# block 1

**Block 1: wire density map**

24 x 24 tiles, from white (low) to dark blue (high), scaled to the fullest tile. Values are wire area over tile area, all layers added.
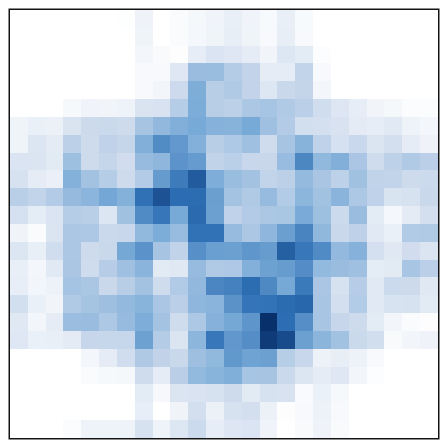

--- config.mk ---
export PLATFORM = sky130hd
export DESIGN_NAME = mac_carry_normalize
export DESIGN_NICKNAME = d
export VERILOG_FILES = /design/src/rtl/mac_carry_normalize_pkg.sv /design/src/rtl/mac_carry_normalize.sv
export SDC_FILE = /design/constraint.sdc
export NUM_CORES = 1
export LEC_CHECK = 0
export CORE_MARGIN = 8
export CORE_UTILIZATION = 49
export DETAILED_ROUTE_END_ITERATION = 12
export PLACE_DENSITY = 0.86
export SKIP_CTS_REPAIR_TIMING = 1
export SLEW_MARGIN = 20
export SYNTH_ARGS = -nofsm -noshare
export SYNTH_HDL_FRONTEND = slang
export SYNTH_SLANG_ARGS = --single-unit
--- constraint.sdc ---
create_clock -name clk -period 6 [get_ports clk]
set_input_delay 1.5 -clock clk [delete_from_list [all_inputs] [get_ports clk]]
set_output_delay 1.5 -clock clk [all_outputs]
set_load 0.1 [all_outputs]
--- src/rtl/mac_carry_normalize_pkg.sv ---
// Shared widths and state encoding for the MAC column-sum carry normalizer.
// The limb and sum widths are common with the MAC element and the limb store.
package mac_carry_normalize_pkg;

  localparam int unsigned LIMB_W      = 27;
  localparam int unsigned SUM_W       = 64;
  localparam int unsigned CARRY_W     = SUM_W - LIMB_W + 1;
  localparam int unsigned FLUSH_LIMBS = 2;
  localparam int unsigned FCNT_W      = (FLUSH_LIMBS > 1) ? $clog2(FLUSH_LIMBS) : 1;

  typedef enum logic {
    ST_RUN   = 1'b0,
    ST_FLUSH = 1'b1
  } state_e;

endpackage

--- src/rtl/mac_carry_normalize.sv ---
// Folds wide MAC column sums into canonical limbs, least significant first,
// then drains the residual carry as FLUSH_LIMBS trailing limbs.
module mac_carry_normalize
  import mac_carry_normalize_pkg::*;
(
  input  logic              clk,
  input  logic              aclr,
  input  logic [SUM_W-1:0]  in_data,
  input  logic              in_valid,
  input  logic              in_last,
  output logic              in_ready,
  output logic [LIMB_W-1:0] out_limb,
  output logic              out_valid,
  output logic              out_last,
  input  logic              out_ready,
  output logic              busy
);

  state_e              state_q, state_d;
  logic [CARRY_W-1:0]  carry_q, carry_d;
  logic [FCNT_W-1:0]   fcnt_q, fcnt_d;
  logic [LIMB_W-1:0]   limb_q, limb_d;
  logic                valid_q, valid_d;
  logic                last_q, last_d;
  logic                busy_q, busy_d;

  logic                out_free;
  logic                in_fire;
  logic                out_fire;
  logic                flush_end;
  logic [SUM_W:0]      sum;

  assign out_free  = !valid_q || out_ready;
  assign in_ready  = !aclr && (state_q == ST_RUN) && out_free;
  assign in_fire   = in_valid && in_ready;
  assign out_fire  = valid_q && out_ready;
  assign flush_end = (fcnt_q == FCNT_W'(FLUSH_LIMBS - 1));
  assign sum       = {1'b0, in_data} + (SUM_W + 1)'(carry_q);

  assign out_limb  = limb_q;
  assign out_valid = valid_q;
  assign out_last  = last_q;
  assign busy      = busy_q;

  always_ff @(posedge clk) begin
    if (aclr) begin
      state_q <= ST_RUN;
    end else begin
      state_q <= state_d;
    end
  end

  always_comb begin
    state_d = state_q;
    case (state_q)
      ST_RUN:   if (in_fire && in_last) state_d = ST_FLUSH;
      ST_FLUSH: if (out_free && flush_end) state_d = ST_RUN;
      default:  state_d = ST_RUN;
    endcase
  end

  // Add/split in RUN, carry drain in FLUSH; everything freezes while the output stalls.
  always_comb begin
    carry_d = carry_q;
    fcnt_d  = fcnt_q;
    limb_d  = limb_q;
    valid_d = valid_q;
    last_d  = last_q;
    busy_d  = busy_q;

    case (state_q)
      ST_RUN: begin
        if (in_fire) begin
          limb_d  = sum[LIMB_W-1:0];
          valid_d = 1'b1;
          last_d  = 1'b0;
          carry_d = sum[SUM_W:LIMB_W];
          fcnt_d  = '0;
        end else if (out_free) begin
          valid_d = 1'b0;
          last_d  = 1'b0;
        end
      end
      ST_FLUSH: begin
        if (out_free) begin
          limb_d  = carry_q[LIMB_W-1:0];
          valid_d = 1'b1;
          last_d  = flush_end;
          carry_d = flush_end ? '0 : (carry_q >> LIMB_W);
          fcnt_d  = flush_end ? '0 : fcnt_q + FCNT_W'(1);
        end
      end
      default: ;
    endcase

    // A new first column may land on the same edge the previous final limb leaves.
    if (out_fire && last_q) busy_d = 1'b0;
    if (in_fire)            busy_d = 1'b1;
  end

  always_ff @(posedge clk) begin
    if (aclr) begin
      carry_q <= '0;
      fcnt_q  <= '0;
      limb_q  <= '0;
      valid_q <= 1'b0;
      last_q  <= 1'b0;
      busy_q  <= 1'b0;
    end else begin
      carry_q <= carry_d;
      fcnt_q  <= fcnt_d;
      limb_q  <= limb_d;
      valid_q <= valid_d;
      last_q  <= last_d;
      busy_q  <= busy_d;
    end
  end

endmodule

# block 2

===== src/rtl/mux_n_reg.sv =====
// mux_n_reg: parametrised N-to-1 multiplexer with a registered output stage and a
// one-entry skid buffer, valid/ready handshaked on both sides.
//
// Parameters:
//   WIDTH  data width of each input and of the output
//   N      number of inputs (2..16)
//   SEL_W  select width, N <= 2**SEL_W
//
// Ports:
//   clk        input   rising-edge clock
//   reset_n    input   asynchronous active-low reset
//   in_data    input   packed inputs, input k at [k*WIDTH +: WIDTH]
//   sel        input   input index, sampled on accept
//   in_valid   input   source offers a beat
//   in_ready   output  block can accept a beat (registered, = !skid_full)
//   out_data   output  registered selected data
//   out_valid  output  out_data holds a beat
//   out_ready  input   consumer takes the beat
//   sel_err    output  one-cycle pulse after an accepted beat with sel >= N
//
// Optional feature, enabled by defining MUX_N_REG_ERRCNT_EN:
//   err_count  output  saturating count (0..255) of invalid-select accepts
//   err_clr    input   clears err_count next cycle, wins over an increment

module mux_n_reg #(
    parameter int unsigned WIDTH = 32,
    parameter int unsigned N     = 3,
    parameter int unsigned SEL_W = 2
) (
    input  logic               clk,
    input  logic               reset_n,
    input  logic [N*WIDTH-1:0] in_data,
    input  logic [SEL_W-1:0]   sel,
    input  logic               in_valid,
    output logic               in_ready,
    output logic [WIDTH-1:0]   out_data,
    output logic               out_valid,
    input  logic               out_ready,
    output logic               sel_err
`ifdef MUX_N_REG_ERRCNT_EN
    ,
    output logic [7:0]         err_count,
    input  logic               err_clr
`endif
);

    // Encoding is {skid_full, out_valid}; 2'b10 is unreachable.
    typedef enum logic [1:0] {
        StEmpty = 2'b00,
        StOne   = 2'b01,
        StFull  = 2'b11
    } state_e;

    // N may equal 2**SEL_W, so compare with one extra bit.
    localparam logic [SEL_W:0] NumIn = (SEL_W + 1)'(N);

    state_e           state_q, state_d;
    logic [WIDTH-1:0] out_data_q, out_data_d;
    logic [WIDTH-1:0] skid_data_q, skid_data_d;
    logic             sel_err_q, sel_err_d;

    logic [WIDTH-1:0] sel_data;
    logic             sel_ok;
    logic             accept;
    logic             acc_ok;
    logic             acc_bad;
    logic             drain;

    // Select decode. Out-of-range selects yield zero but are never loaded.
    always_comb begin
        sel_data = '0;
        for (int k = 0; k < int'(N); k++) begin
            if (sel == SEL_W'(k)) begin
                sel_data = in_data[k*WIDTH +: WIDTH];
            end
        end
    end

    assign sel_ok    = ({1'b0, sel} < NumIn);
    assign in_ready  = (state_q != StFull);
    assign out_valid = (state_q != StEmpty);
    assign out_data  = out_data_q;
    assign sel_err   = sel_err_q;

    assign accept  = in_valid & in_ready;
    assign acc_ok  = accept & sel_ok;
    assign acc_bad = accept & ~sel_ok;
    assign drain   = out_valid & out_ready;

    // Next-state and datapath load control.
    always_comb begin
        state_d     = state_q;
        out_data_d  = out_data_q;
        skid_data_d = skid_data_q;
        sel_err_d   = acc_bad;

        unique case (state_q)
            StEmpty: begin
                if (acc_ok) begin
                    out_data_d = sel_data;
                    state_d    = StOne;
                end
            end
            StOne: begin
                if (drain && acc_ok) begin
                    out_data_d = sel_data;
                end else if (drain) begin
                    // out_data keeps its last value when the stage empties.
                    state_d = StEmpty;
                end else if (acc_ok) begin
                    skid_data_d = sel_data;
                    state_d     = StFull;
                end
            end
            StFull: begin
                // in_ready is low here, so no accept can coincide.
                if (drain) begin
                    out_data_d = skid_data_q;
                    state_d    = StOne;
                end
            end
            default: begin
                state_d = StEmpty;
            end
        endcase
    end

    always_ff @(posedge clk or negedge reset_n) begin
        if (!reset_n) begin
            state_q     <= StEmpty;
            out_data_q  <= '0;
            skid_data_q <= '0;
            sel_err_q   <= 1'b0;
        end else begin
            state_q     <= state_d;
            out_data_q  <= out_data_d;
            skid_data_q <= skid_data_d;
            sel_err_q   <= sel_err_d;
        end
    end

`ifdef MUX_N_REG_ERRCNT_EN
    logic [7:0] err_count_q, err_count_d;

    always_comb begin
        err_count_d = err_count_q;
        if (err_clr) begin
            err_count_d = 8'd0;
        end else if (acc_bad && (err_count_q != 8'hFF)) begin
            err_count_d = err_count_q + 8'd1;
        end
    end

    always_ff @(posedge clk or negedge reset_n) begin
        if (!reset_n) begin
            err_count_q <= 8'd0;
        end else begin
            err_count_q <= err_count_d;
        end
    end

    assign err_count = err_count_q;
`endif

endmodule


===== config.mk =====
export PLATFORM = sky130hd
export DESIGN_NAME = mux_n_reg
export DESIGN_NICKNAME = d
export VERILOG_FILES = /design/src/rtl/mux_n_reg.sv
export SDC_FILE = /design/constraint.sdc
export NUM_CORES = 1
export LEC_CHECK = 0
export ABC_AREA = 1
export CAP_MARGIN = 25
export CELL_PAD_IN_SITES_DETAIL_PLACEMENT = 1
export CELL_PAD_IN_SITES_GLOBAL_PLACEMENT = 2
export CORE_MARGIN = 5
export CORE_UTILIZATION = 25
export CTS_BUF_LIST = sky130_fd_sc_hd__clkbuf_4
export DETAILED_ROUTE_END_ITERATION = 16
export PLACE_DENSITY = 0.91
export RECOVER_POWER = 100
export SETUP_SLACK_MARGIN = 0.5
export SLEW_MARGIN = 20
export SYNTH_ARGS = -nofsm -noshare
export SYNTH_HDL_FRONTEND = slang
export SYNTH_SLANG_ARGS = --single-unit
export TNS_END_PERCENT = 20

===== constraint.sdc =====
create_clock -name clk -period 1.93 [get_ports clk]
set_input_delay 0.4825 -clock clk [delete_from_list [all_inputs] [get_ports clk]]
set_output_delay 0.4825 -clock clk [all_outputs]
set_load 0.01 [all_outputs]

# block 3

**src/rtl/spi_master_driver.sv**
```systemverilog
// -----------------------------------------------------------------------------
// spi_master_driver
//
// Turns parallel command requests into framed serial transactions for the SPI
// slave + RAM subsystem and collects read-back bytes from MISO. Slave and
// master share the system clock, so one serial bit moves per clock cycle.
//
// Frame layout (11 bits, MSB first on MOSI):
//   bit 0     : read/write selector (cmd_type[1])
//   bits 1..10: {cmd_type, cmd_data}, the word the slave presents as rx_data
//
// Ports:
//   i_clk        system clock, rising edge
//   i_rst        synchronous active-high reset
//   i_cmd_valid  command request
//   o_cmd_ready  command accepted when high (IDLE and not in reset)
//   i_cmd_type   00 wr addr, 01 wr data, 10 rd addr, 11 rd data
//   i_cmd_data   address or data byte
//   o_rsp_valid  one-cycle pulse, read byte available
//   o_rsp_data   received byte, held until the next read-data frame completes
//   o_busy       high in every state other than IDLE
//   o_mosi       serial data to slave
//   o_ss_n       slave select, active low
//   i_miso       serial data from slave (only sampled in RECV)
//
// Parameters:
//   RD_LATENCY   cycles between last MOSI bit and first MISO data cycle (0..7)
//   IDLE_GAP     minimum ss_n high cycles between frames (1..7)
// -----------------------------------------------------------------------------
module spi_master_driver #(
    parameter int RD_LATENCY = 2,
    parameter int IDLE_GAP   = 1
) (
    input  logic       i_clk,
    input  logic       i_rst,
    input  logic       i_cmd_valid,
    output logic       o_cmd_ready,
    input  logic [1:0] i_cmd_type,
    input  logic [7:0] i_cmd_data,
    output logic       o_rsp_valid,
    output logic [7:0] o_rsp_data,
    output logic       o_busy,
    output logic       o_mosi,
    output logic       o_ss_n,
    input  logic       i_miso
);

    typedef enum logic [2:0] {
        ST_IDLE  = 3'd0,
        ST_SHIFT = 3'd1,
        ST_WAIT  = 3'd2,
        ST_RECV  = 3'd3,
        ST_GAP   = 3'd4
    } state_t;

    // Counter reload values: each state counts down to zero on its last cycle.
    localparam logic [3:0] LP_SHIFT_LOAD = 4'd10;
    localparam logic [3:0] LP_RECV_LOAD  = 4'd7;
    localparam logic [3:0] LP_WAIT_LOAD  = 4'(RD_LATENCY - 1);
    localparam logic [3:0] LP_GAP_LOAD   = 4'(IDLE_GAP - 1);

    state_t      r_state;
    logic [3:0]  r_cnt;
    logic [9:0]  r_sh;          // frame bits 1..10 still to go out
    logic        r_rd;          // current frame is a read-data frame
    logic [6:0]  r_rx;          // first 7 MISO samples; the 8th goes straight to rsp_data
    logic        r_mosi;
    logic        r_ss_n;
    logic        r_busy;
    logic        r_rsp_valid;
    logic [7:0]  r_rsp_data;

    state_t      w_state_nx;
    logic [3:0]  w_cnt_nx;
    logic [9:0]  w_sh_nx;
    logic        w_rd_nx;
    logic [6:0]  w_rx_nx;
    logic        w_mosi_nx;
    logic        w_ss_n_nx;
    logic        w_busy_nx;
    logic        w_rsp_valid_nx;
    logic [7:0]  w_rsp_data_nx;
    logic        w_accept;

    // Ready is combinational so it is low during reset yet high on the very
    // first cycle after release.
    assign o_cmd_ready = (r_state == ST_IDLE) && !i_rst;
    assign w_accept    = i_cmd_valid && o_cmd_ready;

    assign o_mosi      = r_mosi;
    assign o_ss_n      = r_ss_n;
    assign o_busy      = r_busy;
    assign o_rsp_valid = r_rsp_valid;
    assign o_rsp_data  = r_rsp_data;

    // Next-state and next-output logic.
    always_comb begin
        w_state_nx     = r_state;
        w_cnt_nx       = r_cnt;
        w_sh_nx        = r_sh;
        w_rd_nx        = r_rd;
        w_rx_nx        = r_rx;
        w_mosi_nx      = 1'b0;
        w_rsp_valid_nx = 1'b0;
        w_rsp_data_nx  = r_rsp_data;

        case (r_state)
            ST_IDLE: begin
                if (w_accept) begin
                    w_state_nx = ST_SHIFT;
                    w_cnt_nx   = LP_SHIFT_LOAD;
                    w_sh_nx    = {i_cmd_type, i_cmd_data};
                    w_rd_nx    = (i_cmd_type == 2'b11);
                    // Bit 0 of the frame goes out in the first SHIFT cycle.
                    w_mosi_nx  = i_cmd_type[1];
                end else begin
                    w_cnt_nx   = 4'd0;
                end
            end
            ST_SHIFT: begin
                w_sh_nx = {r_sh[8:0], 1'b0};
                if (r_cnt != 4'd0) begin
                    w_cnt_nx  = r_cnt - 4'd1;
                    w_mosi_nx = r_sh[9];
                end else if (!r_rd) begin
                    w_state_nx = ST_GAP;
                    w_cnt_nx   = LP_GAP_LOAD;
                end else if (RD_LATENCY == 0) begin
                    w_state_nx = ST_RECV;
                    w_cnt_nx   = LP_RECV_LOAD;
                end else begin
                    w_state_nx = ST_WAIT;
                    w_cnt_nx   = LP_WAIT_LOAD;
                end
            end
            ST_WAIT: begin
                if (r_cnt != 4'd0) begin
                    w_cnt_nx = r_cnt - 4'd1;
                end else begin
                    w_state_nx = ST_RECV;
                    w_cnt_nx   = LP_RECV_LOAD;
                end
            end
            ST_RECV: begin
                w_rx_nx = {r_rx[5:0], i_miso};
                if (r_cnt != 4'd0) begin
                    w_cnt_nx = r_cnt - 4'd1;
                end else begin
                    w_state_nx     = ST_GAP;
                    w_cnt_nx       = LP_GAP_LOAD;
                    w_rsp_valid_nx = 1'b1;
                    w_rsp_data_nx  = {r_rx, i_miso};
                end
            end
            ST_GAP: begin
                if (r_cnt != 4'd0) begin
                    w_cnt_nx = r_cnt - 4'd1;
                end else begin
                    w_state_nx = ST_IDLE;
                    w_cnt_nx   = 4'd0;
                end
            end
            default: begin
                w_state_nx = ST_IDLE;
                w_cnt_nx   = 4'd0;
            end
        endcase

        // Select is low for the whole frame body: command, wait and receive.
        w_ss_n_nx = !((w_state_nx == ST_SHIFT) || (w_state_nx == ST_WAIT) ||
                      (w_state_nx == ST_RECV));
        w_busy_nx = (w_state_nx != ST_IDLE);
    end

    // State and output registers with synchronous reset.
    always_ff @(posedge i_clk) begin
        if (i_rst) begin
            r_state     <= ST_IDLE;
            r_cnt       <= 4'd0;
            r_sh        <= 10'd0;
            r_rd        <= 1'b0;
            r_rx        <= 7'd0;
            r_mosi      <= 1'b0;
            r_ss_n      <= 1'b1;
            r_busy      <= 1'b0;
            r_rsp_valid <= 1'b0;
            r_rsp_data  <= 8'h00;
        end else begin
            r_state     <= w_state_nx;
            r_cnt       <= w_cnt_nx;
            r_sh        <= w_sh_nx;
            r_rd        <= w_rd_nx;
            r_rx        <= w_rx_nx;
            r_mosi      <= w_mosi_nx;
            r_ss_n      <= w_ss_n_nx;
            r_busy      <= w_busy_nx;
            r_rsp_valid <= w_rsp_valid_nx;
            r_rsp_data  <= w_rsp_data_nx;
        end
    end

endmodule

```
**config.mk**
```make
export PLATFORM = sky130hd
export DESIGN_NAME = spi_master_driver
export DESIGN_NICKNAME = d
export VERILOG_FILES = /design/src/rtl/spi_master_driver.sv
export SDC_FILE = /design/constraint.sdc
export NUM_CORES = 1
export LEC_CHECK = 0
export CORE_MARGIN = 1.5
export CORE_UTILIZATION = 49
export CTS_BUF_LIST = sky130_fd_sc_hd__clkbuf_8
export CTS_CLUSTER_SIZE = 25
export DETAILED_ROUTE_END_ITERATION = 8
export HOLD_SLACK_MARGIN = 0.15
export PLACE_DENSITY = 0.79
export SLEW_MARGIN = 20
export SYNTH_ARGS = -nofsm -noshare
export SYNTH_HDL_FRONTEND = slang
export SYNTH_SLANG_ARGS = --single-unit
```
**constraint.sdc**
```tcl
create_clock -name i_clk -period 1.55 [get_ports i_clk]
set_input_delay 0.31 -clock i_clk [delete_from_list [all_inputs] [get_ports i_clk]]
set_output_delay 0.31 -clock i_clk [all_outputs]
set_load 0.01 [all_outputs]
```
**Block 1: the clock network**

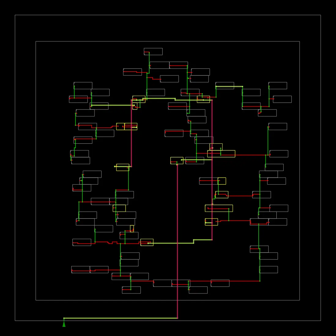
# clk buffers: 11
registers: 70
Clock Skews: 0.0123 ns
CTS sink cnt: 70
clk latency late pin: 0.36 ns

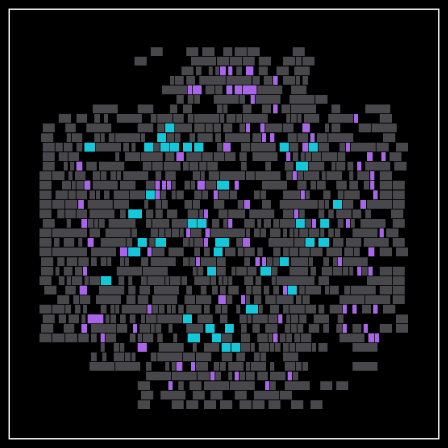
**Above:** block 1 (selected gate families).
legend:
  purple:
    family: NOR gates
    cells: 91
    most_used: nor2_1
  cyan:
    family: AND-OR and OR-AND gates
    cells: 39
    most_used: a21o_1
Non-Filler Instances: 927
Top cell excl fill/tap: clkdlybuf4s50_1
logic share of the area: 57.2%

Notes on 'wire density map' of block 1 above:
emptiest ninth of the die: top left
nearly empty tiles: 22%
tiles over half the peak: 11%
mean over tiles: 0.17
fullest tile: 0.77
densest ninth of the die: middle
Tot GR Track Use: 21.1%
wire per inst: 16.9 um
Vias: 5546
final wirelength: 15700 um

==> results.cfg, block 1 <==
; generated from flow reports
[route]
dr.pass1.iters = 5
met2_length_um = 6910
met1_length_um = 7000
drtIter0Drc = 462

[synth]
syn_inst = 710
compound_area_share_pct = 29.7
synth_nets = 818
top_logic_kind = AND-OR/OR-AND gates
synth.avg_cell_area_um2 = 7.76
ys_top_cells_by_count = nand2_1 (86), dfxtp_1 (70), o21ai_0 (69), a21oi_1 (65), nor2_1 (63)
yosys_cells = 710
ys_types = 69
flop_cell = dfxtp_1
topCellsByArea = dfxtp_1 (25%), ha_1 (8.6%), xnor2_1 (6.8%)
enable_flop_cells = 0

[pwr]
p_per_area_nw_per_um2 = 247
leakagePower_nw = 2.54
p_total_mw = 1.65
peakVddDrop_mv = 0.150

[worst_setup_path]
crit_end = carry_q[31]$_SDFFE_PP0P_
crit_path_end_kind = flip-flop
required_ns = 6.25
crit_buf_inv = 1
critPathLaunch = in_data[0]
r2r_start = carry_q[0]$_SDFFE_PP0P_
cp_top_family = AND-OR/OR-AND gates
reg2reg_depth = 11
cp_max_fo = 13
crit_slowest_cell = o31a_1
rr_endpoint = carry_q[31]$_SDFFE_PP0P_
timing.critical_path.depth = 12

[flow_run]
max_cap_viol_count = 0

[floorplanning]
fp.dieH_um = 122
core_um2 = 10900
ios = 100
fp_util_pct = 50.6
dieArea_um2 = 14900
row_count = 38

[final_timing]
fmax_ghz = 0.217
layout_worst_path_cycle_share_pct = 76.9
setup_violations = 0
holdWs_ns = 0.478
period_needed_ns = 4.61
final_max_slew_viol_count = 0

[placed_design]
gp_congestion = 0.979
dp_hpwl_um = 12000
port_buffers = 99

[cells_and_area]
final_cell_mix = clkdlybuf4s50_1 (98), nand2_1 (86), dfxtp_1 (69), o21ai_0 (68), a21oi_1 (65)
comb_cells = 589
sh_seq_area_pct = 21.0
buf_share_pct = 15.4
biggestCellCategory = combinational gates
inv_count = 8
buffers = 104
logic_area_um2 = 3820

[cts]
cts_buffer_depth = 2
clk_root_buffer_cell = clkbuf_8

[hold_path]
hold_path_end = busy$_SDFFE_PP0P_
min_from = busy$_SDFFE_PP0P_
hold_class = reg -> reg
hold_depth = 2

[grt]
grt-ovfl-total = 0
busiest_layer = met2
grtUsageMet2_pct = 32.6
met3_usage_pct = 4.12
grt_pass1_wl_um = 25600
antenna_found_initial = 0

[run_status]
status = finished clean
-- block 1: where the power goes --
| part | internal (mW) | switching [mW] | total [mW] | leakage, nW |
|---|---|---|---|---|
| logic | 0.235 | 0.436 | 0.671 | 1.85 |
| clock network | 0.246 | 0.189 | 0.435 | 0.113 |
| registers | 0.510 | 0.0369 | 0.547 | 0.577 |
-- block 1: metrics by stage --
stage | setup slack, ns | util, %
3_3_place_gp | 1.12 | 59.3
2_1_floorplan | 0.685 | -
3_5_place_dp | 1.04 | 59.3
5_1_grt | 1.19 | 61.3
6_report | 1.39 | 61.3
4_1_cts | 1.41 | 61.3
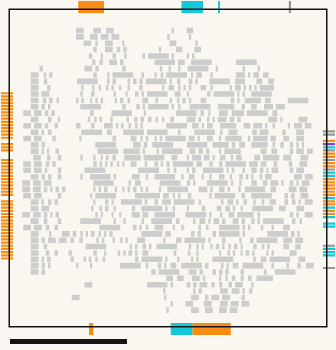
**Above:** block 2 (I/O pins on the die edge).
Bar = 50 um. Pins as bars across the die edge, other pins in grey.
legend:
  orange:
    port: `in_data`
    pins: 96
    direction: input
    edge: 49 left, 20 bottom, 15 right, 12 top
  cyan:
    port: `out_data`
    pins: 32
    direction: output
    edge: 11 top, 11 right, 10 bottom
  purple:
    port: `in_valid`
    pins: 1
    direction: input
    edge: right
# port buffers: 136
Horiz. Die Dim: 135 um

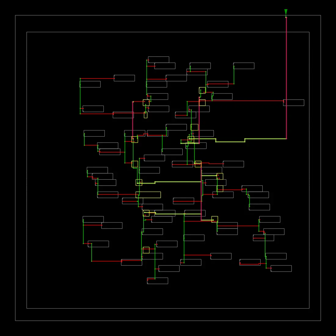
**Above:** block 2 (the clock network).
CTS Buf Count: 9
registers: 67

==> results.cfg, block 2 <==
; generated from flow reports
[synth]
ys_top_cells_by_count = nand2_1 (262), nand3_1 (130), dfrtp_1 (67), o21ai_0 (32), buf_2 (16)
synthArstFlopShare_pct = 100
compound_area_share_pct = 4.21
xor_share_pct = 0
numSynthFlops = 67

[hold_path]
hold_path_end = out_data[5]$_DFFE_PN0P_

[route]
wire_per_inst_um = 17.5
drtAntennaViolNets = 0

[grt]
met3_usage_pct = 3.23
grt_pass1_vias = 4829

[cts]
htreeDepth = 3

[run_status]
status = finished clean

[pwr]
p_int_mw = 4.23
p_per_area_nw_per_um2 = 1220

[cells_and_area]
instances_no_fill = 950

[worst_setup_path]
cp_max_fo = 16
reg2reg_depth = 10
critPathLaunch = state_q[1]$_DFFE_PN0P_

[floorplanning]
fp_util_pct = 25.6

[final_timing]
relSlewSlack_pct = 47.0
block 2: critical path, cell delays in order (launching register included):
cell	delay, ns
dfrtp_1	0.41
clkbuf_1	0.14
ha_4	0.19
inv_8	0.06
buf_4	0.10
buf_6	0.09
nand3_4	0.14
nor2_4	0.25
clkbuf_16	0.24
nand2_1	0.07
nand2_1	0.07
block 2: cells in the final DEF (no fill, tap or decap), drive strengths merged, types with 4 or more instances in the layout:
master         count
buf               57
clkbuf            35
clkdlybuf4s50    100
dfrtp             67
dlygate4sd2       15
ha                 4
inv               10
nand2            270
nand3            132
nor2               6
o21ai             32
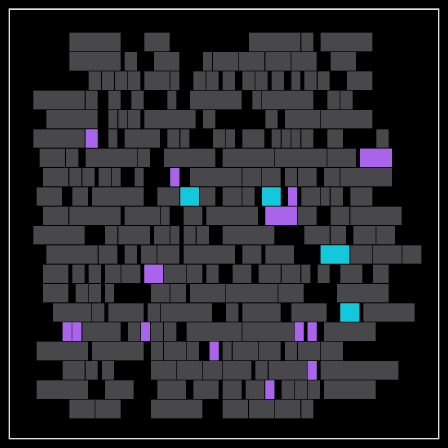
**Above:** block 3 (selected gate families).
legend:
  purple:
    family: NOR gates
    cells: 14
    most_used: nor2_1
  cyan:
    family: AND-OR and OR-AND gates
    cells: 4
    most_used: a21o_1
logic share of the area: 38.0%
Non-Filler Instances: 268
Top cell excl fill/tap: dfxtp_1

==> results.cfg, block 3 <==
; generated from flow reports
[synth]
ys_top_cells_by_count = dfxtp_1 (37), nand3_1 (21), o21ai_0 (20), a21oi_1 (18), nand2_1 (18)
numSynthFlops = 37
synthArstFlopShare_pct = 0
synth_nets = 206
top_area_share_pct = 46.1
syn_inst = 192
seq_area_frac_synth_pct = 46.1

[run_status]
status = finished with violations
violations = setup timing

[route]
drtIter0Drc = 93
route.detailed.drc = 0

[final_timing]
skew_ns = 0.0110
layout_worst_path_cycle_share_pct = 105
setup_ws_ns = -0.0851
final_max_slew_viol_count = 0
holdWs_ns = 0.459
setup_violations = 1

[floorplanning]
core_um2 = 3080
row_count = 20
fp.dieW_um = 60.3
fp_util_pct = 52.2
ios = 27
num_tap_cells = 44

[pwr]
clockPowerShare_pct = 34.1
p_per_area_nw_per_um2 = 1170
pwr-share-seq_pct = 42.8
pg_comb_mw = 0.575
p_int_mw = 1.81
peakVddDrop_mv = 0.704
pg_clk_mw = 0.848
power_leader = registers

[cells_and_area]
largest_reg_flops = 10
n_antenna_cell = 0
fin_area_um2 = 2130
fin_nets = 237
buf_share_pct = 18.5
seq_cell_count = 37
biggestCellCategory = combinational gates
areaGrowthSynthToFinish_pct = 32.7

[hold_path]
hold_depth = 2
hold_class = reg -> reg

[worst_setup_path]
crit_path_end_kind = output port
crit_slowest_cell = or4_4
rr_endpoint = r_sh[2]$_SDFFE_PP0P_
reg2reg_depth = 5
cp_top_family = simple AND/OR/NAND/NOR gates
crit_end = o_cmd_ready
start_kind = flip-flop

[placed_design]
port_buffers = 26
place_worst_setup_slack_ns = -0.515
dpl-instance-area_um2 = 1950

[grt]
track_usage_pct = 22.7

[flow_run]
openroad.warnings = 28
block 3: routing by layer:
metal / wire (um) / global-route usage (%) / vias up
met5: 0 / 0 / -
met4: 34 / 7.94 / 0
met3: 157 / 6.28 / 4
met2: 1990 / 36.6 / 43
met1: 1760 / 29.1 / 759
li1: - / - / 763
block 3: kinds of logic (layout without fill, tap and decap cells):
family	Yosys count	in the layout	synth area share, %
AND/OR/NAND/NOR	70	70	23.4
XOR/XNOR	1	1	0.545
flip-flops	37	37	46.1
AND-OR/OR-AND	62	62	24.0
buffers and inverters	22	54	6.00

==> screenshots <==
Close-up of the layout.
panel A
Bar = 5 um. Window x 58 to 78, y 85 to 105 um. Cells in grey, sequential cells in the stronger grey; small squares are vias.
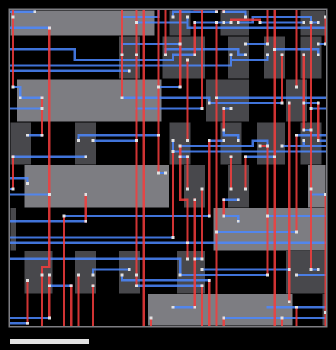
panel B
Bar = 5 um. Window x 20 to 40, y 32 to 52 um. Cells in grey, sequential cells in the stronger grey; small squares are vias.
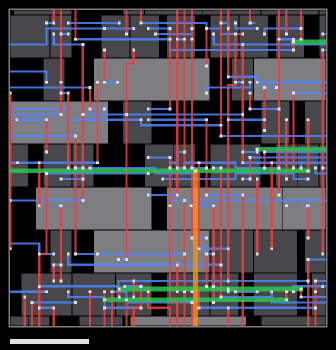
panel C
Bar = 5 um. Window x 51 to 71, y 75 to 95 um. Cells in grey, sequential cells in the stronger grey; small squares are vias.
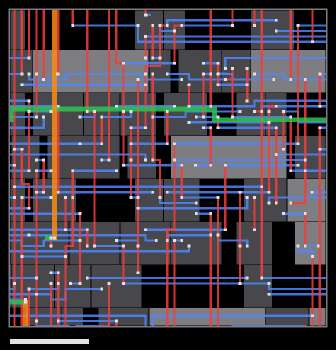
- block 1 = panel C
- block 3 = panel B
- block 2 = panel A
The one with the largest die is panel A.


# block 4

**Block 4: wire density map**

30 x 16 tiles, from white (low) to dark blue (high), scaled to the fullest tile. Values are wire area over tile area, all layers added.
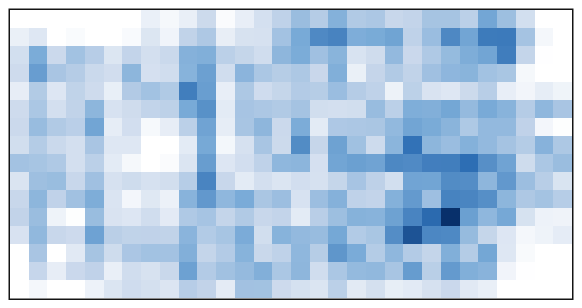

[src/rtl/ram_seq_master.sv]
// ram_seq_master: LOAD streams s_* words into a single-port RAM, DUMP streams RAM words to m_*; RAM_SEQ_CHECKSUM_EN adds a running word sum.
// Latency: LOAD writes in the cycle a word is accepted; DUMP shows its first m_valid two edges after the accept edge, then 1 word/cycle.
// Backpressure: s_ready is high only in LOAD; m_ready stalls DUMP through a 2-entry output FIFO that throttles read issue.
module ram_seq_master #(
    parameter int MEM_DEPTH = 256,
    parameter int MEM_WIDTH = 32,
    localparam int AW = $clog2(MEM_DEPTH)
) (
    input  logic                 clk,
    input  logic                 reset,
    input  logic                 cmd_valid,
    output logic                 cmd_ready,
    input  logic                 cmd_write,
    input  logic [AW-1:0]        cmd_base,
    input  logic [AW:0]          cmd_len,
    input  logic                 s_valid,
    output logic                 s_ready,
    input  logic [MEM_WIDTH-1:0] s_data,
    output logic                 m_valid,
    input  logic                 m_ready,
    output logic [MEM_WIDTH-1:0] m_data,
    output logic                 done,
    output logic                 busy,
    output logic [AW-1:0]        ram_address,
    output logic [MEM_WIDTH-1:0] ram_write_data,
    output logic                 ram_write_en,
    input  logic [MEM_WIDTH-1:0] ram_read_data
`ifdef RAM_SEQ_CHECKSUM_EN
    ,
    output logic [MEM_WIDTH-1:0] checksum
`endif
);

    typedef enum logic [1:0] {IDLE, LOAD, DUMP, FINISH} state_t;

    localparam logic [AW-1:0] LAST_ADDR = AW'(MEM_DEPTH - 1);

    state_t               state, state_next;
    logic [AW-1:0]        addr, addr_inc, addr_hold;
    logic [AW:0]          remaining;
    logic                 inflight;
    logic [MEM_WIDTH-1:0] fifo_mem [2];
    logic                 wr_ptr, rd_ptr;
    logic [1:0]           fifo_cnt, cnt_after;
    logic                 accept, wr, issue, push, pop;

    assign accept   = (state == IDLE) && cmd_valid;
    assign wr       = !reset && (state == LOAD) && s_valid;
    assign push     = (state == DUMP) && inflight;
    assign pop      = m_valid && m_ready;
    assign addr_inc = (addr == LAST_ADDR) ? '0 : addr + AW'(1);

    // Occupancy at the start of next cycle; a pop this cycle frees the slot the new read will land in.
    assign cnt_after = fifo_cnt + {1'b0, push} - {1'b0, pop};
    assign issue     = !reset && (state == DUMP) && (remaining != '0) && (cnt_after < 2'd2);

    assign cmd_ready      = !reset && (state == IDLE);
    assign busy           = !reset && (state != IDLE);
    assign done           = !reset && (state == FINISH);
    assign s_ready        = !reset && (state == LOAD);
    assign m_valid        = !reset && (fifo_cnt != 2'd0);
    assign m_data         = reset ? '0 : fifo_mem[rd_ptr];
    assign ram_write_en   = wr;
    assign ram_write_data = wr ? s_data : '0;
    assign ram_address    = reset ? '0 : ((wr || issue) ? addr : addr_hold);

    always_ff @(posedge clk) begin
        if (reset) begin
            state <= IDLE;
        end else begin
            state <= state_next;
        end
    end

    always_comb begin
        state_next = state;
        case (state)
            IDLE: begin
                if (cmd_valid) begin
                    if (cmd_len == '0) begin
                        state_next = FINISH;
                    end else if (cmd_write) begin
                        state_next = LOAD;
                    end else begin
                        state_next = DUMP;
                    end
                end
            end
            LOAD: begin
                if (wr && (remaining == {{AW{1'b0}}, 1'b1})) begin
                    state_next = FINISH;
                end
            end
            DUMP: begin
                if ((remaining == '0) && !inflight && (cnt_after == 2'd0)) begin
                    state_next = FINISH;
                end
            end
            FINISH: state_next = IDLE;
            default: state_next = IDLE;
        endcase
    end

    always_ff @(posedge clk) begin
        if (reset) begin
            addr      <= '0;
            addr_hold <= '0;
            remaining <= '0;
            inflight  <= 1'b0;
            wr_ptr    <= 1'b0;
            rd_ptr    <= 1'b0;
            fifo_cnt  <= 2'd0;
            for (int i = 0; i < 2; i++) begin
                fifo_mem[i] <= '0;
            end
        end else begin
            inflight <= issue;
            fifo_cnt <= cnt_after;
            if (accept) begin
                addr      <= cmd_base;
                remaining <= cmd_len;
            end else if (wr || issue) begin
                addr      <= addr_inc;
                addr_hold <= addr;
                remaining <= remaining - {{AW{1'b0}}, 1'b1};
            end
            if (push) begin
                fifo_mem[wr_ptr] <= ram_read_data;
                wr_ptr           <= ~wr_ptr;
            end
            if (pop) begin
                rd_ptr <= ~rd_ptr;
            end
        end
    end

`ifdef RAM_SEQ_CHECKSUM_EN
    always_ff @(posedge clk) begin
        if (reset || accept) begin
            checksum <= '0;
        end else if (wr) begin
            checksum <= checksum + s_data;
        end else if (pop) begin
            checksum <= checksum + m_data;
        end
    end
`endif

endmodule

[config.mk]
export PLATFORM = sky130hd
export DESIGN_NAME = ram_seq_master
export DESIGN_NICKNAME = d
export VERILOG_FILES = /design/src/rtl/ram_seq_master.sv
export SDC_FILE = /design/constraint.sdc
export NUM_CORES = 1
export LEC_CHECK = 0
export CAP_MARGIN = 20
export CORE_ASPECT_RATIO = 0.5
export CORE_MARGIN = 2
export CORE_UTILIZATION = 46
export DETAILED_ROUTE_END_ITERATION = 10
export PLACE_DENSITY = 0.8
export SLEW_MARGIN = 25
export SYNTH_ARGS = -nofsm -noshare
export SYNTH_HDL_FRONTEND = slang
export SYNTH_SLANG_ARGS = --single-unit
[constraint.sdc]
create_clock -name clk -period 3.4 [get_ports clk]
set_clock_uncertainty 0.15 [all_clocks]
set_input_delay 0.34 -clock clk [delete_from_list [all_inputs] [get_ports clk]]
set_output_delay 0.34 -clock clk [all_outputs]
set_load 0.03 [all_outputs]
# block 5

<file path="src/rtl/gcd_lcm_post_if.sv">
// Bundle between the gcd front end and the lcm post-processor.
// The master side owns the operand/gcd inputs; the slave side drives the results.
interface gcd_lcm_post_if #(
   parameter int WIDTH = 8
);
   logic               load;
   logic [WIDTH-1:0]   a;
   logic [WIDTH-1:0]   b;
   logic [WIDTH-1:0]   gcd_y;
   logic               gcd_done;
   logic [2*WIDTH-1:0] lcm;
   logic               valid;
   logic               busy;
   logic               err;

   modport master (
      output load, a, b, gcd_y, gcd_done,
      input  lcm, valid, busy, err
   );

   modport slave (
      input  load, a, b, gcd_y, gcd_done,
      output lcm, valid, busy, err
   );
endinterface

</file>
<file path="src/rtl/gcd_lcm_post.sv">
// lcm(a,b) = (a / gcd) * b using a serial restoring divider
// followed by a serial shift-add multiplier.
module gcd_lcm_post #(
   parameter int WIDTH = 8
) (
   input logic          clk,
   input logic          rst_n,
   gcd_lcm_post_if.slave bus
);
   localparam int CW = (WIDTH > 1) ? $clog2(WIDTH) : 1;

   typedef enum logic [2:0] {
      IDLE,
      WAIT_GCD,
      DIV,
      MUL,
      DONE
   } state_t;

   state_t state, state_nx;

   logic [WIDTH-1:0]   ra;
   logic [WIDTH-1:0]   rg;
   logic [WIDTH-1:0]   q;
   logic [WIDTH-1:0]   rem;
   logic [2*WIDTH-1:0] rb_sh;
   logic [2*WIDTH-1:0] acc;
   logic [2*WIDTH-1:0] lcm_q;
   logic [CW-1:0]      cnt;
   logic               valid_q;
   logic               err_q;

   logic [WIDTH:0]     trial;
   logic               take;
   logic               last;

   // Remainder stays below rg, so the low WIDTH bits hold it exactly.
   assign trial = {rem, ra[WIDTH-1]};
   assign take  = (trial >= {1'b0, rg});
   assign last  = (cnt == '0);

   assign bus.lcm   = lcm_q;
   assign bus.valid = valid_q;
   assign bus.err   = err_q;
   assign bus.busy  = (state != IDLE);

   always_ff @(posedge clk or negedge rst_n) begin
      if (!rst_n) begin
         state <= IDLE;
      end else begin
         state <= state_nx;
      end
   end

   always_comb begin
      state_nx = state;
      if (bus.load) begin
         state_nx = WAIT_GCD;
      end else begin
         unique case (state)
            IDLE:     state_nx = IDLE;
            WAIT_GCD: begin
               if (bus.gcd_done) begin
                  state_nx = (bus.gcd_y == '0) ? IDLE : DIV;
               end
            end
            DIV:      if (last) state_nx = MUL;
            MUL:      if (last) state_nx = DONE;
            DONE:     state_nx = IDLE;
            default:  state_nx = IDLE;
         endcase
      end
   end

   always_ff @(posedge clk or negedge rst_n) begin
      if (!rst_n) begin
         ra      <= '0;
         rg      <= '0;
         q       <= '0;
         rem     <= '0;
         rb_sh   <= '0;
         acc     <= '0;
         lcm_q   <= '0;
         cnt     <= '0;
         valid_q <= 1'b0;
         err_q   <= 1'b0;
      end else begin
         valid_q <= 1'b0;
         if (bus.load) begin
            ra    <= bus.a;
            rb_sh <= {{WIDTH{1'b0}}, bus.b};
            q     <= '0;
            acc   <= '0;
            rem   <= '0;
         end else begin
            unique case (state)
               WAIT_GCD: begin
                  if (bus.gcd_done) begin
                     rg  <= bus.gcd_y;
                     rem <= '0;
                     cnt <= CW'(WIDTH - 1);
                     if (bus.gcd_y == '0) begin
                        lcm_q   <= '0;
                        err_q   <= 1'b1;
                        valid_q <= 1'b1;
                     end
                  end
               end
               DIV: begin
                  rem <= take ? (trial[WIDTH-1:0] - rg)
                              : trial[WIDTH-1:0];
                  ra  <= {ra[WIDTH-2:0], 1'b0};
                  q   <= {q[WIDTH-2:0], take};
                  cnt <= last ? CW'(WIDTH - 1) : (cnt - CW'(1));
               end
               MUL: begin
                  if (q[0]) acc <= acc + rb_sh;
                  rb_sh <= {rb_sh[2*WIDTH-2:0], 1'b0};
                  q     <= {1'b0, q[WIDTH-1:1]};
                  cnt   <= cnt - CW'(1);
               end
               DONE: begin
                  lcm_q   <= acc;
                  err_q   <= 1'b0;
                  valid_q <= 1'b1;
               end
               default: ;
            endcase
         end
      end
   end
endmodule
</file>
<file path="src/flat_wrapper.sv">
// flat-port wrapper written by rule: the top's interface ports become plain ports
module gcd_lcm_post_flat 
#(
   parameter int WIDTH = 8
)
  (clk, rst_n, bus_load, bus_a, bus_b, bus_gcd_y, bus_gcd_done, bus_lcm, bus_valid, bus_busy, bus_err);
  gcd_lcm_post_if #(.WIDTH(WIDTH)) bus_i ();
  input logic clk;
  input logic rst_n;
  input wire logic [$bits(bus_i.load)-1:0] bus_load;
  input wire logic [$bits(bus_i.a)-1:0] bus_a;
  input wire logic [$bits(bus_i.b)-1:0] bus_b;
  input wire logic [$bits(bus_i.gcd_y)-1:0] bus_gcd_y;
  input wire logic [$bits(bus_i.gcd_done)-1:0] bus_gcd_done;
  output wire logic [$bits(bus_i.lcm)-1:0] bus_lcm;
  output wire logic [$bits(bus_i.valid)-1:0] bus_valid;
  output wire logic [$bits(bus_i.busy)-1:0] bus_busy;
  output wire logic [$bits(bus_i.err)-1:0] bus_err;
  assign bus_i.load = bus_load;
  assign bus_i.a = bus_a;
  assign bus_i.b = bus_b;
  assign bus_i.gcd_y = bus_gcd_y;
  assign bus_i.gcd_done = bus_gcd_done;
  assign bus_lcm = bus_i.lcm;
  assign bus_valid = bus_i.valid;
  assign bus_busy = bus_i.busy;
  assign bus_err = bus_i.err;
  gcd_lcm_post #(.WIDTH(WIDTH)) u_core (.clk(clk), .rst_n(rst_n), .bus(bus_i));
endmodule
</file>
<file path="config.mk">
export PLATFORM = sky130hd
export DESIGN_NAME = gcd_lcm_post_flat
export DESIGN_NICKNAME = d
export VERILOG_FILES = /design/src/rtl/gcd_lcm_post_if.sv /design/src/rtl/gcd_lcm_post.sv /design/src/flat_wrapper.sv
export SDC_FILE = /design/constraint.sdc
export NUM_CORES = 1
export LEC_CHECK = 0
export CAP_MARGIN = 20
export CORE_MARGIN = 3
export CORE_UTILIZATION = 36
export DETAILED_ROUTE_END_ITERATION = 7
export PLACE_DENSITY = 0.64
export REMOVE_ABC_BUFFERS = 1
export SYNTH_ARGS = -nofsm -noshare
export SYNTH_HDL_FRONTEND = slang
export SYNTH_SLANG_ARGS = --single-unit
</file>
<file path="constraint.sdc">
create_clock -name clk -period 6.3 [get_ports clk]
set_input_delay 0.945 -clock clk [delete_from_list [all_inputs] [get_ports clk]]
set_output_delay 0.945 -clock clk [all_outputs]
set_load 0.03 [all_outputs]
</file>

==> gallery <==
Close-up of the layout.
picture 1
Bar = 5 um. Window x 66 to 86, y 44 to 64 um. Cells in grey, sequential cells in the stronger grey; small squares are vias.
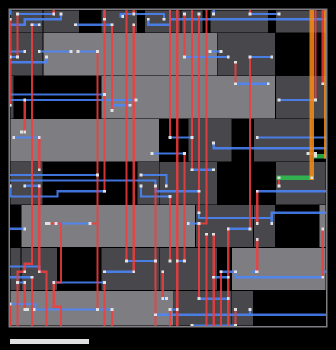
picture 2
Bar = 5 um. Window x 52 to 72, y 76 to 96 um. Cells in grey, sequential cells in the stronger grey; small squares are vias.
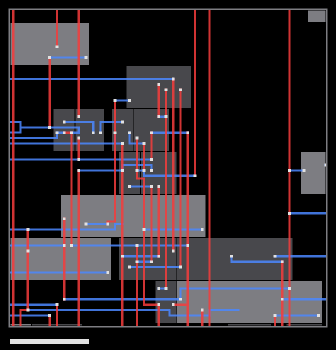
For block 4, see picture 1.
For block 5, see picture 2.

**Block 4: the clock network**

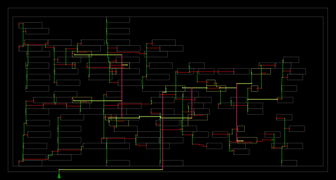
clk latency late pin: 0.34 ns
# clk buffers: 10
clock network power: 0.962 mW
CTS Buf Count: 9

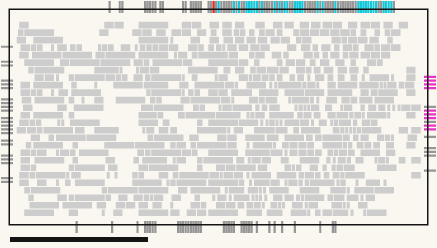
**Above:** block 4 (I/O pins on the die edge).
Bar = 50 um. Pins as bars across the die edge, other pins in grey.
legend:
  cyan:
    port: `s_data`
    pins: 32
    direction: input
    edge: top
  red:
    port: `reset`
    pins: 1
    direction: input
    edge: top
  magenta:
    port: `cmd_len`
    pins: 9
    direction: input
    edge: right
all pins by edge: 91 top, 36 bottom, 22 left, 16 right

Notes on 'wire density map' of block 4 above:
mean over tiles: 0.17
densest ninth of the die: right middle
fullest tile: 0.55
tiles over half the peak: 13%

==> results.cfg, block 4 <==
; generated from flow reports
[cells_and_area]
fin_nets = 734
comb_cells = 342
n_antenna_cell = 0
buf_share_pct = 24.5
seq_cell_count = 97

[cts]
htreeDepth = 3
clk_root_buffer_cell = clkbuf_16
clock_sinks = 97

[grt]
grt_pass1_wl_um = 19400
busiest_layer = met2
grt-ovfl-total = 0
grt_pass1_vias = 3875
track_usage_pct = 21.2
met3_usage_pct = 4.71

[worst_setup_path]
crit_end = ram_address[0]
reg2reg_depth = 14
cp.arrival_ns = 2.78
cp_top_family = adder cells
crit_path_end_kind = output port
start_kind = flip-flop
cp_max_fo = 7
crit_slowest_cell = dfxtp_2

[floorplanning]
fp.dieW_um = 151
dieArea_um2 = 11700
fp_util_pct = 48.0
num_tap_cells = 140

[placed_design]
dpl-instance-area_um2 = 6840
dp.cells = 761
place_worst_setup_slack_ns = -0.0171

[route]
route.detailed.drc = 0
drtAntennaViolNets = 0
wire_per_inst_um = 16.0
totalWireLength_um = 12500
via_per_inst = 5.16
dr.pass1.iters = 5
top_layer_used = met4

[synth]
top_area_share_pct = 38.6
simple_gate_share_pct = 24.1
ys_sh_adder_pct = 2.26
numSynthFlops = 97
enable_flop_cells = 64
synth.avg_cell_area_um2 = 10.4
ys_top_cells_by_count = nor2_1 (67), and2_1 (66), edfxtp_1 (64), mux2i_1 (43), and3_1 (36)
yosys_warnings = 0
mux_share_pct = 8.64
flop_cell = edfxtp_1
compound_area_share_pct = 7.43

[final_timing]
layout_worst_path_cycle_share_pct = 96.1
setup_violations = 0
setup_ws_ns = 0.131

[run_status]
status = finished clean

[pwr]
p_total_mw = 3.48

[flow_run]
openroad.warnings = 30
[block 4: logic make-up after synthesis]
kind of cell,after synthesis
AOI/OAI and AO/OA,54
and+or+nand+nor,224
adders and majority gates,9
DFF,97
muxes,43
xor gates and xnor gates,11
buffers and inverters,41
[block 4: power by group]
part	switching (mW)	internal [mW]	total, mW
registers	0.102	1.37	1.47
logic	0.572	0.475	1.05
clock network	0.456	0.507	0.962
total	1.13	2.35	3.48
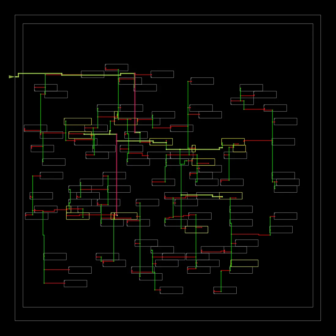
**Above:** block 5 (the clock network).
clock network power: 0.570 mW
# clk buffers: 13
Clock Skews: 0.00426 ns

==> results.cfg, block 5 <==
; generated from flow reports
[run_status]
status = finished clean

[final_timing]
hold_viol_final = 0
relSlewSlack_pct = 33.2
period_needed_ns = 3.07
setup_violations = 0
worstMarginPinSlew_ns = 0.998
holdWs_ns = 0.456
finalSetupTns_ns = 0
fmax_ghz = 0.326

[worst_setup_path]
crit_type = reg -> out
cp.arrival_ns = 2.12
start_kind = flip-flop
crit_path_end_kind = output port
r2r_slack_ns = 3.58
crit_buf_inv = 1
cp_max_fo = 19
cp_top_family = flip-flops
cp_slowest_stage_delay_ns = 0.66
path_cells = or3_1, clkdlybuf4s50_1
rr_endpoint = u_core.acc[15]$_DFFE_PN0P_
reg2reg_depth = 6
crit_slowest_cell = dfrtp_1

[synth]
numSynthFlops = 88
top_area_share_pct = 44.6
largest_area_cell = dfrtp_1
ys_types = 62
seq_area_frac_synth_pct = 44.6
synth_dominant_cell_count = dfrtp_1
flop_cell = dfrtp_1
ys_chip_area_um2 = 4940
compound_area_share_pct = 19.4
yosys_cells = 499
synth.avg_cell_area_um2 = 9.90
top_logic_kind = AND-OR/OR-AND gates
ys_top_cells_by_count = dfrtp_1 (88), nand2_1 (67), a21oi_1 (30), nor2_1 (29)

[cts]
htreeDepth = 3
clk_pin_slew_ns = 0.06
cts_hold_buffers = 0
cts_tree = yes
clock_sinks = 88
clk_latency_ns = 0.33
cts_buffer_depth = 2

[cells_and_area]
drive_gt1_share_pct = 8.33
instances_no_fill = 716
layout.cells.most_common = dfrtp_1
utilization_pct = 43.7

[grt]
grt-ovfl-total = 0
busiest_layer = met2
antenna_found_initial = 0
met3_usage_pct = 3.16

[hold_path]
hold_class = in -> async

[placed_design]
dpl-instance-area_um2 = 5510
place_worst_setup_slack_ns = 3.37
dp_hpwl_um = 8080
dp.cells = 699

[floorplanning]
fp.dieH_um = 123
fp.dieW_um = 123
core_um2 = 13300
ios = 47

[route]
route.met3.wl_um = 376
top_layer_used = met4
totalWireLength_um = 11500
wire_per_inst_um = 16.1
via_per_inst = 5.42
met1_length_um = 5250

[pwr]
leakagePower_nw = 2.57
p_per_area_nw_per_um2 = 252
-- block 5: where the power goes --
group	internal (mW)	switching [mW]	leakage, nW	total, mW
clock	0.358	0.211	0.154	0.570
sequential	0.605	0.0343	1.16	0.639
combinational	0.113	0.147	1.25	0.260
-- block 5: final cells by class --
type | count | area, um^2 | area share, %
inverter | 19 | 71.3 | 1.22
multi-input combinational | 368 | 2550 | 43.7
tap | 176 | 220 | 3.78
clock buffer | 13 | 250 | 4.29
timing repair buffer | 49 | 473 | 8.11
clock inverter | 3 | 65.1 | 1.12
sequential | 88 | 2200 | 37.8

# block 6

File: src/rtl/run_ctrl_pkg.sv
`default_nettype none
// +----------------------------------------------------------------------------+
// | run_ctrl_pkg                                                                 |
// | Shared types and constants for the core run/halt/step sequencer.             |
// | Revision: 1.0                                                                |
// +----------------------------------------------------------------------------+
package run_ctrl_pkg;

  localparam int PC_W = 32;
  localparam logic [PC_W-1:0] RESET_PC = '0;

  typedef enum logic [1:0] {
    HALT  = 2'd0,
    RUN   = 2'd1,
    STEP  = 2'd2,
    BREAK = 2'd3
  } mode_t;

  function automatic logic is_halted(input mode_t m);
    return (m == HALT) || (m == BREAK);
  endfunction

endpackage
`default_nettype wire

File: src/rtl/btn_edge.sv
`default_nettype none
// +----------------------------------------------------------------------------+
// | btn_edge                                                                     |
// | Button synchronizer followed by a one-cycle rising-edge event detector.      |
// | Revision: 1.0                                                                |
// +----------------------------------------------------------------------------+
module btn_edge #(
  parameter int SYNC_STAGES = 2
) (
  input  logic clk,
  input  logic rst,
  input  logic btn_i,
  output logic ev_o
);

  logic [SYNC_STAGES-1:0] sync_q;
  logic [SYNC_STAGES-1:0] flush_q;
  logic                   prev_q;
  logic                   w_armed;
  logic                   w_synced;

  assign w_synced = sync_q[SYNC_STAGES-1];
  assign w_armed  = flush_q[SYNC_STAGES-1];

  // Until the chain has refilled after reset the button is treated as already
  // pressed, so a button held through reset does not produce an event.
  always_ff @(posedge clk) begin
    if (rst) begin
      sync_q  <= '0;
      flush_q <= '0;
      prev_q  <= 1'b1;
    end else begin
      sync_q  <= {sync_q[SYNC_STAGES-2:0], btn_i};
      flush_q <= {flush_q[SYNC_STAGES-2:0], 1'b1};
      prev_q  <= w_armed ? w_synced : 1'b1;
    end
  end

  assign ev_o = w_armed & w_synced & ~prev_q;

endmodule
`default_nettype wire

File: src/rtl/core_run_ctrl.sv
`default_nettype none
// +----------------------------------------------------------------------------+
// | core_run_ctrl                                                                |
// | Run/halt/single-step sequencer producing the core clock-enable pulse.        |
// | Revision: 1.0                                                                |
// +----------------------------------------------------------------------------+
module core_run_ctrl
  import run_ctrl_pkg::*;
#(
  parameter int DIV_W       = 24,
  parameter int SYNC_STAGES = 2
) (
  input  logic             clk,
  input  logic             rst,
  input  logic             run_btn,
  input  logic             step_btn,
  input  logic             halt_btn,
  input  logic [DIV_W-1:0] div_val,
  input  logic             bp_en,
  input  logic [PC_W-1:0]  bp_addr,
  input  logic [PC_W-1:0]  pcout,
  output logic             core_en,
  output logic [1:0]       mode,
  output logic             halted,
  output logic [31:0]      instr_count
);

  mode_t            mode_q, mode_d;
  logic [DIV_W-1:0] cnt_q, cnt_d;
  logic             bp_skip_q, bp_skip_d;
  logic [31:0]      icnt_q, icnt_d;

  logic w_run_ev, w_step_ev, w_halt_ev;
  logic w_tick, w_bp_hit, w_en;

  btn_edge #(.SYNC_STAGES(SYNC_STAGES)) u_run_edge (
    .clk   (clk),
    .rst   (rst),
    .btn_i (run_btn),
    .ev_o  (w_run_ev)
  );

  btn_edge #(.SYNC_STAGES(SYNC_STAGES)) u_step_edge (
    .clk   (clk),
    .rst   (rst),
    .btn_i (step_btn),
    .ev_o  (w_step_ev)
  );

  btn_edge #(.SYNC_STAGES(SYNC_STAGES)) u_halt_edge (
    .clk   (clk),
    .rst   (rst),
    .btn_i (halt_btn),
    .ev_o  (w_halt_ev)
  );

  assign w_tick   = (cnt_q >= div_val);
  assign w_bp_hit = bp_en && (pcout == bp_addr) && !bp_skip_q;

  // The enable is decoded in the same cycle as the mode register so a halt
  // event or a breakpoint on the PC the core is about to execute can veto it.
  always_comb begin
    mode_d    = mode_q;
    cnt_d     = '0;
    bp_skip_d = bp_skip_q;
    w_en      = 1'b0;
    unique case (mode_q)
      HALT: begin
        if (!w_halt_ev && w_step_ev) begin
          mode_d = STEP;
        end else if (!w_halt_ev && w_run_ev) begin
          mode_d = RUN;
        end
      end
      RUN: begin
        if (w_halt_ev) begin
          mode_d = HALT;
        end else if (w_tick) begin
          if (w_bp_hit) begin
            mode_d = BREAK;
          end else begin
            w_en      = 1'b1;
            bp_skip_d = 1'b0;
          end
        end else begin
          cnt_d = cnt_q + DIV_W'(1);
        end
      end
      STEP: begin
        w_en      = 1'b1;
        bp_skip_d = 1'b0;
        mode_d    = HALT;
      end
      BREAK: begin
        if (w_halt_ev) begin
          mode_d = HALT;
        end else if (w_step_ev) begin
          mode_d = STEP;
        end else if (w_run_ev) begin
          mode_d    = RUN;
          bp_skip_d = 1'b1;
        end
      end
      default: mode_d = HALT;
    endcase
  end

  assign icnt_d = w_en ? (icnt_q + 32'd1) : icnt_q;

  always_ff @(posedge clk) begin
    if (rst) begin
      mode_q    <= HALT;
      cnt_q     <= '0;
      bp_skip_q <= 1'b0;
      icnt_q    <= '0;
    end else begin
      mode_q    <= mode_d;
      cnt_q     <= cnt_d;
      bp_skip_q <= bp_skip_d;
      icnt_q    <= icnt_d;
    end
  end

  assign core_en     = w_en & ~rst;
  assign mode        = mode_q;
  assign halted      = is_halted(mode_q);
  assign instr_count = icnt_q;

endmodule
`default_nettype wire

File: config.mk
export PLATFORM = sky130hd
export DESIGN_NAME = core_run_ctrl
export DESIGN_NICKNAME = d
export VERILOG_FILES = /design/src/rtl/run_ctrl_pkg.sv /design/src/rtl/btn_edge.sv /design/src/rtl/core_run_ctrl.sv
export SDC_FILE = /design/constraint.sdc
export NUM_CORES = 1
export LEC_CHECK = 0
export CORE_MARGIN = 2
export CORE_UTILIZATION = 51
export CTS_CLUSTER_SIZE = 16
export DETAILED_ROUTE_END_ITERATION = 8
export PLACE_DENSITY = 0.93
export SYNTH_ARGS = -nofsm -noshare
export SYNTH_HDL_FRONTEND = slang
export SYNTH_SLANG_ARGS = --single-unit
File: constraint.sdc
create_clock -name clk -period 6.8 [get_ports clk]
set_clock_uncertainty 0.05 [all_clocks]
set_input_delay 0.68 -clock clk [delete_from_list [all_inputs] [get_ports clk]]
set_output_delay 0.68 -clock clk [all_outputs]
set_load 0.03 [all_outputs]
# block 7

--- src/rtl/etapa_decodificacion.sv ---
// Decode stage: skid FIFO from fetch, registered valid/ready bundle to execute,
// redirect/squash control and halt. Define ID_EARLY_JUMP_EN to resolve JUMP_OP in decode.
module etapa_decodificacion #(
    parameter int unsigned DEPTH         = 4,
    parameter int unsigned SQUASH_CYCLES = 2,
    parameter logic [4:0]  HALT_OP       = 5'b01011,
    parameter logic [4:0]  JUMP_OP       = 5'b01000
) (
    input  logic        clk,
    input  logic        rst_n,
    input  logic [31:0] Instruccion,
    input  logic        fetch_valid,
    input  logic        ex_redirect,
    input  logic [6:0]  ex_target,
    input  logic        id_ready,
    output logic        id_valid,
    output logic [4:0]  id_opcode,
    output logic [3:0]  id_rd,
    output logic [3:0]  id_rs1,
    output logic [3:0]  id_rs2,
    output logic [31:0] id_imm,
    output logic [6:0]  branchResultOut,
    output logic        halted,
    output logic        overflow_err,
    output logic [1:0]  o_state
);

    localparam int unsigned AW = $clog2(DEPTH);
    localparam int unsigned CW = $clog2(SQUASH_CYCLES + 2);
    localparam logic [AW:0] PTR_ONE = {{AW{1'b0}}, 1'b1};

    typedef enum logic [1:0] {
        ST_RUN    = 2'd0,
        ST_SQUASH = 2'd1,
        ST_HALT   = 2'd2
    } state_t;

    state_t      r_state;
    logic [CW-1:0] r_sq_cnt;
    logic [31:0] r_mem [DEPTH];
    logic [AW:0] r_wr_ptr;
    logic [AW:0] r_rd_ptr;
    logic        r_valid;
    logic [31:0] r_instr;
    logic [6:0]  r_branch;
    logic        r_halted;
    logic        r_ovf;

    logic        w_empty;
    logic        w_full;
    logic [31:0] w_head;
    logic        w_ex_redir;
    logic        w_pop;
    logic        w_jump_en;
    logic        w_jump;
    logic        w_halt;
    logic        w_flush;
    logic        w_push_req;
    logic        w_push;
    logic        w_ovf;

`ifdef ID_EARLY_JUMP_EN
    assign w_jump_en = 1'b1;
`else
    assign w_jump_en = 1'b0;
`endif

    assign w_empty = (r_wr_ptr == r_rd_ptr);
    assign w_full  = (r_wr_ptr[AW] != r_rd_ptr[AW]) &&
                     (r_wr_ptr[AW-1:0] == r_rd_ptr[AW-1:0]);
    assign w_head  = r_mem[r_rd_ptr[AW-1:0]];

    // Handshake: a bundle transfers on any edge where id_valid & id_ready; the
    // output register holds while id_valid & ~id_ready and refills from the FIFO
    // head whenever it is empty or transferring.
    assign w_ex_redir = ex_redirect && (ex_target != 7'd0) && (r_state != ST_HALT);
    assign w_pop      = (r_state != ST_HALT) && !w_empty && (!r_valid || id_ready) && !w_ex_redir;
    assign w_jump     = w_jump_en && w_pop && (w_head[31:27] == JUMP_OP) && (w_head[6:0] != 7'd0);
    assign w_halt     = w_pop && (w_head[31:27] == HALT_OP);
    assign w_flush    = w_ex_redir || w_jump || w_halt;

    // A word arriving on a flush edge is wrong-path and is dropped without counting as overflow.
    assign w_push_req = (r_state == ST_RUN) && fetch_valid;
    assign w_push     = w_push_req && !w_flush && (!w_full || w_pop);
    assign w_ovf      = w_push_req && !w_flush && w_full && !w_pop;

    always_ff @(posedge clk) begin
        if (w_push) begin
            r_mem[r_wr_ptr[AW-1:0]] <= Instruccion;
        end
    end

    always_ff @(posedge clk) begin
        if (!rst_n) begin
            r_state  <= ST_RUN;
            r_sq_cnt <= '0;
            r_wr_ptr <= '0;
            r_rd_ptr <= '0;
            r_valid  <= 1'b0;
            r_instr  <= '0;
            r_branch <= '0;
            r_halted <= 1'b0;
            r_ovf    <= 1'b0;
        end else begin
            r_branch <= 7'd0;
            if (w_ovf) begin
                r_ovf <= 1'b1;
            end

            if (w_flush) begin
                r_wr_ptr <= '0;
                r_rd_ptr <= '0;
            end else begin
                if (w_push) r_wr_ptr <= r_wr_ptr + PTR_ONE;
                if (w_pop)  r_rd_ptr <= r_rd_ptr + PTR_ONE;
            end

            if (w_ex_redir) begin
                r_valid <= 1'b0;
            end else if (w_pop) begin
                r_valid <= 1'b1;
                r_instr <= w_head;
            end else if (id_ready) begin
                r_valid <= 1'b0;
            end

            // Execute redirect outranks anything decode resolves on the same edge.
            if (w_ex_redir) begin
                r_branch <= ex_target;
                r_state  <= ST_SQUASH;
                r_sq_cnt <= CW'(SQUASH_CYCLES);
            end else if (w_jump) begin
                r_branch <= w_head[6:0];
                r_state  <= ST_SQUASH;
                r_sq_cnt <= CW'(SQUASH_CYCLES);
            end else if (w_halt) begin
                r_halted <= 1'b1;
                r_state  <= ST_HALT;
            end else if ((r_state == ST_SQUASH) && fetch_valid) begin
                if (r_sq_cnt <= CW'(1)) begin
                    r_sq_cnt <= '0;
                    r_state  <= ST_RUN;
                end else begin
                    r_sq_cnt <= r_sq_cnt - CW'(1);
                end
            end
        end
    end

    assign id_valid        = r_valid;
    assign id_opcode       = r_instr[31:27];
    assign id_rd           = r_instr[26:23];
    assign id_rs1          = r_instr[22:19];
    assign id_rs2          = r_instr[18:15];
    assign id_imm          = {{13{r_instr[18]}}, r_instr[18:0]};
    assign branchResultOut = r_branch;
    assign halted          = r_halted;
    assign overflow_err    = r_ovf;
    assign o_state         = r_state;

endmodule
--- config.mk ---
export PLATFORM = sky130hd
export DESIGN_NAME = etapa_decodificacion
export DESIGN_NICKNAME = d
export VERILOG_FILES = /design/src/rtl/etapa_decodificacion.sv
export SDC_FILE = /design/constraint.sdc
export NUM_CORES = 1
export LEC_CHECK = 0
export ABC_CLOCK_PERIOD_IN_PS = 7700
export CORE_MARGIN = 4
export CORE_UTILIZATION = 60
export CTS_BUF_LIST = sky130_fd_sc_hd__clkbuf_2 sky130_fd_sc_hd__clkbuf_4 sky130_fd_sc_hd__clkbuf_8
export CTS_CLUSTER_SIZE = 16
export DETAILED_ROUTE_END_ITERATION = 8
export PLACE_DENSITY = 0.94
export SLEW_MARGIN = 20
export SYNTH_ARGS = -nofsm -noshare
export SYNTH_HDL_FRONTEND = slang
export SYNTH_SLANG_ARGS = --single-unit
--- constraint.sdc ---
create_clock -name clk -period 7.7 [get_ports clk]
set_clock_uncertainty 0.2 [all_clocks]
set_input_delay 0.77 -clock clk [delete_from_list [all_inputs] [get_ports clk]]
set_output_delay 0.77 -clock clk [all_outputs]
set_load 0.005 [all_outputs]
# block 8

--- config.mk ---
export PLATFORM = sky130hd
export DESIGN_NAME = keypad_scan_ctrl_flat
export DESIGN_NICKNAME = d
export VERILOG_FILES = /design/src/rtl/keypad_scan_ctrl_pkg.sv /design/src/rtl/keypad_scan_ctrl_if.sv /design/src/rtl/keypad_scan_ctrl_sync.sv /design/src/rtl/keypad_scan_ctrl.sv /design/src/flat_wrapper.sv
export SDC_FILE = /design/constraint.sdc
export NUM_CORES = 1
export LEC_CHECK = 0
export CORE_MARGIN = 2
export CORE_UTILIZATION = 25
export DETAILED_ROUTE_END_ITERATION = 10
export GPL_TIMING_DRIVEN = 0
export REMOVE_ABC_BUFFERS = 1
export SLEW_MARGIN = 20
export SYNTH_ARGS = -nofsm -noshare
export SYNTH_HDL_FRONTEND = slang
export SYNTH_SLANG_ARGS = --single-unit
--- constraint.sdc ---
create_clock -name clk -period 2.7 [get_ports clk]
set_clock_uncertainty 0.05 [all_clocks]
set_input_delay 0.54 -clock clk [delete_from_list [all_inputs] [get_ports clk]]
set_output_delay 0.54 -clock clk [all_outputs]
set_load 0.01 [all_outputs]
--- src/rtl/keypad_scan_ctrl_pkg.sv ---
// Shared types and constants for the 4x4 hex keypad scanner: key codes, keymap,
// scan FSM states and the row-priority helper.
package keypad_pkg;

    typedef logic [3:0] key_code_t;
    typedef logic [1:0] col_idx_t;

    typedef enum logic [1:0] {
        SCAN    = 2'd0,
        CONFIRM = 2'd1,
        HELD    = 2'd2
    } scan_state_t;

    // Indexed [column][row]; row 0 is the top row of the physical pad.
    localparam key_code_t KEYMAP [4][4] = '{
        '{4'h1, 4'h4, 4'h7, 4'hE},
        '{4'h2, 4'h5, 4'h8, 4'h0},
        '{4'h3, 4'h6, 4'h9, 4'hF},
        '{4'hA, 4'hB, 4'hC, 4'hD}
    };

    function automatic logic [1:0] highest_row(input logic [3:0] rows);
        logic [1:0] idx;
        idx = 2'd0;
        if (rows[3])      idx = 2'd3;
        else if (rows[2]) idx = 2'd2;
        else if (rows[1]) idx = 2'd1;
        return idx;
    endfunction

endpackage

--- src/rtl/keypad_scan_ctrl_if.sv ---
// Key-event handshake between the keypad scanner (master) and the key consumer (slave).
interface keypad_scan_ctrl_if;
    import keypad_pkg::*;

    logic      key_valid;
    key_code_t key_code;
    logic      key_ready;
    logic      key_held;
    logic      overrun;

    modport master (
        output key_valid,
        output key_code,
        output key_held,
        output overrun,
        input  key_ready
    );

    modport slave (
        input  key_valid,
        input  key_code,
        input  key_held,
        input  overrun,
        output key_ready
    );

endinterface

--- src/rtl/keypad_scan_ctrl_sync.sv ---
// Two-flop synchronizer for the asynchronous keypad row lines.
module keypad_sync (
    input  logic       clk,
    input  logic       rst_n,
    input  logic [3:0] d,
    output logic [3:0] q
);

    logic [3:0] meta;

    always_ff @(posedge clk or negedge rst_n) begin
        if (!rst_n) begin
            meta <= 4'b0000;
            q    <= 4'b0000;
        end else begin
            meta <= d;
            q    <= meta;
        end
    end

endmodule

--- src/rtl/keypad_scan_ctrl.sv ---
// 4x4 keypad scan controller: column scan with settle time, per-key debounce on a
// frozen column, and a single valid/ready key event per press.
module keypad_scan_ctrl
    import keypad_pkg::*;
#(
    parameter int SETTLE_CYCLES   = 16,
    parameter int DEBOUNCE_CYCLES = 1000
) (
    input  logic               clk,
    input  logic               rst_n,
    input  logic [3:0]         row_in,
    output logic [3:0]         col,
    keypad_scan_ctrl_if.master key_if
);

    localparam logic [1:0] ST_SCAN    = 2'(SCAN);
    localparam logic [1:0] ST_CONFIRM = 2'(CONFIRM);
    localparam logic [1:0] ST_HELD    = 2'(HELD);

    localparam int MAX_CYCLES = (SETTLE_CYCLES > DEBOUNCE_CYCLES) ? SETTLE_CYCLES : DEBOUNCE_CYCLES;
    localparam int CNT_W      = $clog2(MAX_CYCLES + 1);

    localparam logic [CNT_W-1:0] SETTLE_LAST = CNT_W'(SETTLE_CYCLES - 1);
    localparam logic [CNT_W-1:0] DEB_LAST    = CNT_W'(DEBOUNCE_CYCLES - 1);

    logic [3:0]       rs;
    logic [1:0]       state;
    col_idx_t         col_idx;
    logic [1:0]       cap_row;
    logic [CNT_W-1:0] cnt;

    logic      key_valid;
    key_code_t key_code;
    logic      key_held;
    logic      overrun;

    logic row_hit;
    logic confirm;
    logic transfer;
    logic load;

    keypad_sync u_sync (
        .clk   (clk),
        .rst_n (rst_n),
        .d     (row_in),
        .q     (rs)
    );

    assign row_hit  = rs[cap_row];
    assign confirm  = (state == ST_CONFIRM) && row_hit && (cnt == DEB_LAST);
    assign transfer = key_valid && key_if.key_ready;
    assign load     = confirm && (!key_valid || transfer);

    assign col = ~(4'b0001 << col_idx);

    // One counter serves settle, press debounce and release debounce, since only
    // one of them is live in any state; it is cleared on every state change.
    always_ff @(posedge clk or negedge rst_n) begin
        if (!rst_n) begin
            state    <= ST_SCAN;
            col_idx  <= 2'd0;
            cap_row  <= 2'd0;
            cnt      <= '0;
            key_held <= 1'b0;
        end else begin
            case (state)
                ST_SCAN: begin
                    if (cnt == SETTLE_LAST) begin
                        cnt <= '0;
                        if (rs != 4'b0000) begin
                            cap_row <= highest_row(rs);
                            state   <= ST_CONFIRM;
                        end else begin
                            col_idx <= col_idx + 2'd1;
                        end
                    end else begin
                        cnt <= cnt + CNT_W'(1);
                    end
                end
                ST_CONFIRM: begin
                    if (!row_hit) begin
                        col_idx <= col_idx + 2'd1;
                        state   <= ST_SCAN;
                        cnt     <= '0;
                    end else if (cnt == DEB_LAST) begin
                        key_held <= 1'b1;
                        state    <= ST_HELD;
                        cnt      <= '0;
                    end else begin
                        cnt <= cnt + CNT_W'(1);
                    end
                end
                ST_HELD: begin
                    if (row_hit) begin
                        cnt <= '0;
                    end else if (cnt == DEB_LAST) begin
                        key_held <= 1'b0;
                        col_idx  <= col_idx + 2'd1;
                        state    <= ST_SCAN;
                        cnt      <= '0;
                    end else begin
                        cnt <= cnt + CNT_W'(1);
                    end
                end
                default: begin
                    state <= ST_SCAN;
                    cnt   <= '0;
                end
            endcase
        end
    end

    // A confirmed key that finds the previous event still unaccepted is dropped
    // and flagged, so the consumer always sees the oldest unread key.
    always_ff @(posedge clk or negedge rst_n) begin
        if (!rst_n) begin
            key_valid <= 1'b0;
            key_code  <= 4'h0;
            overrun   <= 1'b0;
        end else begin
            overrun <= confirm && key_valid && !key_if.key_ready;
            if (load) begin
                key_valid <= 1'b1;
                key_code  <= KEYMAP[col_idx][cap_row];
            end else if (transfer) begin
                key_valid <= 1'b0;
            end
        end
    end

    assign key_if.key_valid = key_valid;
    assign key_if.key_code  = key_code;
    assign key_if.key_held  = key_held;
    assign key_if.overrun   = overrun;

endmodule

--- src/flat_wrapper.sv ---
// flat-port wrapper written by rule: the top's interface ports become plain ports
module keypad_scan_ctrl_flat import keypad_pkg::*;
#(
    parameter int SETTLE_CYCLES   = 16,
    parameter int DEBOUNCE_CYCLES = 1000
)
  (clk, rst_n, row_in, col, key_if_key_valid, key_if_key_code, key_if_key_held, key_if_overrun, key_if_key_ready);
  keypad_scan_ctrl_if key_if_i ();
  input  logic clk;
  input  logic rst_n;
  input  logic [3:0] row_in;
  output logic [3:0] col;
  output wire logic [$bits(key_if_i.key_valid)-1:0] key_if_key_valid;
  output wire logic [$bits(key_if_i.key_code)-1:0] key_if_key_code;
  output wire logic [$bits(key_if_i.key_held)-1:0] key_if_key_held;
  output wire logic [$bits(key_if_i.overrun)-1:0] key_if_overrun;
  input wire logic [$bits(key_if_i.key_ready)-1:0] key_if_key_ready;
  assign key_if_key_valid = key_if_i.key_valid;
  assign key_if_key_code = key_if_i.key_code;
  assign key_if_key_held = key_if_i.key_held;
  assign key_if_overrun = key_if_i.overrun;
  assign key_if_i.key_ready = key_if_key_ready;
  keypad_scan_ctrl #(.SETTLE_CYCLES(SETTLE_CYCLES), .DEBOUNCE_CYCLES(DEBOUNCE_CYCLES)) u_core (.clk(clk), .rst_n(rst_n), .row_in(row_in), .col(col), .key_if(key_if_i));
endmodule
# block 9

`src/rtl/fetch_unit.sv`:
```
// Instruction-fetch stage: owns the PC, issues one word request at a time to
// instruction memory and hands fetched words to decode through a stallable register.
module fetch_unit #(
  parameter logic [31:0] RESET_PC = 32'h0000_0000,
  parameter logic [31:0] PC_STEP  = 32'd4
) (
  input  logic        clk,
  input  logic        reset,
  input  logic        enable,
  output logic [31:0] pc,
  output logic        imem_req,
  output logic [31:0] imem_addr,
  input  logic        imem_ack,
  input  logic [31:0] imem_rdata,
  input  logic        redirect,
  input  logic [31:0] redirect_pc,
  input  logic        stall,
  output logic        if_valid,
  output logic [31:0] if_instr,
  output logic [31:0] if_pc
);

  typedef enum logic [1:0] {IDLE, FETCH, HOLD, DROP} state_t;

  localparam logic [31:0] RESET_PC_AL = RESET_PC & ~32'h3;

  state_t      r_state;
  logic [31:0] r_pc;
  logic [31:0] r_fetch_addr;
  logic        r_if_valid;
  logic [31:0] r_if_instr;
  logic [31:0] r_if_pc;
  logic        r_skid_valid;
  logic [31:0] r_skid_instr;
  logic [31:0] r_skid_pc;

  state_t      w_state_nxt;
  logic [31:0] w_pc_nxt;
  logic [31:0] w_fetch_addr_nxt;
  logic        w_if_valid_nxt;
  logic [31:0] w_if_instr_nxt;
  logic [31:0] w_if_pc_nxt;
  logic        w_skid_valid_nxt;
  logic [31:0] w_skid_instr_nxt;
  logic [31:0] w_skid_pc_nxt;

  logic        w_slot_free;
  logic [31:0] w_target;
  logic [31:0] w_step_addr;

  assign w_slot_free = !r_if_valid || !stall;
  assign w_target    = redirect_pc & ~32'h3;
  assign w_step_addr = r_fetch_addr + PC_STEP;

  always_comb begin
    w_state_nxt      = r_state;
    w_pc_nxt         = r_pc;
    w_fetch_addr_nxt = r_fetch_addr;
    w_if_valid_nxt   = r_if_valid;
    w_if_instr_nxt   = r_if_instr;
    w_if_pc_nxt      = r_if_pc;
    w_skid_valid_nxt = r_skid_valid;
    w_skid_instr_nxt = r_skid_instr;
    w_skid_pc_nxt    = r_skid_pc;

    // Decode takes the current word whenever the slot is free.
    if (w_slot_free) w_if_valid_nxt = 1'b0;

    if (redirect) begin
      w_pc_nxt         = w_target;
      w_if_valid_nxt   = 1'b0;
      w_skid_valid_nxt = 1'b0;
      case (r_state)
        FETCH: begin
          if (imem_ack) begin
            w_fetch_addr_nxt = w_target;
            w_state_nxt      = FETCH;
          end else begin
            w_state_nxt = DROP;
          end
        end
        DROP: begin
          // A stale request still in flight must be absorbed before refetching.
          if (imem_ack) begin
            w_fetch_addr_nxt = w_target;
            w_state_nxt      = enable ? FETCH : IDLE;
          end
        end
        default: begin
          w_fetch_addr_nxt = w_target;
          w_state_nxt      = enable ? FETCH : IDLE;
        end
      endcase
    end else begin
      case (r_state)
        IDLE: begin
          if (enable && !r_skid_valid) begin
            w_fetch_addr_nxt = r_pc;
            w_state_nxt      = FETCH;
          end
        end
        FETCH: begin
          if (imem_ack) begin
            w_pc_nxt = w_step_addr;
            if (w_slot_free) begin
              w_if_valid_nxt   = 1'b1;
              w_if_instr_nxt   = imem_rdata;
              w_if_pc_nxt      = r_fetch_addr;
              w_fetch_addr_nxt = w_step_addr;
              w_state_nxt      = enable ? FETCH : IDLE;
            end else begin
              w_skid_valid_nxt = 1'b1;
              w_skid_instr_nxt = imem_rdata;
              w_skid_pc_nxt    = r_fetch_addr;
              w_state_nxt      = HOLD;
            end
          end
        end
        HOLD: begin
          if (w_slot_free) begin
            w_if_valid_nxt   = 1'b1;
            w_if_instr_nxt   = r_skid_instr;
            w_if_pc_nxt      = r_skid_pc;
            w_skid_valid_nxt = 1'b0;
            w_fetch_addr_nxt = r_pc;
            w_state_nxt      = enable ? FETCH : IDLE;
          end
        end
        DROP: begin
          if (imem_ack) begin
            w_fetch_addr_nxt = r_pc;
            w_state_nxt      = enable ? FETCH : IDLE;
          end
        end
      endcase
    end
  end

  always_ff @(posedge clk) begin
    if (reset) begin
      r_state      <= IDLE;
      r_pc         <= RESET_PC_AL;
      r_fetch_addr <= RESET_PC_AL;
      r_if_valid   <= 1'b0;
      r_if_instr   <= 32'h0;
      r_if_pc      <= 32'h0;
      r_skid_valid <= 1'b0;
    end else begin
      r_state      <= w_state_nxt;
      r_pc         <= w_pc_nxt;
      r_fetch_addr <= w_fetch_addr_nxt;
      r_if_valid   <= w_if_valid_nxt;
      r_if_instr   <= w_if_instr_nxt;
      r_if_pc      <= w_if_pc_nxt;
      r_skid_valid <= w_skid_valid_nxt;
    end
  end

  // Skid data is qualified by r_skid_valid, so it needs no reset.
  always_ff @(posedge clk) begin
    r_skid_instr <= w_skid_instr_nxt;
    r_skid_pc    <= w_skid_pc_nxt;
  end

  assign pc        = r_pc;
  assign imem_req  = (r_state == FETCH) || (r_state == DROP);
  assign imem_addr = r_fetch_addr;
  assign if_valid  = r_if_valid;
  assign if_instr  = r_if_instr;
  assign if_pc     = r_if_pc;

endmodule

```
`config.mk`:
```
export PLATFORM = sky130hd
export DESIGN_NAME = fetch_unit
export DESIGN_NICKNAME = d
export VERILOG_FILES = /design/src/rtl/fetch_unit.sv
export SDC_FILE = /design/constraint.sdc
export NUM_CORES = 1
export LEC_CHECK = 0
export ABC_AREA = 1
export CORE_AREA = 5 5 138 140
export DETAILED_ROUTE_END_ITERATION = 8
export DIE_AREA = 0 0 143 145
export PLACE_DENSITY = 0.81
export SLEW_MARGIN = 10
export SYNTH_ARGS = -nofsm -noshare
export SYNTH_HDL_FRONTEND = slang
export SYNTH_SLANG_ARGS = --single-unit
```
`constraint.sdc`:
```
create_clock -name clk -period 6.88 [get_ports clk]
set_input_delay 2.064 -clock clk [delete_from_list [all_inputs] [get_ports clk]]
set_output_delay 2.064 -clock clk [all_outputs]
set_load 0.005 [all_outputs]
```
**Block 6: wire density map**

19 x 19 tiles, from white (low) to dark blue (high), scaled to the fullest tile. Values are wire area over tile area, all layers added.
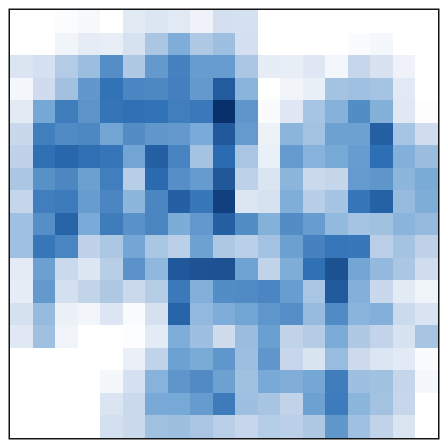
tiles over half the peak: 34%
emptiest ninth of the die: bottom left
mean over tiles: 0.20
densest ninth of the die: middle
fullest tile: 0.55
final wirelength: 11500 um
Tot GR Track Use: 25.6%
Vias: 4205

==> results.cfg, block 6 <==
; generated from flow reports
[worst_setup_path]
crit_buf_inv = 3
cpMostUsedCell = clkdlybuf4s50_1
path_cells = clkdlybuf4s50_1, inv_1, ha_1, nand4_1, nor3_1, o211ai_1, o2111ai_1, nand4_2, nor2_1, clkdlybuf4s50_1
cp_slowest_stage_delay_ns = 0.71

[cells_and_area]
clock_buffers = 9
areaGrowthSynthToFinish_pct = 35.8
utilization_pct = 70.9
buffers = 130

[route]
met1_length_um = 4600
dr.pass1.iters = 5
route.detailed.drc = 0
route.met3.wl_um = 697
via_per_inst = 5.60

[floorplanning]
fp_util_pct = 52.2
core_um2 = 8180

[cts]
clk_latency_ns = 0.35
cts_resized = 0
htreeDepth = 3

[final_timing]
setup_violations = 0
worstMarginPinSlew_ns = 0.908
layout_worst_path_cycle_share_pct = 70.3
relSlewSlack_pct = 39.3

[synth]
ys_sh_adder_pct = 9.09
xor_share_pct = 11.3
flop_cell = dfxtp_1
seq_area_frac_synth_pct = 32.8
mux_share_pct = 1.23
synth_dominant_cell_count = dfxtp_1
ys_top_cells_by_count = dfxtp_1 (70), nor2_1 (48), nand2_1 (40), xnor2_1 (40), a21oi_1 (37)
top_area_share_pct = 32.8
simple_gate_share_pct = 27.0
synth_nets = 642
largest_area_cell = dfxtp_1

[pwr]
p_per_area_nw_per_um2 = 165
peakVddDrop_mv = 0.142

[run_status]
status = finished clean

[grt]
met3_usage_pct = 5.85
grtUsageMet2_pct = 46.2
grt_max_degree = 38

[placed_design]
dpl-instance-area_um2 = 5600
block 6: sequential cells by signal, indices dropped and copies added, names as in the netlist, 2 cells and up:
signal              cells
mode                    2
cnt_q                  24
u_step_edge.sync_q      2
u_halt_edge.sync_q      2
instr_count            32
u_run_edge.sync_q       2
block 6: report_power, final:
group / internal, mW / switching, mW / total, mW
sequential: 0.417 / 0.00708 / 0.425
clock: 0.170 / 0.168 / 0.338
combinational: 0.101 / 0.0944 / 0.195
total: 0.688 / 0.270 / 0.957
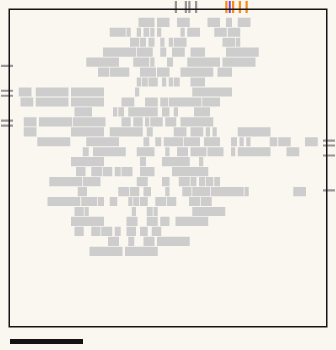
**Above:** block 8 (I/O pins on the die edge).
Bar = 20 um. Pins as bars across the die edge, other pins in grey.
legend:
  orange:
    port: `key_if_key_code`
    pins: 4
    direction: output
    edge: top
  purple:
    port: `rst_n`
    pins: 1
    direction: input
    edge: top
all pins by edge: 9 top, 5 left, 4 right
# port buffers: 17
Die H: 86.3 um
Horiz. Die Dim: 86.3 um

==> results.cfg, block 8 <==
; generated from flow reports
[synth]
numSynthFlops = 31
ys_chip_area_um2 = 1690
top_area_share_pct = 45.8
largest_area_cell = dfrtp_1
top_logic_kind = AND-OR/OR-AND gates
ys_sh_adder_pct = 8.12
syn_inst = 155
compound_area_share_pct = 14.2
mux_share_pct = 8.35

[placed_design]
dp_hpwl_um = 2130
dpl-instance-area_um2 = 1930

[worst_setup_path]
r2r_slack_ns = 0.53
rr_endpoint = u_core.col_idx[1]$_DFFE_PN0P_
reg2reg_depth = 4
crit_buf_inv = 3
crit_type = reg -> out
critPathLaunch = u_core.col_idx[0]$_DFFE_PN0P_
cp_top_family = buffers and inverters
start_kind = flip-flop
crit_end = col[0]
timing.critical_path.depth = 4

[final_timing]
setup_ws_ns = 0.453
setup_violations = 0
rsz0062_at_grt = no
worstMarginPinSlew_ns = 0.669

[route]
met2_length_um = 1270
vias = 1179
totalWireLength_um = 2950
met1_length_um = 1520
wire_per_inst_um = 11.6

[cells_and_area]
inv_count = 15
sh_seq_area_pct = 37.9
logic_area_um2 = 835
drive_gt1_share_pct = 10.9
buffers = 17
seq_cell_count = 31
comb_share_pct = 40.8
largest_reg_flops = 10

[floorplanning]
core_um2 = 6680
num_tap_cells = 80

[pwr]
p_int_mw = 1.08
p_total_mw = 1.64
clockPowerShare_pct = 27.5
power_leader = registers

[grt]
grt_pass1_vias = 1138
grt_max_degree = 32
grtUsageMet1_pct = 12.0
grtUsageMet2_pct = 12.7

[cts]
clk_root_buffer_cell = clkbuf_8
clk_pin_slew_ns = 0.07

[run_status]
status = finished clean

[flow_run]
max_cap_viol_count = 0
openroad.warnings = 33
block 8: placed cells by master (no fill, tap or decap), types with 2 or more instances in the layout:
master and instances:
nand2_1 11, xnor2_1 6, nor2_1 3, or4_1 2, nand3_1 6, a211oi_1 11, clkbuf_8 5, nor3_1 7
nor4b_1 2, mux2i_1 7, nand2b_1 2, mux2_2 3, xor2_1 3, inv_1 15, ha_1 11, clkdlybuf4s50_1 16
dfrtp_1 31, a21oi_1 4, and3_1 2, o21ai_0 5
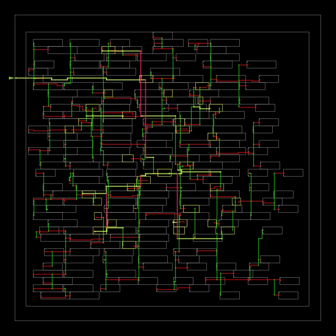
**Above:** block 7 (the clock network).
CTS Buf Count: 17
CTS sink cnt: 182
registers: 182
clk latency late pin: 0.45 ns
# clk buffers: 18

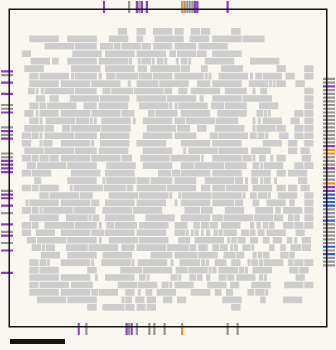
**Above:** block 7 (I/O pins on the die edge).
Bar = 20 um. Pins as bars across the die edge, other pins in grey.
legend:
  blue:
    port: `branchResultOut`
    pins: 7
    direction: output
    edge: right
  orange:
    port: `id_opcode`
    pins: 5
    direction: output
    edge: 3 right, 1 top, 1 bottom
  purple:
    port: `Instruccion`
    pins: 32
    direction: input
    edge: 17 left, 7 top, 5 right, 3 bottom
all pins by edge: 51 right, 28 left, 14 top, 12 bottom

==> results.cfg, block 7 <==
; generated from flow reports
[run_status]
status = finished clean

[cts]
cts_hold_buffers = 0
htreeDepth = 4

[synth]
yosys_warnings = 0
synth.avg_cell_area_um2 = 16.3

[hold_path]
hold_path_end = r_instr[20]$_SDFFE_PN0P_
hold_depth = 2

[flow_run]
max_cap_viol_count = 0
openroad.warnings = 29

[cells_and_area]
layout.cells.most_common = edfxtp_1
largest_reg_flops = 128

[worst_setup_path]
crit_buf_inv = 2
critPathLaunch = ex_target[2]
cp_max_fo = 36
cp_slowest_stage_delay_ns = 0.55
path_cells = clkdlybuf4s50_1, or4_4, o21ai_2, nor3b_4, buf_4, a21oi_1, and2_2

[route]
route.detailed.drc = 0

[grt]
grt_pass1_wl_um = 21100
grt-ovfl-total = 0

[pwr]
p_total_mw = 1.75

[floorplanning]
row_count = 38
fp.dieW_um = 115

[final_timing]
rsz0062_at_grt = no
hold_viol_final = 0
-- block 7: where the power goes --
| group | total [mW] | switching [mW] | leakage [nW] | internal [mW] |
|---|---|---|---|---|
| sequential | 1.07 | 0.00767 | 1.60 | 1.06 |
| combinational | 0.0869 | 0.0382 | 0.855 | 0.0488 |
| clock | 0.598 | 0.356 | 0.191 | 0.242 |
| total | 1.75 | 0.402 | 2.64 | 1.35 |
-- block 7: per-layer routing --
metal,track usage (%),routed length (um)
met3,5.84,1120
met2,37.9,6980
met5,0,0
met1,25.7,5080
met4,6.10,173
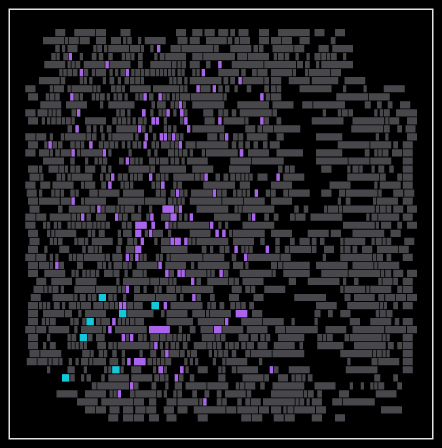
**Above:** block 9 (selected gate families).
legend:
  cyan:
    family: AND-OR and OR-AND gates
    cells: 7
    most_used: o21a_1
    where: bottom left
  purple:
    family: NOR gates
    cells: 108
    most_used: nor2_1
Top cell excl fill/tap: nand2_1
Non-Filler Instances: 1537
logic share of the area: 32.1%

==> results.cfg, block 9 <==
; generated from flow reports
[cells_and_area]
fin_nets = 1371
clock_buffers = 20
areaGrowthSynthToFinish_pct = 29.6
utilization_pct = 65.0
sh_seq_area_pct = 39.7
fill_cells = 1544
buffers = 203
n_antenna_cell = 0
drive_gt1_share_pct = 5.05

[synth]
synthArstFlopShare_pct = 0
numSynthFlops = 196
mux_share_pct = 0
compound_area_share_pct = 17.1
topCellsByArea = dfxtp_1 (30%), edfxtp_1 (22%), nand2_1 (13%)
top_logic_kind = simple AND/OR/NAND/NOR gates
enable_flop_cells = 64

[cts]
clk_root_buffer_cell = clkbuf_16
clk_latency_ns = 0.43
cts_tree = yes
cts_hold_buffers = 0

[route]
vias = 8191
wire_per_inst_um = 16.3
dr.pass1.iters = 5
drtIter0Drc = 679

[placed_design]
dp_hpwl_um = 17300
port_buffers = 197

[worst_setup_path]
timing.critical_path.depth = 8
rr_endpoint = r_skid_instr[29]$_DFFE_PP_
cp_top_family = buffers and inverters
critPathLaunch = redirect
reg2reg_depth = 7
required_ns = 6.98
r2r_start = r_state[1]$_SDFFE_PP0P_
crit_buf_inv = 5

[grt]
track_usage_pct = 23.9
grt_max_degree = 102

[run_status]
status = finished clean

[hold_path]
hold_class = reg -> reg

[final_timing]
holdWs_ns = 0.492
setup_ws_ns = 1.97
period_needed_ns = 4.91

[floorplanning]
dieArea_um2 = 20700
fp.dieW_um = 143
-- block 9: sequential cells by signal, summed over array words and instances (netlist names) --
signal / cells
r_skid_pc: 32
pc: 32
if_pc: 32
r_state: 2
if_instr: 32
if_valid: 1
imem_addr: 32
r_skid_instr: 32
r_skid_valid: 1
-- block 9: routing by layer --
metal	GRT usage, %	share of wire (%)	up-vias
met5	0	0	-
li1	-	-	4077
met3	6.09	10	38
met4	7.27	2.0	0
met2	35.0	44	371
met1	34.7	44	3705


==> notes/layouts.md <==
Pictures saved along the way, in no particular order.

Wire density map.
shot_01.png
12 x 12 tiles, from white (low) to dark blue (high), scaled to the fullest tile. Values are wire area over tile area, all layers added.
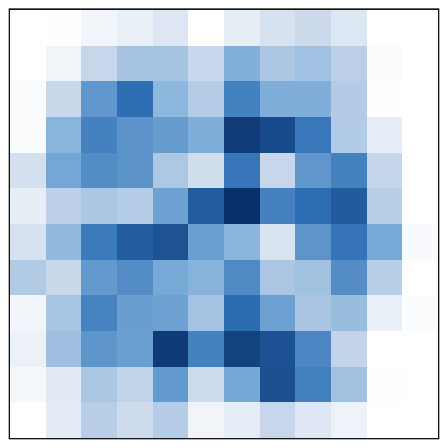
shot_02.png
27 x 27 tiles, from white (low) to dark blue (high), scaled to the fullest tile. Values are wire area over tile area, all layers added.
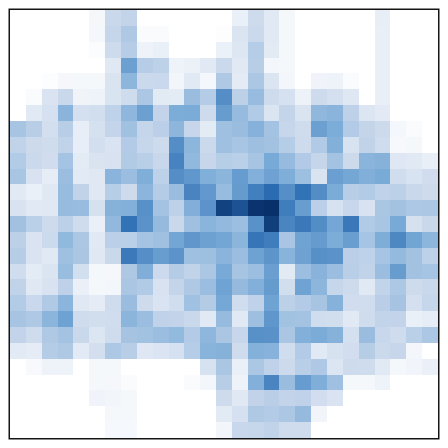
shot_03.png
29 x 29 tiles, from white (low) to dark blue (high), scaled to the fullest tile. Values are wire area over tile area, all layers added.
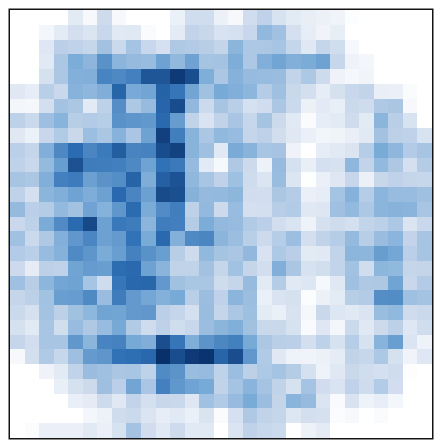
shot_04.png
17 x 17 tiles, from white (low) to dark blue (high), scaled to the fullest tile. Values are wire area over tile area, all layers added.
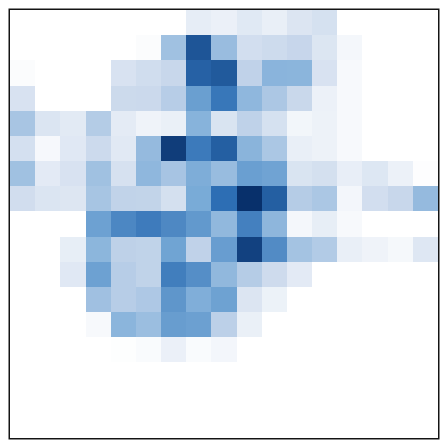
shot_05.png
23 x 23 tiles, from white (low) to dark blue (high), scaled to the fullest tile. Values are wire area over tile area, all layers added.
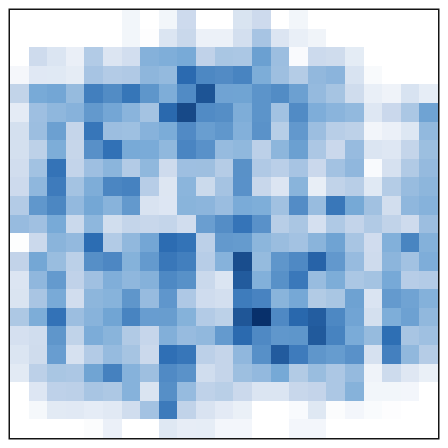
shot_06.png
25 x 25 tiles, from white (low) to dark blue (high), scaled to the fullest tile. Values are wire area over tile area, all layers added.
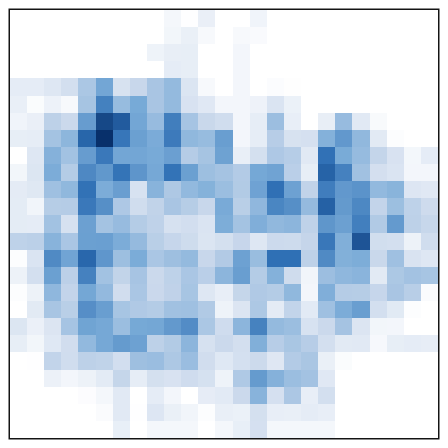
shot_05.png -> block 7
shot_03.png -> block 9
shot_02.png -> block 2
shot_04.png -> block 8
shot_06.png -> block 5
shot_01.png -> block 3

Key to shot_04.png:
tiles over half the peak: 10%
mean over tiles: 0.062
emptiest ninth of the die: bottom right
densest ninth of the die: middle


==> notes/layouts.md <==
Pictures saved along the way, in no particular order.

Selected gate families.
Plate I
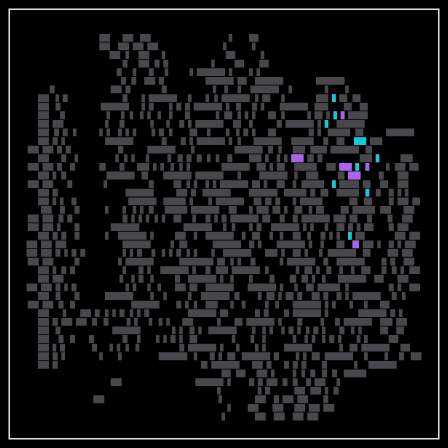
Plate II
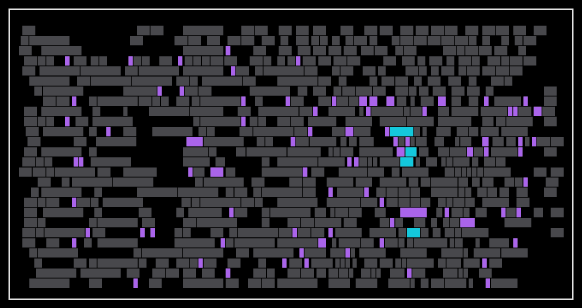
Plate III
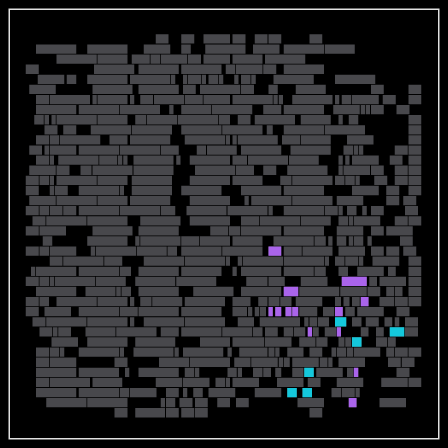
Plate IV
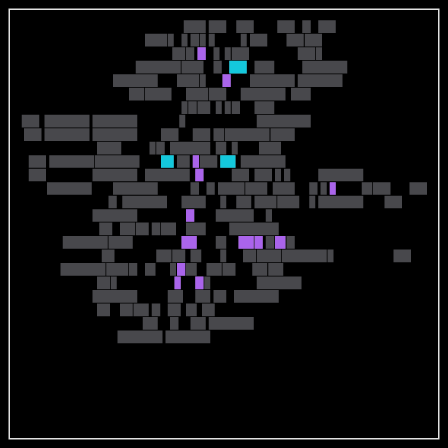
Plate V
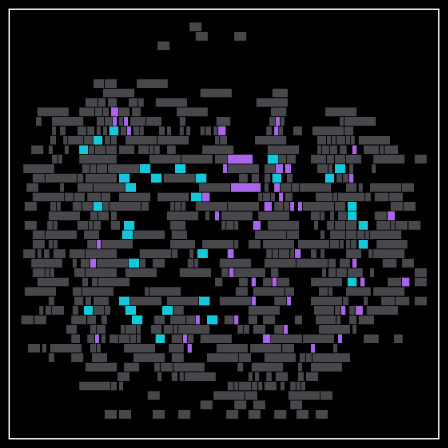
Plate VI
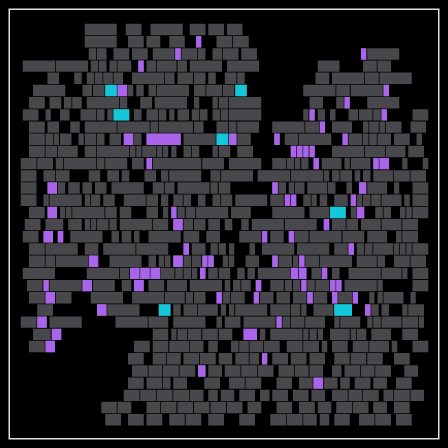
- block 6 = Plate VI
- block 8 = Plate IV
- block 5 = Plate V
- block 7 = Plate III
- block 4 = Plate II
- block 2 = Plate I
The one with the most cells is Plate I.

No activity file was given, so power comes from the tool's default toggle rates.
